==================== imem_arbiter
Figure 1. The metal 1 layer (imem_arbiter).
Scale bar: 20 um. Supply wires on this layer in gray.
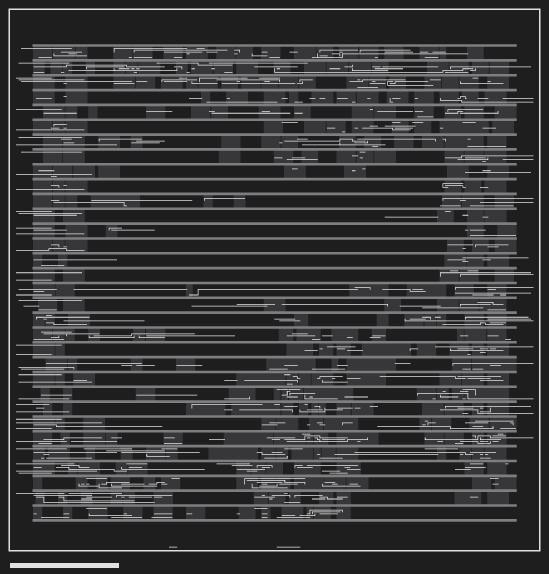
<file path="src/rtl/riscv_structures.sv">
// Shared types for the instruction-memory arbiter: FSM states, the default
// memory index width, the request bundle used by the address/data mux, and
// an alignment helper.
package riscv_structures;

    localparam int IMEM_ADDR_W = 8;

    typedef enum logic [1:0] {
        S_RUN    = 2'b00,
        S_LOCKED = 2'b01,
        S_DRAIN  = 2'b10
    } imem_arb_state_e;

    typedef struct packed {
        logic [31:0] addr;
        logic [31:0] wdata;
        logic        we;
    } imem_req_t;

    // A word access is misaligned when either of the two byte-offset bits is set.
    function automatic logic addr_misaligned(input logic [31:0] addr);
        return (addr[1:0] != 2'b00);
    endfunction

endpackage

</file>
<file path="src/rtl/imem_arb_pick.sv">
// Combinational grant picker for the instruction-memory arbiter.
// Drain blocks everyone, lock gives the bus to the loader only, and under
// contention the loader wins unless fetch has been starved to the limit.
module imem_arb_pick (
    input  logic f_req,
    input  logic l_req,
    input  logic lock,
    input  logic drain,
    input  logic starved,
    output logic f_gnt,
    output logic l_gnt
);

    // Grant selection; at most one of the two grants is ever set.
    always_comb begin
        f_gnt = 1'b0;
        l_gnt = 1'b0;
        if (drain) begin
            f_gnt = 1'b0;
            l_gnt = 1'b0;
        end else if (lock) begin
            f_gnt = 1'b0;
            l_gnt = l_req;
        end else if (f_req && l_req) begin
            if (starved) begin
                f_gnt = 1'b1;
            end else begin
                l_gnt = 1'b1;
            end
        end else begin
            f_gnt = f_req;
            l_gnt = l_req;
        end
    end

endmodule

</file>
<file path="src/rtl/imem_arbiter.sv">
// Instruction-memory arbiter between the fetch stage and the loader/debug port.
// Same-cycle grants, responses exactly one cycle later, loader lock with a
// one-cycle drain, and a starvation limit for fetch.
// Optional build macro IMEM_MISALIGN_CHECK_EN: misaligned requests are consumed
// without touching memory and answered with rdata=0 plus an err_misalign pulse.
module imem_arbiter
    import riscv_structures::*;
#(
    parameter int ADDR_W     = IMEM_ADDR_W,
    parameter int STARVE_MAX = 4
) (
    input  logic              clk,
    input  logic              rst_n,
    input  logic              f_req,
    input  logic [31:0]       f_addr,
    input  logic              f_flush,
    output logic              f_gnt,
    output logic              f_rvalid,
    output logic [31:0]       f_rdata,
    input  logic              l_req,
    input  logic              l_we,
    input  logic [31:0]       l_addr,
    input  logic [31:0]       l_wdata,
    input  logic              l_lock,
    output logic              l_gnt,
    output logic              l_rvalid,
    output logic [31:0]       l_rdata,
    output logic              m_en,
    output logic              m_we,
    output logic [ADDR_W-1:0] m_addr,
    output logic [31:0]       m_wdata,
    input  logic [31:0]       m_rdata,
    output logic              err_misalign
);

    localparam int               CNT_W   = $clog2(STARVE_MAX + 1);
    localparam logic [CNT_W-1:0] CNT_MAX = CNT_W'(STARVE_MAX);
    localparam logic [CNT_W-1:0] CNT_ONE = CNT_W'(1);

    imem_arb_state_e  state_r, state_nxt_s;
    logic [CNT_W-1:0] starve_cnt_r, starve_nxt_s;
    logic             f_pend_r, l_pend_r, f_mis_r, l_mis_r;
    logic             f_gnt_s, l_gnt_s, f_mis_s, l_mis_s;
    logic             lock_s, drain_s, starved_s;
    imem_req_t        f_pkt_s, l_pkt_s, sel_pkt_s;

`ifdef IMEM_MISALIGN_CHECK_EN
    assign f_mis_s = addr_misaligned(f_addr);
    assign l_mis_s = addr_misaligned(l_addr);
`else
    assign f_mis_s = 1'b0;
    assign l_mis_s = 1'b0;
`endif

    // A lock request already masks fetch in the cycle it is raised.
    assign lock_s    = (state_r == S_LOCKED) || ((state_r == S_RUN) && l_lock);
    assign drain_s   = (state_r == S_DRAIN);
    assign starved_s = (starve_cnt_r == CNT_MAX);

    imem_arb_pick u_pick (
        .f_req   (f_req),
        .l_req   (l_req),
        .lock    (lock_s),
        .drain   (drain_s),
        .starved (starved_s),
        .f_gnt   (f_gnt_s),
        .l_gnt   (l_gnt_s)
    );

    assign f_pkt_s = '{addr: f_addr, wdata: 32'h0000_0000, we: 1'b0};
    assign l_pkt_s = '{addr: l_addr, wdata: l_wdata,       we: l_we};

    // Only the granted side's byte-address bits [ADDR_W+1:2] reach the memory.
    logic unused_addr_bits_s;
    assign unused_addr_bits_s = ^{sel_pkt_s.addr[31:ADDR_W+2], sel_pkt_s.addr[1:0]};

    // Select the request bundle of whichever side holds the grant.
    always_comb begin
        if (l_gnt_s) begin
            sel_pkt_s = l_pkt_s;
        end else begin
            sel_pkt_s = f_pkt_s;
        end
    end

    // Memory port drive; everything is quiet while reset is asserted.
    always_comb begin
        m_en    = 1'b0;
        m_we    = 1'b0;
        m_addr  = {ADDR_W{1'b0}};
        m_wdata = 32'h0000_0000;
        if (!rst_n) begin
            m_en = 1'b0;
        end else begin
            m_en = (f_gnt_s && !f_mis_s) || (l_gnt_s && !l_mis_s);
            m_we = l_gnt_s && sel_pkt_s.we && !l_mis_s;
            if (m_en) begin
                m_addr = sel_pkt_s.addr[ADDR_W+1:2];
            end else begin
                m_addr = {ADDR_W{1'b0}};
            end
            if (m_we) begin
                m_wdata = sel_pkt_s.wdata;
            end else begin
                m_wdata = 32'h0000_0000;
            end
        end
    end

    assign f_gnt    = rst_n && f_gnt_s;
    assign l_gnt    = rst_n && l_gnt_s;
    assign f_rvalid = f_pend_r && !f_flush;
    assign l_rvalid = l_pend_r;
    assign f_rdata  = (rst_n && !f_mis_r) ? m_rdata : 32'h0000_0000;
    assign l_rdata  = (rst_n && !l_mis_r) ? m_rdata : 32'h0000_0000;

`ifdef IMEM_MISALIGN_CHECK_EN
    assign err_misalign = (f_rvalid && f_mis_r) || (l_rvalid && l_mis_r);
`else
    assign err_misalign = 1'b0;
`endif

    // Lock / drain sequencing.
    always_comb begin
        state_nxt_s = state_r;
        case (state_r)
            S_RUN:    state_nxt_s = l_lock ? S_LOCKED : S_RUN;
            S_LOCKED: state_nxt_s = l_lock ? S_LOCKED : S_DRAIN;
            S_DRAIN:  state_nxt_s = S_RUN;
            default:  state_nxt_s = S_RUN;
        endcase
    end

    // Starvation count: consecutive loader wins while fetch keeps asking.
    always_comb begin
        starve_nxt_s = starve_cnt_r;
        if ((state_r != S_RUN) || l_lock) begin
            starve_nxt_s = {CNT_W{1'b0}};
        end else if (f_gnt_s || !f_req) begin
            starve_nxt_s = {CNT_W{1'b0}};
        end else if (l_gnt_s && !starved_s) begin
            starve_nxt_s = starve_cnt_r + CNT_ONE;
        end else begin
            starve_nxt_s = starve_cnt_r;
        end
    end

    // FSM state register.
    always_ff @(posedge clk or negedge rst_n) begin
        if (!rst_n) begin
            state_r <= S_RUN;
        end else begin
            state_r <= state_nxt_s;
        end
    end

    // Starvation counter register.
    always_ff @(posedge clk or negedge rst_n) begin
        if (!rst_n) begin
            starve_cnt_r <= {CNT_W{1'b0}};
        end else begin
            starve_cnt_r <= starve_nxt_s;
        end
    end

    // Response ownership: who was granted last cycle, and whether it was misaligned.
    always_ff @(posedge clk or negedge rst_n) begin
        if (!rst_n) begin
            f_pend_r <= 1'b0;
            l_pend_r <= 1'b0;
            f_mis_r  <= 1'b0;
            l_mis_r  <= 1'b0;
        end else begin
            f_pend_r <= f_gnt_s;
            l_pend_r <= l_gnt_s;
            f_mis_r  <= f_gnt_s && f_mis_s;
            l_mis_r  <= l_gnt_s && l_mis_s;
        end
    end

endmodule
</file>
<file path="config.mk">
export PLATFORM = sky130hd
export DESIGN_NAME = imem_arbiter
export DESIGN_NICKNAME = d
export VERILOG_FILES = /design/src/rtl/riscv_structures.sv /design/src/rtl/imem_arb_pick.sv /design/src/rtl/imem_arbiter.sv
export SDC_FILE = /design/constraint.sdc
export NUM_CORES = 1
export LEC_CHECK = 0
export CAP_MARGIN = 40
export CORE_AREA = 4 4 93 95
export CTS_CLUSTER_SIZE = 12
export DETAILED_ROUTE_END_ITERATION = 6
export DIE_AREA = 0 0 97 99
export MAX_ROUTING_LAYER = met4
export PLACE_DENSITY = 0.77
export SYNTH_ARGS = -nofsm -noshare
export SYNTH_HDL_FRONTEND = slang
export SYNTH_SLANG_ARGS = --single-unit
</file>
<file path="constraint.sdc">
create_clock -name clk -period 1.6 [get_ports clk]
set_clock_uncertainty 0.05 [all_clocks]
set_input_delay 0.32 -clock clk [delete_from_list [all_inputs] [get_ports clk]]
set_output_delay 0.32 -clock clk [all_outputs]
set_load 0.02 [all_outputs]
</file>
==> flow_summary.toml <==
# flow metrics
[pwr]
switching_share_pct = 35.12
powerDensity_mw_per_mm2 = 374.6
top_power_group = "combinational logic"
leakage_uw = 0.001626
seqPwrFrac_pct = 14.1
power_uw = 1346
p_int_uw = 873.3
clock_power_uw = 241

[timing]
fin_crit_ns = 2.152
setup_violations = 45
rsz0062_at_grt = "true"
finalWorstSetupSlack_ns = -0.5521
worst_hold_slack_ns = 0.09410

[setup_path]
setup.worst_path.end = "m_wdata[18]"
critPathKind = "reg -> out"
slowest_delay_ns = 0.39
cp_num_cells = 9
cp.buffers_inverters = 4
worst_ep_arrival_time_ns = 1.78
crit_chain = "inv_2 -> ha_4 -> nand3_4 -> o211ai_4 -> buf_12 -> nor2_4 -> clkbuf_16 -> and2_4 -> buf_6"
cp_max_fo = 7
cp_slowest_cell = "dfrtp_1"
critical_path_required_ns = 1.23
timing.rr.start = "starve_cnt_r[1]"

[synth]
top_cells_by_area = "and2_4, buf_4, and2_1"
ys_seq_share_pct = 13.50
synth_area_mm2 = 0.001297
synthDistinctLibCells = 28

[cells_and_area]
reg_top3 = "starve_cnt_r (3), state_r (2)"
seq_share_pct = 4.875
num-clock-buffers = 4
lay_top_count = "clkdlybuf4s50_1"
comb_cells = 111
nNonClkInverters = 4
clk_share_pct = 1.253
layout_top_cells = "clkdlybuf4s50_1, buf_6, clkdlybuf4s15_2"
largest_reg_flops = 3

[detailed_routing]
ant_nets = 0
vias_per_cell = 3.886
route.vias.total = 1772

[status]
failed_checks = "negative setup slack"
status = "finished with violations"

[global_routing]
grt-ovfl-total = 0
grt_pass1_wl_um = 10070
grt.busiest_layer = "met2"
groute.usage.overall_pct = 13.13
grt_pass1_vias = 1983

[clock_tree]
tritoncts = "done"
clock-sinks = 7
postCtsSetupRepairBufs = 9
numCtsBuffers = 3
clk_path_buf_depth = 2

[flow_run]
maxCapViolCount = 0
warnings = 78

[die]
fp_util_pct = 16.79
die_x_um = 97

[place]
port_buffers = 196

[min_path]
hold_path.class = "in -> async"
## Picture notes: Figure 1
The longest straight run is 30.8 um. The layer carries 2770 um of wire. 373 nets have wire on it. The layer holds 41% of the routed length. The wires run mostly horizontal.


==================== x_scale_seq
Figure 2. The metal 2 layer (x_scale_seq).
Scale bar: 20 um.
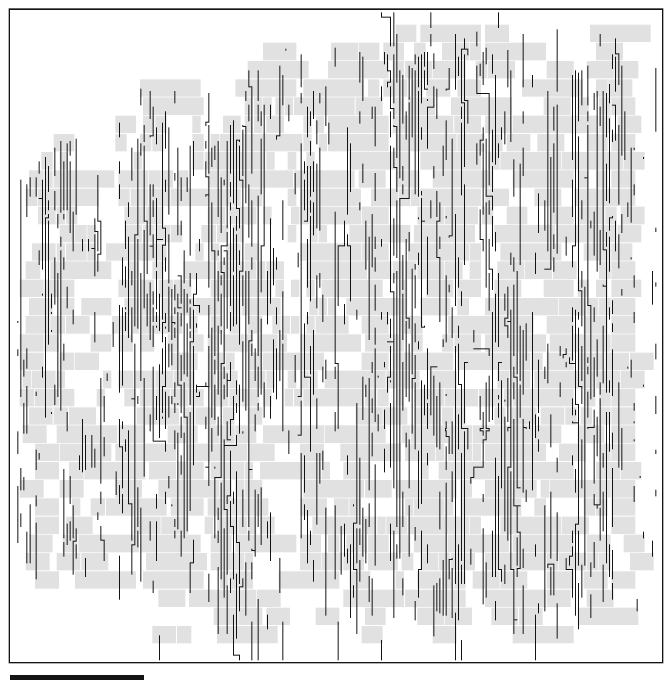
Figure 3. Zoomed window (x_scale_seq).
Scale bar: 10 um. Region (29, 9) to (69, 49) um. Cells in gray, sequential cells in the stronger gray; small squares are vias.
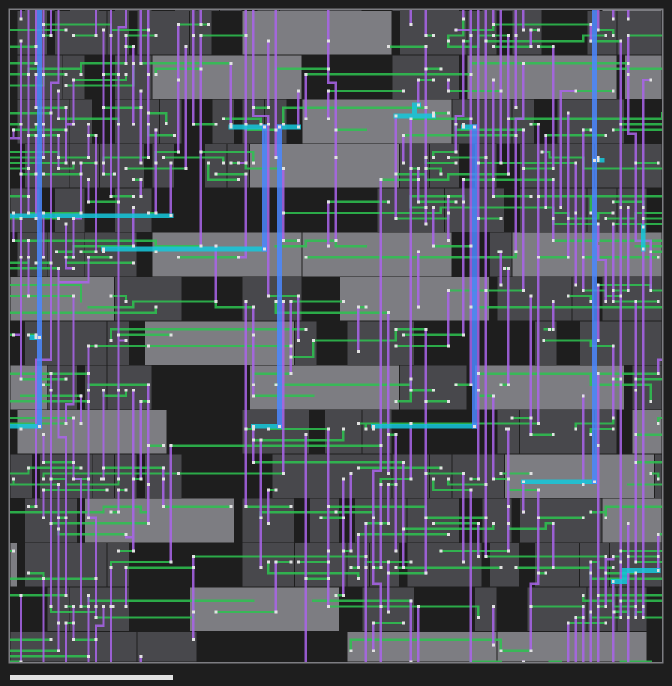
Figure 4. The metal 1 layer (x_scale_seq).
Scale bar: 20 um. Supply wires on this layer in gray.
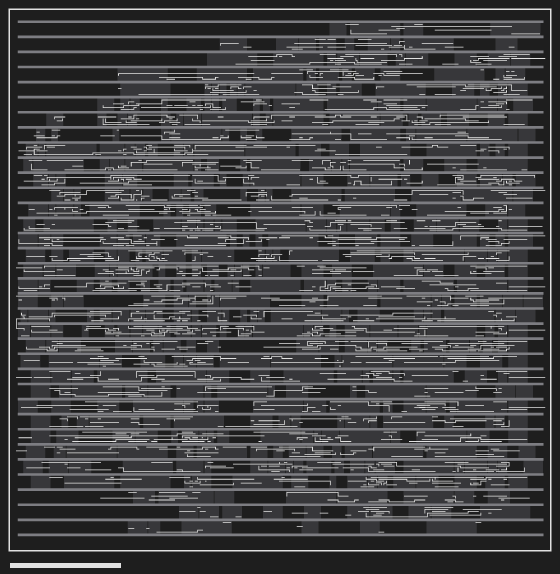
### config.mk
export PLATFORM = sky130hd
export DESIGN_NAME = x_scale_seq
export DESIGN_NICKNAME = d
export VERILOG_FILES = /design/src/rtl/x_scale_pkg.sv /design/src/rtl/x_scale_skid_fifo.sv /design/src/rtl/x_scale_seq.sv
export SDC_FILE = /design/constraint.sdc
export NUM_CORES = 1
export LEC_CHECK = 0
export CORE_UTILIZATION = 55
export CTS_BUF_LIST = sky130_fd_sc_hd__clkbuf_4 sky130_fd_sc_hd__clkbuf_8 sky130_fd_sc_hd__clkbuf_16
export CTS_CLUSTER_SIZE = 16
export DETAILED_ROUTE_END_ITERATION = 8
export GPL_TIMING_DRIVEN = 0
export PLACE_DENSITY = 0.82
export SETUP_SLACK_MARGIN = 0.2
export SKIP_LAST_GASP = 1
export SYNTH_ARGS = -nofsm -noshare
export SYNTH_HDL_FRONTEND = slang
export SYNTH_SLANG_ARGS = --single-unit
export TNS_END_PERCENT = 30
### constraint.sdc
create_clock -name clk -period 3.2 [get_ports clk]
set_input_delay 0.32 -clock clk [delete_from_list [all_inputs] [get_ports clk]]
set_output_delay 0.32 -clock clk [all_outputs]
set_load 0.05 [all_outputs]
### src/rtl/x_scale_pkg.sv
// Shared definitions for the horizontal scale-coordinate sequencer.
// Holds the default widths of the scale ROM and the sequencer state type.
package x_scale_pkg;

    localparam int unsigned X_ADDR_WIDTH = 11;
    localparam int unsigned X_DATA_WIDTH = 15;
    localparam int unsigned X_FRAC_WIDTH = 4;

    typedef enum logic [1:0] {
        ST_IDLE  = 2'd0,
        ST_RUN   = 2'd1,
        ST_DRAIN = 2'd2
    } state_e;

endpackage

### src/rtl/x_scale_skid_fifo.sv
// Two-entry FIFO used to absorb ROM words while the coordinate consumer stalls.
// Ports:
//   clk, rst      - clock, asynchronous active-high reset
//   push, din     - write request and data (ignored when full unless popping)
//   pop, dout     - read request and head data (ignored when empty)
//   full, empty   - occupancy flags
//   count         - number of stored entries (0..2)
module x_scale_skid_fifo
    import x_scale_pkg::*;
#(
    parameter int unsigned WIDTH = X_ADDR_WIDTH + X_DATA_WIDTH + 1
) (
    input  logic             clk,
    input  logic             rst,
    input  logic             push,
    input  logic             pop,
    input  logic [WIDTH-1:0] din,
    output logic [WIDTH-1:0] dout,
    output logic             full,
    output logic             empty,
    output logic [1:0]       count
);

    logic [WIDTH-1:0] mem_q [2];
    logic             wr_ptr_q, wr_ptr_d;
    logic             rd_ptr_q, rd_ptr_d;
    logic [1:0]       count_q, count_d;
    logic             do_push, do_pop;

    always_comb begin
        do_pop   = pop && (count_q != 2'd0);
        do_push  = push && ((count_q != 2'd2) || do_pop);
        wr_ptr_d = wr_ptr_q ^ do_push;
        rd_ptr_d = rd_ptr_q ^ do_pop;
        count_d  = count_q;
        case ({do_push, do_pop})
            2'b10:   count_d = count_q + 2'd1;
            2'b01:   count_d = count_q - 2'd1;
            default: count_d = count_q;
        endcase
    end

    always_ff @(posedge clk or posedge rst) begin
        if (rst) begin
            for (int unsigned i = 0; i < 2; i++) begin
                mem_q[i] <= '0;
            end
            wr_ptr_q <= 1'b0;
            rd_ptr_q <= 1'b0;
            count_q  <= 2'd0;
        end else begin
            if (do_push) begin
                mem_q[wr_ptr_q] <= din;
            end
            wr_ptr_q <= wr_ptr_d;
            rd_ptr_q <= rd_ptr_d;
            count_q  <= count_d;
        end
    end

    assign dout  = mem_q[rd_ptr_q];
    assign full  = (count_q == 2'd2);
    assign empty = (count_q == 2'd0);
    assign count = count_q;

endmodule

### src/rtl/x_scale_seq.sv
// Horizontal scale sequencer: walks output columns 0..out_width-1, reads the
// per-column source x position from a scale ROM (1-cycle latency) and streams
// {col, int, frac, last} coordinates through a valid/ready interface.
// Ports:
//   clk, rst               - clock, asynchronous active-high reset
//   line_start, out_width  - start one line of out_width columns (ignored while busy)
//   busy, line_done        - line in progress / single-cycle completion pulse
//   rom_addr, rom_rd_data  - scale ROM address and returned word
//   coord_valid/ready      - coordinate handshake
//   coord_col/int/frac/last- coordinate fields
module x_scale_seq
    import x_scale_pkg::*;
#(
    parameter int unsigned ADDR_WIDTH = X_ADDR_WIDTH,
    parameter int unsigned DATA_WIDTH = X_DATA_WIDTH,
    parameter int unsigned FRAC_WIDTH = X_FRAC_WIDTH
) (
    input  logic                             clk,
    input  logic                             rst,
    input  logic                             line_start,
    input  logic [ADDR_WIDTH-1:0]            out_width,
    output logic                             busy,
    output logic [ADDR_WIDTH-1:0]            rom_addr,
    input  logic [DATA_WIDTH-1:0]            rom_rd_data,
    output logic                             coord_valid,
    input  logic                             coord_ready,
    output logic [ADDR_WIDTH-1:0]            coord_col,
    output logic [DATA_WIDTH-FRAC_WIDTH-1:0] coord_int,
    output logic [FRAC_WIDTH-1:0]            coord_frac,
    output logic                             coord_last,
    output logic                             line_done
);

    localparam int unsigned ENT_WIDTH = ADDR_WIDTH + DATA_WIDTH + 1;
    localparam logic [ADDR_WIDTH-1:0] ONE = ADDR_WIDTH'(1);

    state_e                  state_q, state_d;
    logic [ADDR_WIDTH-1:0]   cnt_q, cnt_d;
    logic [ADDR_WIDTH-1:0]   width_q, width_d;
    logic [ADDR_WIDTH-1:0]   infl_col_q, infl_col_d;
    logic                    infl_q, infl_d;
    logic                    infl_last_q, infl_last_d;
    logic                    line_done_q, line_done_d;

    logic                    fifo_push, fifo_pop, fifo_full, fifo_empty;
    logic [1:0]              fifo_count;
    logic [ENT_WIDTH-1:0]    fifo_dout, bypass_ent, head;
    logic                    head_valid, head_last, hs;
    logic                    issue, issue_last, start_ok;
    logic [2:0]              occ;

    // Entry layout: {col, rom word, last}. The word arriving from the ROM this
    // cycle is presented directly when the FIFO is empty, which is what gives
    // coord_valid two cycles after line_start; it is only pushed if not taken.
    always_comb begin
        bypass_ent = {infl_col_q, rom_rd_data, infl_last_q};
        head       = fifo_empty ? bypass_ent : fifo_dout;
        head_valid = !fifo_empty || infl_q;
        head_last  = head[0];
        hs         = head_valid && coord_ready;
        fifo_pop   = hs && !fifo_empty;
        fifo_push  = infl_q && !(hs && fifo_empty) && (!fifo_full || fifo_pop);
        // Words held or in flight after this cycle's pop; a new read must fit in 2.
        occ        = {1'b0, fifo_count} + {2'b00, infl_q} - {2'b00, hs};
        issue      = (state_q == ST_RUN) && (occ < 3'd2);
        issue_last = issue && (cnt_q == width_q - ONE);
        start_ok   = (state_q == ST_IDLE) && line_start;
    end

    x_scale_skid_fifo #(
        .WIDTH(ENT_WIDTH)
    ) u_fifo (
        .clk   (clk),
        .rst   (rst),
        .push  (fifo_push),
        .pop   (fifo_pop),
        .din   (bypass_ent),
        .dout  (fifo_dout),
        .full  (fifo_full),
        .empty (fifo_empty),
        .count (fifo_count)
    );

    // State register
    always_ff @(posedge clk or posedge rst) begin
        if (rst) begin
            state_q <= ST_IDLE;
        end else begin
            state_q <= state_d;
        end
    end

    // Next-state logic
    always_comb begin
        state_d = state_q;
        case (state_q)
            ST_IDLE:  if (line_start && (out_width != '0)) state_d = ST_RUN;
            ST_RUN:   if (issue_last) state_d = ST_DRAIN;
            ST_DRAIN: if (hs && head_last) state_d = ST_IDLE;
            default:  state_d = ST_IDLE;
        endcase
    end

    // Column counter and in-flight tracking
    always_comb begin
        cnt_d       = cnt_q;
        width_d     = width_q;
        if (start_ok) begin
            cnt_d   = '0;
            width_d = out_width;
        end else if (issue && !issue_last) begin
            // The counter parks on the last column so it never wraps.
            cnt_d   = cnt_q + ONE;
        end else if ((state_q == ST_DRAIN) && hs && head_last) begin
            cnt_d   = '0;
        end
        infl_d      = issue;
        infl_col_d  = issue ? cnt_q : infl_col_q;
        infl_last_d = issue ? issue_last : infl_last_q;
        line_done_d = (start_ok && (out_width == '0)) || (hs && head_last);
    end

    always_ff @(posedge clk or posedge rst) begin
        if (rst) begin
            cnt_q       <= '0;
            width_q     <= '0;
            infl_q      <= 1'b0;
            infl_col_q  <= '0;
            infl_last_q <= 1'b0;
            line_done_q <= 1'b0;
        end else begin
            cnt_q       <= cnt_d;
            width_q     <= width_d;
            infl_q      <= infl_d;
            infl_col_q  <= infl_col_d;
            infl_last_q <= infl_last_d;
            line_done_q <= line_done_d;
        end
    end

    // Outputs
    always_comb begin
        busy        = (state_q != ST_IDLE);
        rom_addr    = (state_q != ST_IDLE) ? cnt_q : '0;
        coord_valid = head_valid;
        coord_col   = '0;
        coord_int   = '0;
        coord_frac  = '0;
        coord_last  = 1'b0;
        if (head_valid) begin
            coord_col  = head[ENT_WIDTH-1 -: ADDR_WIDTH];
            coord_int  = head[DATA_WIDTH : FRAC_WIDTH+1];
            coord_frac = head[FRAC_WIDTH : 1];
            coord_last = head[0];
        end
        line_done   = line_done_q;
    end

endmodule
==> flow_summary.toml <==
# flow metrics
[global_routing]
grt_max_degree = 70
antenna_found_initial = 0

[synth]
yosys_area_mm2 = 0.004996
synthFlopType = "dfrtp_1"
syn_inst = 472

[cells_and_area]
areaGrowthSynthToFinish_pct = 21.99
lay_top_count = "dfrtp_1"
signal_buffers = 106
layout.area.top_class = "multi-input combinational cells"
utilization_pct = 69.55
comb_cells = 331

[clock_tree]
path_clk_slew_ns = 0.09

[timing]
finalWorstSetupSlack_ns = 0.1612
skew_ns = 0.006565

[setup_path]
crit_chain = "clkbuf_1 -> nor2_2 -> clkbuf_2 -> nand3_1 -> o21ai_0 -> clkdlybuf4s50_1"
cp_slowest_cell = "clkdlybuf4s50_1"
cp_top_family = "buffers and inverters"

[place]
dpl.cell_count = 651

[die]
pin_count = 71
core.rowCount = 34

[pwr]
seqPwrFrac_pct = 31.1
p_int_uw = 3304

[status]
status = "completed"

[detailed_routing]
postRouteWirelength_um = 10970
About Figure 2:
The wires run mostly vertical. The layer carries 5320 um of wire. The longest straight run is 53.7 um.

About Figure 3:
Key: met1 = green; met3 = cyan; met4 = blue; met2 = purple
Most frequent: dfrtp_1 (19), nand2_1 (14), mux2_2 (8). Netlist names of flops here include `u_fifo.mem_q` (7), `infl_col_q` (3), `state_q` (2). Sequential cells in the window: 19. 124 logic cells have their middle in the window.

About Figure 4:
The layer carries 5020 um of wire. The longest straight run is 31.3 um. The layer holds 46% of the routed length. 533 nets have wire on it.


==================== prog_clk_divider
`src/rtl/prog_clk_div_pkg.sv`:
```
// prog_clk_divider shared types and helpers.
// Ratio limits, slip flag encoding, half-period math.
package prog_clk_div_pkg;

    localparam int DIV_MIN = 2;

    typedef enum logic [1:0] {
        SLIP_NONE,
        SLIP_ADD,
        SLIP_SUB
    } slip_e;

    function automatic logic [31:0] ceil_half(
        input logic [31:0] n
    );
        return (n >> 1) + {31'd0, n[0]};
    endfunction

endpackage

```
`src/rtl/prog_clk_div_cfg.sv`:
```
// prog_clk_divider ratio config: pending ratio,
// load/ack handshake, reject of ratios below DIV_MIN.
module prog_clk_div_cfg
    import prog_clk_div_pkg::*;
#(
    parameter int CNT_W       = 16,
    parameter int DIV_DEFAULT = 5
) (
    input  logic             clk_in,
    input  logic             rst_n,
    input  logic             i_en,
    input  logic             i_wrap,
    input  logic [CNT_W-1:0] i_val,
    input  logic             i_load,
    output logic             o_busy,
    output logic             o_ack,
    output logic             o_err,
    output logic             o_apply,
    output logic [CNT_W-1:0] o_div
);

    logic [CNT_W-1:0] r_pend;
    logic [CNT_W-1:0] r_div;
    logic             r_busy;
    logic             r_ack;
    logic             r_err;
    logic             w_ok;
    logic             w_bad;

    assign w_ok    = i_load & (i_val >= CNT_W'(DIV_MIN));
    assign w_bad   = i_load & (i_val <  CNT_W'(DIV_MIN));
    // A stopped divider has no boundary to wait for.
    assign o_apply = r_busy & (i_wrap | ~i_en);

    always_ff @(posedge clk_in or negedge rst_n) begin
        if (!rst_n) begin
            r_pend <= CNT_W'(DIV_DEFAULT);
            r_div  <= CNT_W'(DIV_DEFAULT);
            r_busy <= 1'b0;
            r_ack  <= 1'b0;
            r_err  <= 1'b0;
        end else begin
            r_ack  <= o_apply;
            r_err  <= w_bad;
            r_busy <= w_ok | (r_busy & ~o_apply);
            if (o_apply)
                r_div <= r_pend;
            if (w_ok)
                r_pend <= i_val;
        end
    end

    assign o_busy = r_busy;
    assign o_ack  = r_ack;
    assign o_err  = r_err;
    assign o_div  = r_div;

endmodule

```
`src/rtl/prog_clk_divider.sv`:
```
// Programmable integer clock divider with phase slip.
// PROG_CLK_DIVIDER_DUTY50_EN adds exact 50% duty for odd N.
module prog_clk_divider
    import prog_clk_div_pkg::*;
#(
    parameter int CNT_W       = 16,
    parameter int DIV_DEFAULT = 5
) (
    input  logic             clk_in,
    input  logic             rst_n,
    input  logic             en,
    input  logic [CNT_W-1:0] div_val,
    input  logic             div_load,
    output logic             div_ack,
    output logic             busy,
    output logic             cfg_err,
    input  logic             slip_add,
    input  logic             slip_sub,
    output logic             clk_o,
    output logic             tick,
    output logic [CNT_W-1:0] div_cur
);

    localparam logic [CNT_W:0] ONE = 1;
    localparam logic [CNT_W:0] TWO = 2;

    logic [CNT_W:0] r_cnt;
    logic [CNT_W:0] w_div;
    logic [CNT_W:0] w_last;
    logic [CNT_W:0] w_phi;
    slip_e          r_slip;
    slip_e          w_base;
    slip_e          w_slip_nx;
    logic           w_sub_ok;
    logic           w_wrap;
    logic           w_apply;
    logic           w_p;
    logic           r_clk;
    logic           r_tick;

    prog_clk_div_cfg #(
        .CNT_W       (CNT_W),
        .DIV_DEFAULT (DIV_DEFAULT)
    ) u_cfg (
        .clk_in  (clk_in),
        .rst_n   (rst_n),
        .i_en    (en),
        .i_wrap  (w_wrap),
        .i_val   (div_val),
        .i_load  (div_load),
        .o_busy  (busy),
        .o_ack   (div_ack),
        .o_err   (cfg_err),
        .o_apply (w_apply),
        .o_div   (div_cur)
    );

    // One extra bit so N+1 fits for the largest N.
    assign w_div    = {1'b0, div_cur};
    assign w_sub_ok = (div_cur != CNT_W'(DIV_MIN));

    always_comb begin
        w_last = w_div - ONE;
        unique case (r_slip)
            SLIP_ADD: w_last = w_div;
            SLIP_SUB: w_last = w_sub_ok ? w_div - TWO : w_div - ONE;
            default:  w_last = w_div - ONE;
        endcase
    end

    assign w_wrap = en & (r_cnt >= w_last);

    always_comb begin
        w_base = r_slip;
        if (w_wrap)
            w_base = (r_slip == SLIP_SUB && !w_sub_ok && !w_apply)
                   ? SLIP_SUB : SLIP_NONE;
        w_slip_nx = w_base;
        if (en) begin
            unique case ({slip_add, slip_sub})
                2'b10:   w_slip_nx = (w_base == SLIP_SUB) ? SLIP_NONE : SLIP_ADD;
                2'b01:   w_slip_nx = (w_base == SLIP_ADD) ? SLIP_NONE : SLIP_SUB;
                default: w_slip_nx = w_base;
            endcase
        end
    end

`ifdef PROG_CLK_DIVIDER_DUTY50_EN
    assign w_phi = div_cur[0] ? (w_div >> 1)
                 : (CNT_W+1)'(ceil_half(32'(div_cur)));
`else
    assign w_phi = (CNT_W+1)'(ceil_half(32'(div_cur)));
`endif

    assign w_p = en & (r_cnt < w_phi);

    always_ff @(posedge clk_in or negedge rst_n) begin
        if (!rst_n) begin
            r_cnt  <= '0;
            r_slip <= SLIP_NONE;
            r_clk  <= 1'b0;
            r_tick <= 1'b0;
        end else begin
            r_cnt  <= w_wrap || !en ? '0 : r_cnt + ONE;
            r_slip <= w_slip_nx;
            r_clk  <= w_p;
            r_tick <= w_p & ~r_clk;
        end
    end

`ifdef PROG_CLK_DIVIDER_DUTY50_EN
    logic r_odd;
    logic r_neg;

    always_ff @(posedge clk_in or negedge rst_n) begin
        if (!rst_n)
            r_odd <= 1'b0;
        else
            r_odd <= div_cur[0];
    end

    // Half-cycle stretch; overlaps r_clk so the OR cannot glitch.
    always_ff @(negedge clk_in or negedge rst_n) begin
        if (!rst_n)
            r_neg <= 1'b0;
        else
            r_neg <= r_clk & r_odd;
    end

    assign clk_o = r_clk | r_neg;
`else
    assign clk_o = r_clk;
`endif

    assign tick = r_tick;

endmodule

```
`config.mk`:
```
export PLATFORM = sky130hd
export DESIGN_NAME = prog_clk_divider
export DESIGN_NICKNAME = d
export VERILOG_FILES = /design/src/rtl/prog_clk_div_pkg.sv /design/src/rtl/prog_clk_div_cfg.sv /design/src/rtl/prog_clk_divider.sv
export SDC_FILE = /design/constraint.sdc
export NUM_CORES = 1
export LEC_CHECK = 0
export ABC_AREA = 1
export CAP_MARGIN = 10
export CORE_MARGIN = 1
export CORE_UTILIZATION = 55
export CTS_CLUSTER_SIZE = 20
export DETAILED_ROUTE_END_ITERATION = 10
export PLACE_DENSITY = 0.77
export SLEW_MARGIN = 20
export SYNTH_ARGS = -nofsm -noshare
export SYNTH_HDL_FRONTEND = slang
export SYNTH_SLANG_ARGS = --single-unit
```
`constraint.sdc`:
```
create_clock -name clk_in -period 9.7 [get_ports clk_in]
set_input_delay 1.94 -clock clk_in [delete_from_list [all_inputs] [get_ports clk_in]]
set_output_delay 1.94 -clock clk_in [all_outputs]
set_load 0.01 [all_outputs]
```
Figure 5. The metal 2 layer (prog_clk_divider).
Scale bar: 20 um.
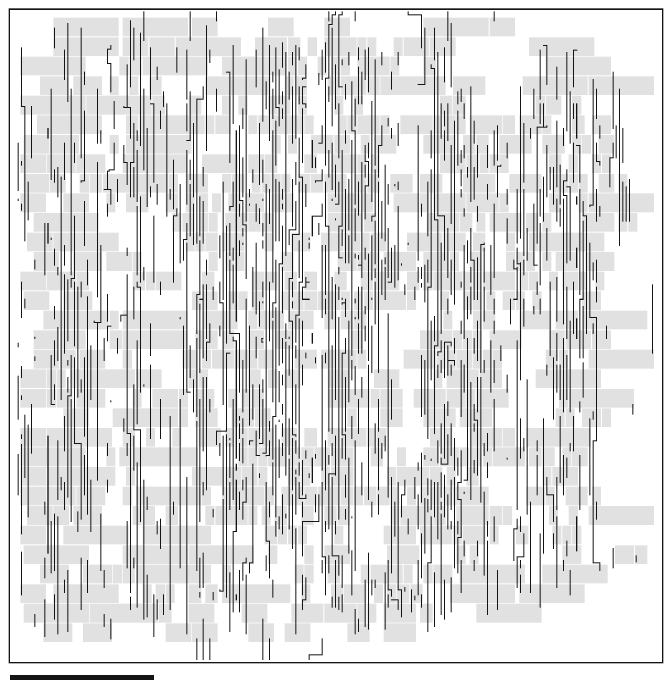
The layer carries 5240 um of wire. 539 nets have wire on it. The layer holds 49% of the routed length.
via count: 3882
grt met2 use: 47.66%
drt total wl: 10770 um

Figure 6. Zoomed window (prog_clk_divider).
Scale bar: 10 um. Region (25, 7) to (65, 47) um. Cells in gray, sequential cells in the stronger gray; small squares are vias.
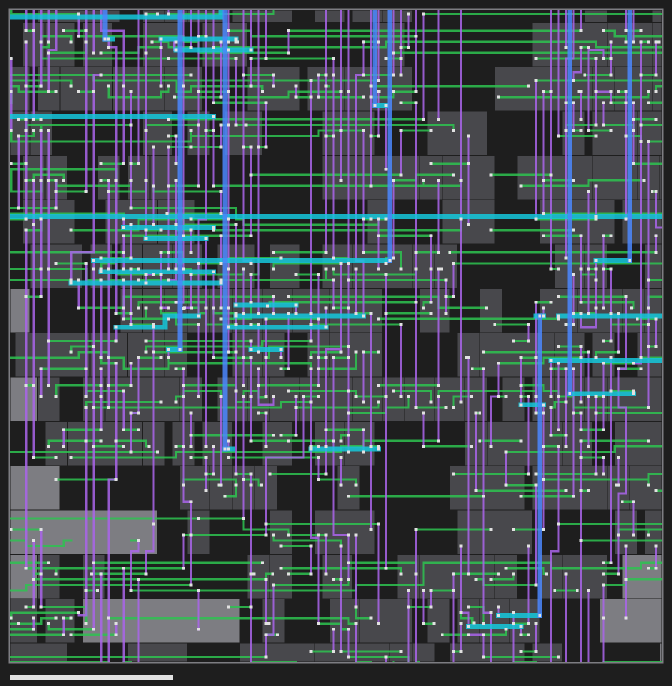
Key: met1 = green; met4 = blue; met3 = cyan; met2 = purple
Sequential cells in the window: 2. 157 logic cells have their middle in the window. Netlist names of flops here include `u_cfg.o_div` (2). Most frequent: nand2_1 (30), inv_1 (17), nor2_1 (16).

==> flow_summary.toml <==
# flow metrics
[setup_path]
cp_num_cells = 22
crit_chain = "inv_1 -> ha_1 -> inv_1 -> nor2_1 -> inv_1 -> nor3_1 -> nand3_1 -> xor2_1 -> a22oi_1 -> ha_1 -> nand2_1 -> inv_1 -> nand2_1 -> nor2_1 -> nand3_1 -> nand2_1 -> nor2_1 -> nand3_2 -> nand2_2 -> inv_2 -> nand2_1 -> o21ai_0"
cp-end-kind = "flip-flop"
cp.buffers_inverters = 5
cp_top_family = "simple AND/OR/NAND/NOR gates"
cp_slowest_cell = "dfrtp_1"
cp_max_fo = 33
worst_ep_arrival_time_ns = 4.07

[cells_and_area]
finalNonFillerCells = 698
lay_top_count = "nand2_1"
layout.area.top_class = "multi-input combinational cells"
final_area_mm2 = 0.004898
comb_cells = 419

[min_path]
hold_depth = 1
hold_path.class = "reg -> reg"
hold_end = "tick"

[timing]
tns_ns = 0
final_hold_viol_count = 0
slew_headroom_pct = 53.19
worst_pin_slew_ns = 0.7022

[synth]
synth-edff-count = 0
synth_flops = 56
synthDistinctLibCells = 39
synthTopCellsByCount = "nand2_1, inv_1, dfrtp_1, nor2_1, ha_1"
ys_seq_share_pct = 32.45

[clock_tree]
cts-resized-gates = 0
tritoncts = "done"
cts_hold_buf = 0

[detailed_routing]
wl_per_cell_um = 15.43
met1_length_um = 4697
wl_met2_um = 5235
vias_per_cell = 5.562

[place]
dp_slack_ns = 5.668
dpl.cell_count = 690

[status]
status = "completed"

[pwr]
vdd_ir_drop_max_v = 0.00009124
p_comb_uw = 448
leakage_uw = 0.002301
seqPwrFrac_pct = 34.1
power_frac_comb_pct = 50.5

[die]
pin_count = 43
fp.dieArea_mm2 = 0.008239

[global_routing]
grt_pass1_wl_um = 18240

==================== clk_gate_ctrl
Figure 7. Routed metal, one color a layer (clk_gate_ctrl).
Two of the layers only.
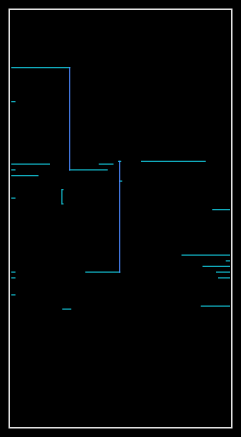
Figure 8. Routing congestion (clk_gate_ctrl).
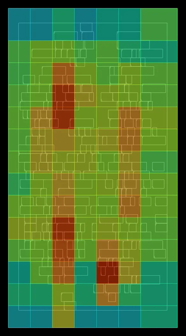
`src/rtl/gck_pkg.sv`:
```
// Shared definitions for the clock-gate controller: FSM encoding,
// legal parameter bounds and the counter widths derived from them.
package gck_pkg;

  typedef enum logic [1:0] {
    ST_RUN   = 2'd0,
    ST_IDLE  = 2'd1,
    ST_GATED = 2'd2,
    ST_WAKE  = 2'd3
  } gck_state_e;

  localparam int IDLE_TH_MIN  = 2;
  localparam int IDLE_TH_MAX  = 255;
  localparam int WAKE_LAT_MIN = 1;
  localparam int WAKE_LAT_MAX = 15;

  // Sized for the largest legal parameter so any setting fits.
  localparam int IDLE_CNT_W = $clog2(IDLE_TH_MAX + 1);
  localparam int WAKE_CNT_W = $clog2(WAKE_LAT_MAX + 1);

  localparam int EVT_W = 16;

endpackage

```
`src/rtl/gck_sat_cnt.sv`:
```
// 16-bit event counter that sticks at all-ones; synchronous clear wins
// over increment.
module gck_sat_cnt
  import gck_pkg::*;
(
  input  logic             clk_i,
  input  logic             clr_i,
  input  logic             inc_i,
  output logic [EVT_W-1:0] cnt_o
);

  logic [EVT_W-1:0] cnt_q;

  always_ff @(posedge clk_i) begin
    if (clr_i) begin
      cnt_q <= '0;
    end else if (inc_i && (cnt_q != {EVT_W{1'b1}})) begin
      cnt_q <= cnt_q + 1'b1;
    end
  end

  assign cnt_o = cnt_q;

endmodule

```
`src/rtl/clk_gate_ctrl.sv`:
```
// Idle-detect clock-gate controller: drops clk_en after IDLE_TH quiet
// cycles and brings the clock back with a WAKE_LAT settle before rdy.
module clk_gate_ctrl
  import gck_pkg::*;
#(
  parameter int IDLE_TH  = 8,
  parameter int WAKE_LAT = 2
) (
  input  logic        clk,
  input  logic        rst_n,
  input  logic        busy,
  input  logic        req,
  input  logic        force_on,
  output logic        clk_en,
  output logic        rdy,
  output logic        gated,
  output logic [15:0] gate_events
);

  localparam logic [IDLE_CNT_W-1:0] IDLE_LAST = IDLE_CNT_W'(IDLE_TH - 1);
  localparam logic [WAKE_CNT_W-1:0] WAKE_LAST = WAKE_CNT_W'(WAKE_LAT - 1);

  gck_state_e            state_q, state_d;
  logic [IDLE_CNT_W-1:0] idle_cnt_q, idle_cnt_d;
  logic [WAKE_CNT_W-1:0] wake_cnt_q, wake_cnt_d;
  logic                  clk_en_q, clk_en_d;
  logic                  rdy_q, rdy_d;
  logic                  gated_q, gated_d;
  logic                  act;
  logic                  gate_inc;

  always_comb begin
    act        = busy | req | force_on;
    state_d    = state_q;
    idle_cnt_d = idle_cnt_q;
    wake_cnt_d = wake_cnt_q;
    gate_inc   = 1'b0;
    unique case (state_q)
      ST_RUN: begin
        if (!act) begin
          state_d    = ST_IDLE;
          idle_cnt_d = IDLE_CNT_W'(1);
        end
      end
      ST_IDLE: begin
        // Activity beats the threshold when both land on the same edge.
        if (act) begin
          state_d    = ST_RUN;
          idle_cnt_d = '0;
        end else if (idle_cnt_q == IDLE_LAST) begin
          state_d    = ST_GATED;
          idle_cnt_d = '0;
          gate_inc   = 1'b1;
        end else begin
          idle_cnt_d = idle_cnt_q + 1'b1;
        end
      end
      ST_GATED: begin
        if (act) begin
          state_d    = ST_WAKE;
          wake_cnt_d = '0;
        end
      end
      ST_WAKE: begin
        // Wake always runs to completion; activity is not sampled here.
        if (wake_cnt_q == WAKE_LAST) begin
          state_d    = ST_RUN;
          wake_cnt_d = '0;
        end else begin
          wake_cnt_d = wake_cnt_q + 1'b1;
        end
      end
      default: state_d = ST_RUN;
    endcase
    clk_en_d = (state_d != ST_GATED);
    rdy_d    = (state_d == ST_RUN) || (state_d == ST_IDLE);
    gated_d  = (state_d == ST_GATED);
  end

  // Outputs are decoded from the next state so they are plain flops.
  always_ff @(posedge clk) begin
    if (!rst_n) begin
      state_q    <= ST_RUN;
      idle_cnt_q <= '0;
      wake_cnt_q <= '0;
      clk_en_q   <= 1'b1;
      rdy_q      <= 1'b1;
      gated_q    <= 1'b0;
    end else begin
      state_q    <= state_d;
      idle_cnt_q <= idle_cnt_d;
      wake_cnt_q <= wake_cnt_d;
      clk_en_q   <= clk_en_d;
      rdy_q      <= rdy_d;
      gated_q    <= gated_d;
    end
  end

  gck_sat_cnt u_evt_cnt (
    .clk_i (clk),
    .clr_i (~rst_n),
    .inc_i (gate_inc),
    .cnt_o (gate_events)
  );

  assign clk_en = clk_en_q;
  assign rdy    = rdy_q;
  assign gated  = gated_q;

endmodule

```
`config.mk`:
```
export PLATFORM = sky130hd
export DESIGN_NAME = clk_gate_ctrl
export DESIGN_NICKNAME = d
export VERILOG_FILES = /design/src/rtl/gck_pkg.sv /design/src/rtl/gck_sat_cnt.sv /design/src/rtl/clk_gate_ctrl.sv
export SDC_FILE = /design/constraint.sdc
export NUM_CORES = 1
export LEC_CHECK = 0
export CAP_MARGIN = 20
export CORE_ASPECT_RATIO = 2
export CORE_MARGIN = 3
export CORE_UTILIZATION = 40
export DETAILED_ROUTE_END_ITERATION = 12
export GPL_ROUTABILITY_DRIVEN = 0
export GPL_TIMING_DRIVEN = 1
export PLACE_DENSITY_LB_ADDON = 0.12
export SYNTH_ARGS = -nofsm -noshare
export SYNTH_HDL_FRONTEND = slang
export SYNTH_HIERARCHICAL = 1
export SYNTH_SLANG_ARGS = --single-unit
```
`constraint.sdc`:
```
create_clock -name clk -period 3.2 [get_ports clk]
set_input_delay 0.48 -clock clk [delete_from_list [all_inputs] [get_ports clk]]
set_output_delay 0.48 -clock clk [all_outputs]
set_load 0.01 [all_outputs]
```
==> flow_summary.toml <==
# flow metrics
[status]
status = "completed"

[die]
fp_util_pct = 42.18
pin_count = 24
fp.coreArea_mm2 = 0.004170
core.rowCount = 33

[synth]
ys_seq_share_pct = 37.55
top_cells_by_area = "dfxtp_1, a21oi_1, xnor2_1"
synthFlopType = "dfxtp_1"
yosys_area_mm2 = 0.001759
synth-edff-count = 0
syn_inst = 194
syn_avg_cell_area_um2 = 9.068
synthDistinctLibCells = 48

[cells_and_area]
finalNonFillerCells = 272
seq_share_pct = 31.19
lay_top_count = "dfxtp_1"

[min_path]
hold_end = "u_evt_cnt/cnt_o[1]"

[detailed_routing]
drc = 0
wl_met2_um = 2371
vias_per_cell = 5.761
met1_length_um = 1620

[place]
dpl.cell_count = 264
hpwl_um = 3066

[setup_path]
critical_path_required_ns = 3.40
slowest_delay_ns = 0.46
cp_top_family = "simple AND/OR/NAND/NOR gates"
r2r_cells = 10

[clock_tree]
cts-resized-gates = 0

[timing]
rsz0062_at_grt = "false"
max_freq_ghz = 0.3836
slew_viol_final = 0
worst_pin_slew_ns = 0.7741
setup_violations = 0
worst_hold_slack_ns = 0.5332

[global_routing]
grt-ovfl-total = 0

[pwr]
leakage_uw = 0.0006864
p_switching_uw = 171.8
## Picture notes: Figure 7
Key: met3 = cyan [wire length 109 um]; met4 = blue [wire length 51.0 um]

## Picture notes: Figure 8
grt met2 use: 33.33%
fin util: 50.80%
Global Route Usage Sum: 17.47%
Wirelength per Cell: 15.26 um


==================== mem_controller
## config.mk

```make
export PLATFORM = sky130hd
export DESIGN_NAME = mem_controller
export DESIGN_NICKNAME = d
export VERILOG_FILES = /design/src/rtl/mem_controller.sv
export SDC_FILE = /design/constraint.sdc
export NUM_CORES = 1
export LEC_CHECK = 0
export CAP_MARGIN = 5
export CORE_ASPECT_RATIO = 0.9
export CORE_MARGIN = 1
export CORE_UTILIZATION = 48
export DETAILED_ROUTE_END_ITERATION = 6
export PLACE_DENSITY = 0.86
export SETUP_SLACK_MARGIN = 0.05
export SYNTH_ARGS = -nofsm -noshare
export SYNTH_HDL_FRONTEND = slang
export SYNTH_SLANG_ARGS = --single-unit
```

## constraint.sdc

```tcl
create_clock -name clk_i -period 6.9 [get_ports clk_i]
set_clock_uncertainty 0.05 [all_clocks]
set_input_delay 1.035 -clock clk_i [delete_from_list [all_inputs] [get_ports clk_i]]
set_output_delay 1.035 -clock clk_i [all_outputs]
set_load 0.02 [all_outputs]
```

## src/rtl/mem_controller.sv

```systemverilog
// Round-robin arbiter that funnels per-consumer read/write requests onto one memory port,
// one transaction at a time, and relays the completion back to the granted consumer.
module mem_controller #(
    parameter int unsigned ADDR_BITS     = 8,
    parameter int unsigned DATA_BITS     = 8,
    parameter int unsigned NUM_CONSUMERS = 4,
    parameter bit          WRITE_ENABLE  = 1'b1
) (
    input  logic                               clk_i,
    input  logic                               reset_i,
    input  logic [NUM_CONSUMERS-1:0]           consumer_read_valid_i,
    input  logic [NUM_CONSUMERS*ADDR_BITS-1:0] consumer_read_address_i,
    output logic [NUM_CONSUMERS-1:0]           consumer_read_ready_o,
    output logic [NUM_CONSUMERS*DATA_BITS-1:0] consumer_read_data_o,
    input  logic [NUM_CONSUMERS-1:0]           consumer_write_valid_i,
    input  logic [NUM_CONSUMERS*ADDR_BITS-1:0] consumer_write_address_i,
    input  logic [NUM_CONSUMERS*DATA_BITS-1:0] consumer_write_data_i,
    output logic [NUM_CONSUMERS-1:0]           consumer_write_ready_o,
    output logic                               mem_read_valid_o,
    output logic [ADDR_BITS-1:0]               mem_read_address_o,
    input  logic                               mem_read_ready_i,
    input  logic [DATA_BITS-1:0]               mem_read_data_i,
    output logic                               mem_write_valid_o,
    output logic [ADDR_BITS-1:0]               mem_write_address_o,
    output logic [DATA_BITS-1:0]               mem_write_data_o,
    input  logic                               mem_write_ready_i
);

    localparam int unsigned IdxW = (NUM_CONSUMERS > 1) ? $clog2(NUM_CONSUMERS) : 1;
    localparam int unsigned SumW = IdxW + 1;

    typedef enum logic [1:0] {StIdle, StReadWait, StWriteWait, StRelay} state_e;

    state_e                         state_q, state_d;
    logic [IdxW-1:0]                rr_ptr_q, rr_ptr_d;
    logic [IdxW-1:0]                grant_q, grant_d;
    logic                           is_write_q, is_write_d;
    logic                           mem_rv_q, mem_rv_d;
    logic                           mem_wv_q, mem_wv_d;
    logic [ADDR_BITS-1:0]           mem_ra_q, mem_ra_d;
    logic [ADDR_BITS-1:0]           mem_wa_q, mem_wa_d;
    logic [DATA_BITS-1:0]           mem_wd_q, mem_wd_d;
    logic [NUM_CONSUMERS-1:0]       crr_q, crr_d;
    logic [NUM_CONSUMERS-1:0]       cwr_q, cwr_d;
    logic [NUM_CONSUMERS*DATA_BITS-1:0] crd_q, crd_d;

    logic [NUM_CONSUMERS-1:0] rd_req, wr_req;
    logic                     found;
    logic                     pick_write;
    logic [IdxW-1:0]          pick, scan;
    logic                     granted_valid;

    // With the write path removed, write requests are simply invisible to the arbiter.
    assign rd_req = consumer_read_valid_i;
    assign wr_req = WRITE_ENABLE ? consumer_write_valid_i : '0;

    function automatic logic [IdxW-1:0] wrap_add(input logic [IdxW-1:0] a,
                                                 input logic [IdxW-1:0] b);
        logic [SumW-1:0] sum;
        sum = {1'b0, a} + {1'b0, b};
        if (sum >= SumW'(NUM_CONSUMERS)) sum = sum - SumW'(NUM_CONSUMERS);
        return sum[IdxW-1:0];
    endfunction

    always_comb begin
        found      = 1'b0;
        pick_write = 1'b0;
        pick       = '0;
        scan       = '0;
        for (int unsigned i = 0; i < NUM_CONSUMERS; i++) begin
            scan = wrap_add(rr_ptr_q, IdxW'(i));
            if (!found && (rd_req[scan] || wr_req[scan])) begin
                found      = 1'b1;
                pick       = scan;
                pick_write = !rd_req[scan];
            end
        end
    end

    assign granted_valid = is_write_q ? wr_req[grant_q] : rd_req[grant_q];

    always_comb begin
        state_d    = state_q;
        rr_ptr_d   = rr_ptr_q;
        grant_d    = grant_q;
        is_write_d = is_write_q;
        mem_rv_d   = mem_rv_q;
        mem_wv_d   = mem_wv_q;
        mem_ra_d   = mem_ra_q;
        mem_wa_d   = mem_wa_q;
        mem_wd_d   = mem_wd_q;
        crr_d      = crr_q;
        cwr_d      = cwr_q;
        crd_d      = crd_q;
        unique case (state_q)
            StIdle: begin
                if (found) begin
                    grant_d    = pick;
                    rr_ptr_d   = wrap_add(pick, IdxW'(1));
                    is_write_d = pick_write;
                    if (pick_write) begin
                        mem_wv_d = 1'b1;
                        mem_wa_d = consumer_write_address_i[pick*ADDR_BITS +: ADDR_BITS];
                        mem_wd_d = consumer_write_data_i[pick*DATA_BITS +: DATA_BITS];
                        state_d  = StWriteWait;
                    end else begin
                        mem_rv_d = 1'b1;
                        mem_ra_d = consumer_read_address_i[pick*ADDR_BITS +: ADDR_BITS];
                        state_d  = StReadWait;
                    end
                end
            end
            StReadWait: begin
                if (mem_read_ready_i) begin
                    mem_rv_d                                  = 1'b0;
                    crd_d[grant_q*DATA_BITS +: DATA_BITS]     = mem_read_data_i;
                    crr_d[grant_q]                            = 1'b1;
                    state_d                                   = StRelay;
                end
            end
            StWriteWait: begin
                if (mem_write_ready_i) begin
                    mem_wv_d       = 1'b0;
                    cwr_d[grant_q] = 1'b1;
                    state_d        = StRelay;
                end
            end
            StRelay: begin
                // Hold completion until the consumer withdraws its request.
                if (!granted_valid) begin
                    crr_d[grant_q] = 1'b0;
                    cwr_d[grant_q] = 1'b0;
                    state_d        = StIdle;
                end
            end
            default: state_d = StIdle;
        endcase
    end

    always_ff @(posedge clk_i or posedge reset_i) begin
        if (reset_i) begin
            state_q    <= StIdle;
            rr_ptr_q   <= '0;
            grant_q    <= '0;
            is_write_q <= 1'b0;
            mem_rv_q   <= 1'b0;
            mem_wv_q   <= 1'b0;
            mem_ra_q   <= '0;
            mem_wa_q   <= '0;
            mem_wd_q   <= '0;
            crr_q      <= '0;
            cwr_q      <= '0;
            crd_q      <= '0;
        end else begin
            state_q    <= state_d;
            rr_ptr_q   <= rr_ptr_d;
            grant_q    <= grant_d;
            is_write_q <= is_write_d;
            mem_rv_q   <= mem_rv_d;
            mem_wv_q   <= mem_wv_d;
            mem_ra_q   <= mem_ra_d;
            mem_wa_q   <= mem_wa_d;
            mem_wd_q   <= mem_wd_d;
            crr_q      <= crr_d;
            cwr_q      <= cwr_d;
            crd_q      <= crd_d;
        end
    end

    assign consumer_read_ready_o  = crr_q;
    assign consumer_read_data_o   = crd_q;
    assign consumer_write_ready_o = cwr_q;
    assign mem_read_valid_o       = mem_rv_q;
    assign mem_read_address_o     = mem_ra_q;
    assign mem_write_valid_o      = mem_wv_q;
    assign mem_write_address_o    = mem_wa_q;
    assign mem_write_data_o       = mem_wd_q;

endmodule

```

Figure 9. Zoomed window (mem_controller).
Scale bar: 10 um. Region (33, 9) to (73, 49) um. Cells in gray, sequential cells in the stronger gray; small squares are vias.
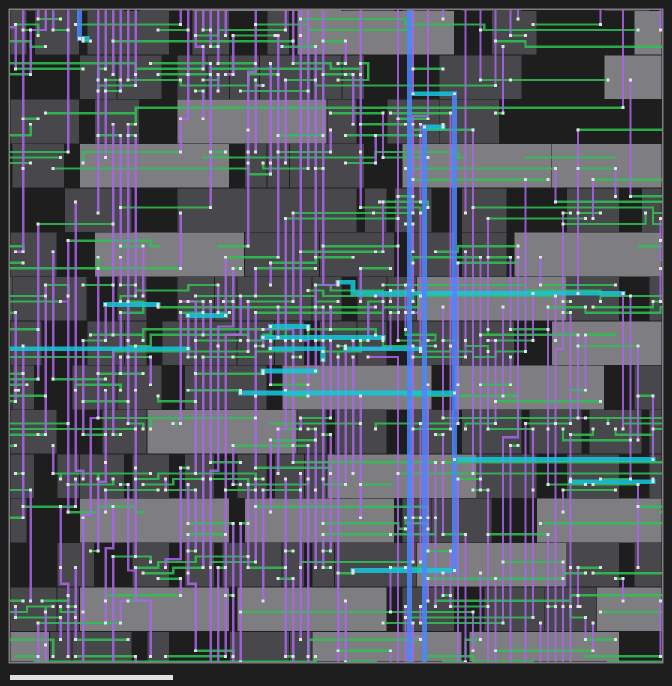
Key: met3 = cyan; met1 = green; met2 = purple; met4 = blue
114 logic cells have their middle in the window. Sequential cells in the window: 21. Most frequent: dfrtp_1 (20), nand2_1 (10), a22o_1 (9). Netlist names of flops here include `consumer_read_data_o` (9), `grant_q` (2).

==> flow_summary.toml <==
# flow metrics
[detailed_routing]
drc = 2
wl_per_cell_um = 18.95

[cells_and_area]
buffer_area_share_pct = 27.63
num-clock-buffers = 10
comb_cells = 377
seq_area_mm2 = 0.001828

[global_routing]
groute.usage.overall_pct = 29.52
grt_max_degree = 84
use_met1_pct = 39.94

[synth]
yosysTopAreaCell = "dfrtp_1"
synthFlopType = "dfrtp_1"

[setup_path]
r2r_cells = 7
cp_max_fo = 16
worst_ep_arrival_time_ns = 4.34

[die]
fp.dieArea_mm2 = 0.01032

[timing]
slew_viol_final = 0
finalWorstSetupSlack_ns = 2.786
fin_crit_ns = 4.114

[pwr]
leakage_uw = 0.002807

[status]
status = "finished with violations"
failed_checks = "design-rule violations"
Figure 10. The metal 1 layer (mem_controller).
Scale bar: 20 um. Supply wires on this layer in gray.
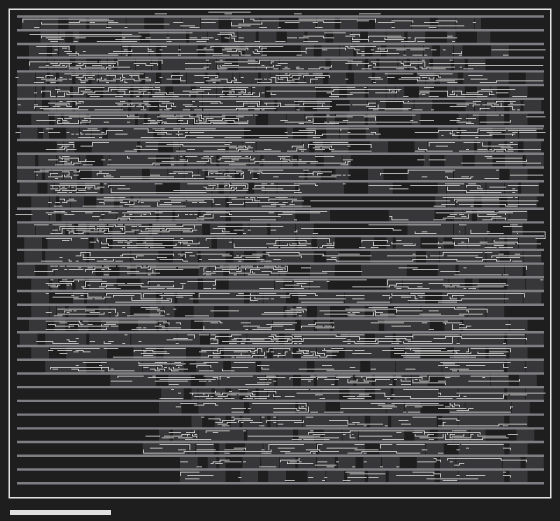
The longest straight run is 39.6 um. The layer holds 41% of the routed length. 690 nets have wire on it. The layer carries 6320 um of wire. The wires run mostly horizontal.


==================== hpram_cmd_arbiter
Figure 11. The metal 2 layer (hpram_cmd_arbiter).
Scale bar: 20 um.
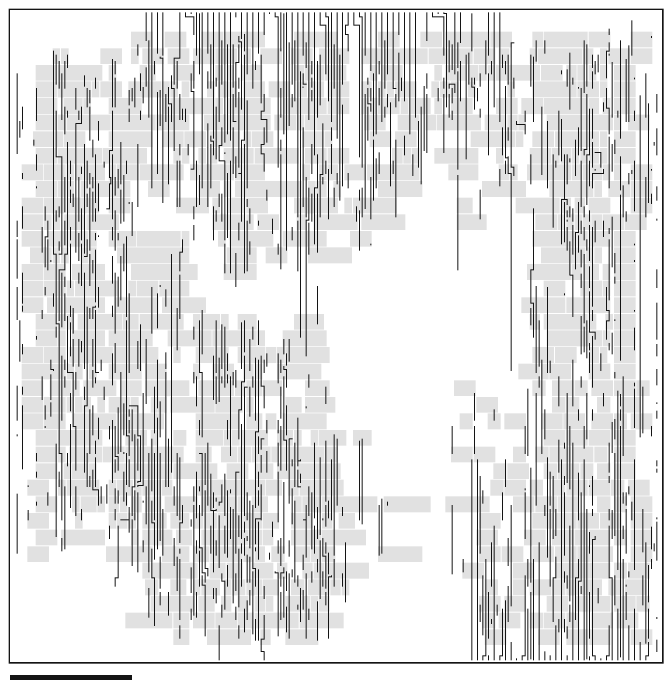
Figure 12. Sizing map (hpram_cmd_arbiter).
Scale bar: 20 um.
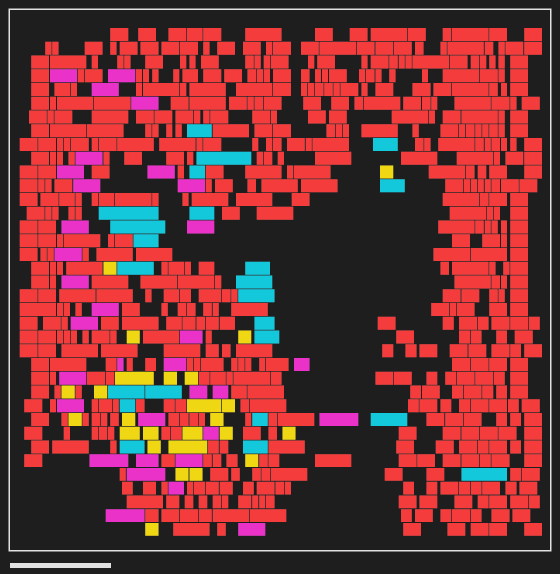
File: src/rtl/hpram_cmd_arbiter.sv
// hpram_cmd_arbiter
// Shares the HyperRAM command/data port between a write DMA and a read DMA.
// Whole bursts are granted round-robin, a fixed idle gap follows every burst,
// and a read that stops delivering beats is abandoned with a sticky flag.
// Every output is registered except the write data/mask, which pass the
// requester's same-cycle (first-word-fall-through) data through a gate.

module hpram_cmd_arbiter #(
    parameter int ADDR_WIDTH  = 22,
    parameter int DATA_WIDTH  = 32,
    parameter int BURST_WORDS = 16,
    parameter int GAP_CYCLES  = 4,
    parameter int TIMEOUT     = 255,
    localparam int MW         = DATA_WIDTH / 8
) (
    input  logic                  I_clk,
    input  logic                  I_rst_n,
    input  logic                  I_init_calib,
    input  logic                  I_wr_req,
    input  logic [ADDR_WIDTH-1:0] I_wr_addr,
    output logic                  O_wr_ack,
    output logic                  O_wr_data_req,
    input  logic [DATA_WIDTH-1:0] I_wr_data,
    input  logic [MW-1:0]         I_wr_mask,
    input  logic                  I_rd_req,
    input  logic [ADDR_WIDTH-1:0] I_rd_addr,
    output logic                  O_rd_ack,
    output logic                  O_rd_data_valid,
    output logic [DATA_WIDTH-1:0] O_rd_data,
    output logic                  O_cmd,
    output logic                  O_cmd_en,
    output logic [ADDR_WIDTH-1:0] O_addr,
    output logic [DATA_WIDTH-1:0] O_wr_data,
    output logic [MW-1:0]         O_data_mask,
    input  logic                  I_rd_data_valid,
    input  logic [DATA_WIDTH-1:0] I_rd_data,
    output logic                  O_busy,
    output logic                  O_timeout
);

    localparam int BW = $clog2(BURST_WORDS + 1);
    localparam int GW = $clog2(GAP_CYCLES + 1);
    localparam int TW = $clog2(TIMEOUT + 1);

    localparam logic [BW-1:0] BEAT_LAST = BW'(BURST_WORDS - 1);
    localparam logic [GW-1:0] GAP_LAST  = GW'(GAP_CYCLES - 1);
    localparam logic [TW-1:0] TO_LAST   = TW'(TIMEOUT - 1);

    typedef enum logic [2:0] {
        S_IDLE,
        S_WR_CMD,
        S_WR_DATA,
        S_RD_CMD,
        S_RD_WAIT,
        S_GAP
    } state_t;

    state_t                  state_q, state_d;
    logic [BW-1:0]           beat_q, beat_d;
    logic [GW-1:0]           gap_q, gap_d;
    logic [TW-1:0]           to_q, to_d;
    logic                    last_wr_q, last_wr_d;   // 1: last grant went to the writer
    logic                    cmd_q, cmd_d;
    logic                    cmd_en_q, cmd_en_d;
    logic [ADDR_WIDTH-1:0]   addr_q, addr_d;
    logic                    wr_ack_q, wr_ack_d;
    logic                    rd_ack_q, rd_ack_d;
    logic                    wr_data_req_q, wr_data_req_d;
    logic                    rd_data_valid_q, rd_data_valid_d;
    logic [DATA_WIDTH-1:0]   rd_data_q, rd_data_d;
    logic                    timeout_q, timeout_d;
    logic                    busy_q, busy_d;

    logic                    grant_wr;
    logic                    grant_rd;

    // Round-robin pick: on a tie the side that did not win last time goes next.
    always_comb begin
        grant_wr = I_wr_req && (!I_rd_req || !last_wr_q);
        grant_rd = I_rd_req && !grant_wr;
    end

    // Next-state and next-output computation; outputs are the values for the state being entered.
    always_comb begin
        state_d         = state_q;
        beat_d          = beat_q;
        gap_d           = gap_q;
        to_d            = to_q;
        last_wr_d       = last_wr_q;
        cmd_d           = cmd_q;
        addr_d          = addr_q;
        cmd_en_d        = 1'b0;
        wr_ack_d        = 1'b0;
        rd_ack_d        = 1'b0;
        wr_data_req_d   = 1'b0;
        rd_data_valid_d = 1'b0;
        rd_data_d       = rd_data_q;
        timeout_d       = timeout_q;

        if (!I_init_calib) begin
            // Lost calibration: drop whatever burst was running, it is never resumed.
            state_d = S_IDLE;
            beat_d  = '0;
            gap_d   = '0;
            to_d    = '0;
        end else begin
            case (state_q)
                S_IDLE: begin
                    if (grant_wr) begin
                        state_d       = S_WR_CMD;
                        last_wr_d     = 1'b1;
                        cmd_en_d      = 1'b1;
                        cmd_d         = 1'b1;
                        addr_d        = I_wr_addr;
                        wr_ack_d      = 1'b1;
                        wr_data_req_d = 1'b1;
                        beat_d        = '0;
                    end else if (grant_rd) begin
                        state_d   = S_RD_CMD;
                        last_wr_d = 1'b0;
                        cmd_en_d  = 1'b1;
                        cmd_d     = 1'b0;
                        addr_d    = I_rd_addr;
                        rd_ack_d  = 1'b1;
                        beat_d    = '0;
                        to_d      = '0;
                    end
                end
                S_WR_CMD: begin
                    // Beat 0 rides with the command; beat 1 follows immediately.
                    state_d       = S_WR_DATA;
                    beat_d        = BW'(1);
                    wr_data_req_d = 1'b1;
                end
                S_WR_DATA: begin
                    if (beat_q == BEAT_LAST) begin
                        state_d = S_GAP;
                        beat_d  = '0;
                        gap_d   = '0;
                    end else begin
                        beat_d        = beat_q + BW'(1);
                        wr_data_req_d = 1'b1;
                    end
                end
                S_RD_CMD: begin
                    state_d = S_RD_WAIT;
                    beat_d  = '0;
                    to_d    = '0;
                end
                S_RD_WAIT: begin
                    if (I_rd_data_valid) begin
                        rd_data_valid_d = 1'b1;
                        rd_data_d       = I_rd_data;
                        to_d            = '0;
                        if (beat_q == BEAT_LAST) begin
                            state_d = S_GAP;
                            beat_d  = '0;
                            gap_d   = '0;
                        end else begin
                            beat_d = beat_q + BW'(1);
                        end
                    end else if (to_q == TO_LAST) begin
                        // TIMEOUT consecutive cycles without a beat: give up on this read.
                        timeout_d = 1'b1;
                        state_d   = S_GAP;
                        beat_d    = '0;
                        gap_d     = '0;
                        to_d      = '0;
                    end else begin
                        to_d = to_q + TW'(1);
                    end
                end
                S_GAP: begin
                    if (gap_q == GAP_LAST) begin
                        state_d = S_IDLE;
                        gap_d   = '0;
                    end else begin
                        gap_d = gap_q + GW'(1);
                    end
                end
                default: begin
                    state_d = S_IDLE;
                end
            endcase
        end

        busy_d = (state_d != S_IDLE);
    end

    // State, counters and registered outputs; write wins the first tie after reset.
    always_ff @(posedge I_clk) begin
        if (!I_rst_n) begin
            state_q         <= S_IDLE;
            beat_q          <= '0;
            gap_q           <= '0;
            to_q            <= '0;
            last_wr_q       <= 1'b0;
            cmd_q           <= 1'b0;
            cmd_en_q        <= 1'b0;
            addr_q          <= '0;
            wr_ack_q        <= 1'b0;
            rd_ack_q        <= 1'b0;
            wr_data_req_q   <= 1'b0;
            rd_data_valid_q <= 1'b0;
            rd_data_q       <= '0;
            timeout_q       <= 1'b0;
            busy_q          <= 1'b0;
        end else begin
            state_q         <= state_d;
            beat_q          <= beat_d;
            gap_q           <= gap_d;
            to_q            <= to_d;
            last_wr_q       <= last_wr_d;
            cmd_q           <= cmd_d;
            cmd_en_q        <= cmd_en_d;
            addr_q          <= addr_d;
            wr_ack_q        <= wr_ack_d;
            rd_ack_q        <= rd_ack_d;
            wr_data_req_q   <= wr_data_req_d;
            rd_data_valid_q <= rd_data_valid_d;
            rd_data_q       <= rd_data_d;
            timeout_q       <= timeout_d;
            busy_q          <= busy_d;
        end
    end

    assign O_wr_ack        = wr_ack_q;
    assign O_wr_data_req   = wr_data_req_q;
    assign O_rd_ack        = rd_ack_q;
    assign O_rd_data_valid = rd_data_valid_q;
    assign O_rd_data       = rd_data_q;
    assign O_cmd           = cmd_q;
    assign O_cmd_en        = cmd_en_q;
    assign O_addr          = addr_q;
    assign O_busy          = busy_q;
    assign O_timeout       = timeout_q;
    assign O_wr_data       = wr_data_req_q ? I_wr_data : '0;
    assign O_data_mask     = wr_data_req_q ? I_wr_mask : '0;

endmodule

File: config.mk
export PLATFORM = sky130hd
export DESIGN_NAME = hpram_cmd_arbiter
export DESIGN_NICKNAME = d
export VERILOG_FILES = /design/src/rtl/hpram_cmd_arbiter.sv
export SDC_FILE = /design/constraint.sdc
export NUM_CORES = 1
export LEC_CHECK = 0
export CAP_MARGIN = 20
export CORE_MARGIN = 1.5
export CORE_UTILIZATION = 35
export CTS_BUF_LIST = sky130_fd_sc_hd__clkbuf_4 sky130_fd_sc_hd__clkbuf_8
export CTS_CLUSTER_SIZE = 24
export DETAILED_ROUTE_END_ITERATION = 6
export HOLD_SLACK_MARGIN = 0.12
export PLACE_DENSITY = 0.89
export SYNTH_ARGS = -nofsm -noshare
export SYNTH_HDL_FRONTEND = slang
export SYNTH_SLANG_ARGS = --single-unit
File: constraint.sdc
create_clock -name I_clk -period 1.8 [get_ports I_clk]
set_input_delay 0.18 -clock I_clk [delete_from_list [all_inputs] [get_ports I_clk]]
set_output_delay 0.18 -clock I_clk [all_outputs]
set_load 0.005 [all_outputs]
==> flow_summary.toml <==
# flow metrics
[cells_and_area]
nets = 799
antenna_cells = 0
final_area_mm2 = 0.006485
lay_top_count = "clkdlybuf4s50_1"

[synth]
yosys_area_mm2 = 0.003775
synthDistinctLibCells = 42
simple_gate_share_pct = 29.10
most_common_cell = "nand2_1"
synth-edff-count = 0
synth_flops = 81
syn_avg_cell_area_um2 = 8.315
ys_sh_adder_pct = 1.326
ys_seq_share_pct = 42.96
syn_inst = 454

[timing]
period_used_pct = 96.27
fin_crit_ns = 1.733

[setup_path]
critPathKind = "reg -> out"
cp-end-kind = "primary output"
r2r_cells = 6
cp_max_fo = 18
rr_endpoint = "O_busy"
cp.buffers_inverters = 2
timing.rr.start = "beat_q[0]"
critical_path_required_ns = 1.62
cp_top_family = "buffers and inverters"

[detailed_routing]
met1_length_um = 4573
vias_per_cell = 4.924

[die]
fp_util_pct = 36.24
die_x_um = 106.9
fp.dieH_um = 106.9

[min_path]
hold_path.class = "in -> reg"

[clock_tree]
cts-resized-gates = 1
worstSkewPairLatency_ns = 0.35

[pwr]
clock_power_uw = 1520
switching_share_pct = 25.18

[status]
status = "completed"

[global_routing]
grt_pass1_wl_um = 18730
## Picture notes: Figure 11
The layer holds 51% of the routed length. The wires run mostly vertical. The longest straight run is 55.9 um. The layer carries 6250 um of wire.

## Picture notes: Figure 12
Key: drive 1 or less = red [cells 601]; drive 3 to 4 = yellow [cells 25]; drive 6 and up = cyan [cells 23]; drive 2 = magenta [cells 33]



==> layout pictures side by side <==
The metal 2 layer.
Scale bar: 20 um.
image #1
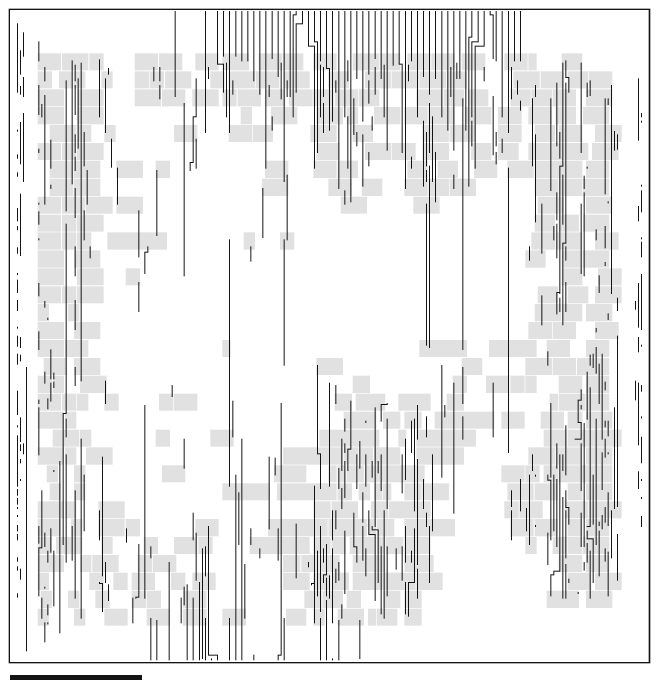
image #2
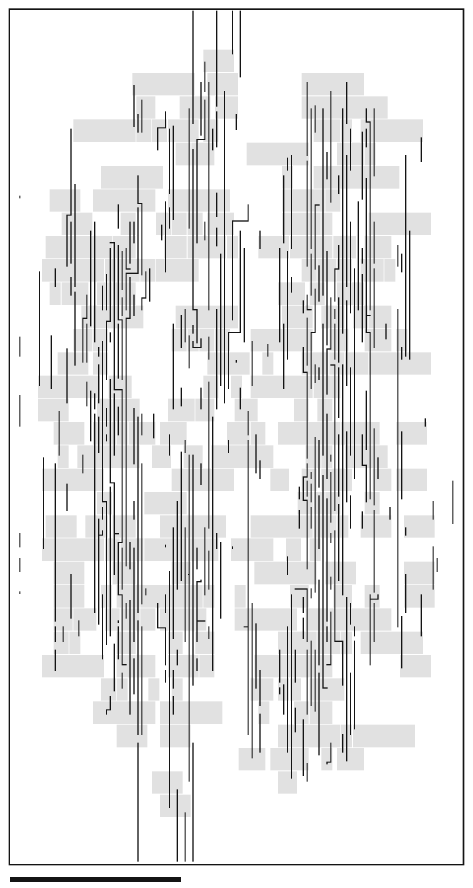
image #3
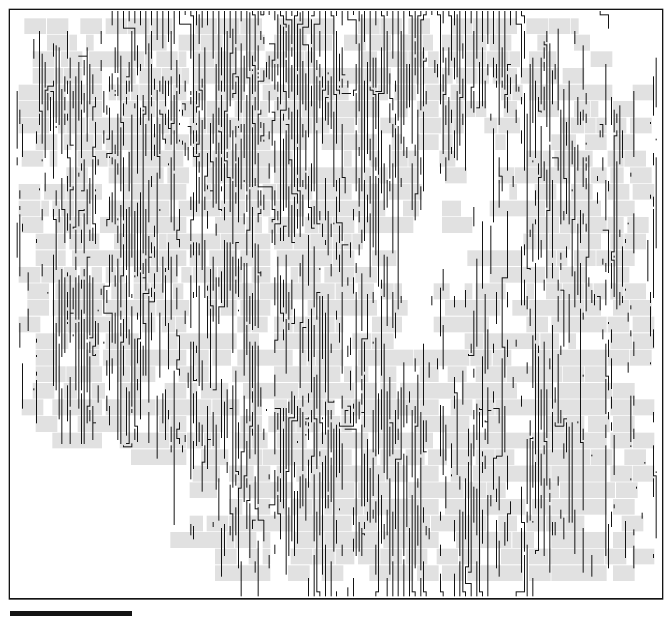
| from | picture |
|---|---|
| mem_controller | image #3 |
| imem_arbiter | image #1 |
| clk_gate_ctrl | image #2 |
- smallest die: image #2

Key to image #3:
The longest straight run is 31.8 um. The layer holds 48% of the routed length.


==> screenshots <==
Routing congestion.
panel A
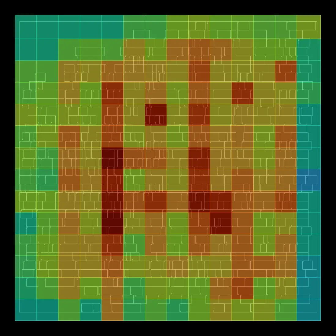
panel B
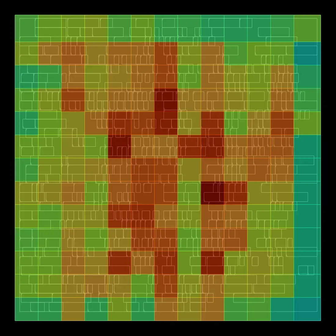
panel C
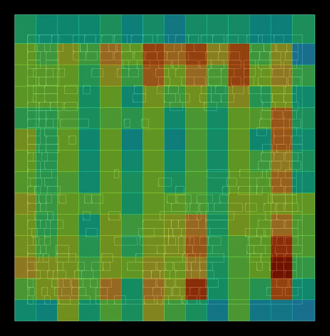
panel D
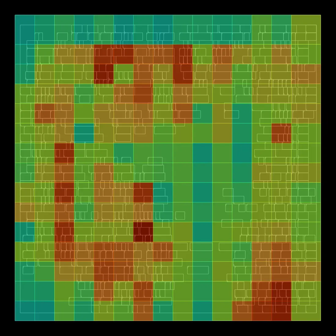
panel E
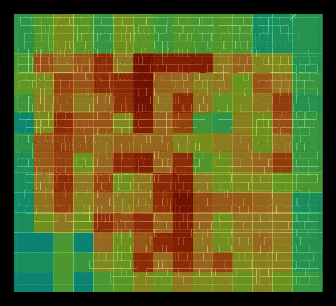
| from | picture |
|---|---|
| imem_arbiter | panel C |
| hpram_cmd_arbiter | panel D |
| mem_controller | panel E |
| x_scale_seq | panel A |
| prog_clk_divider | panel B |

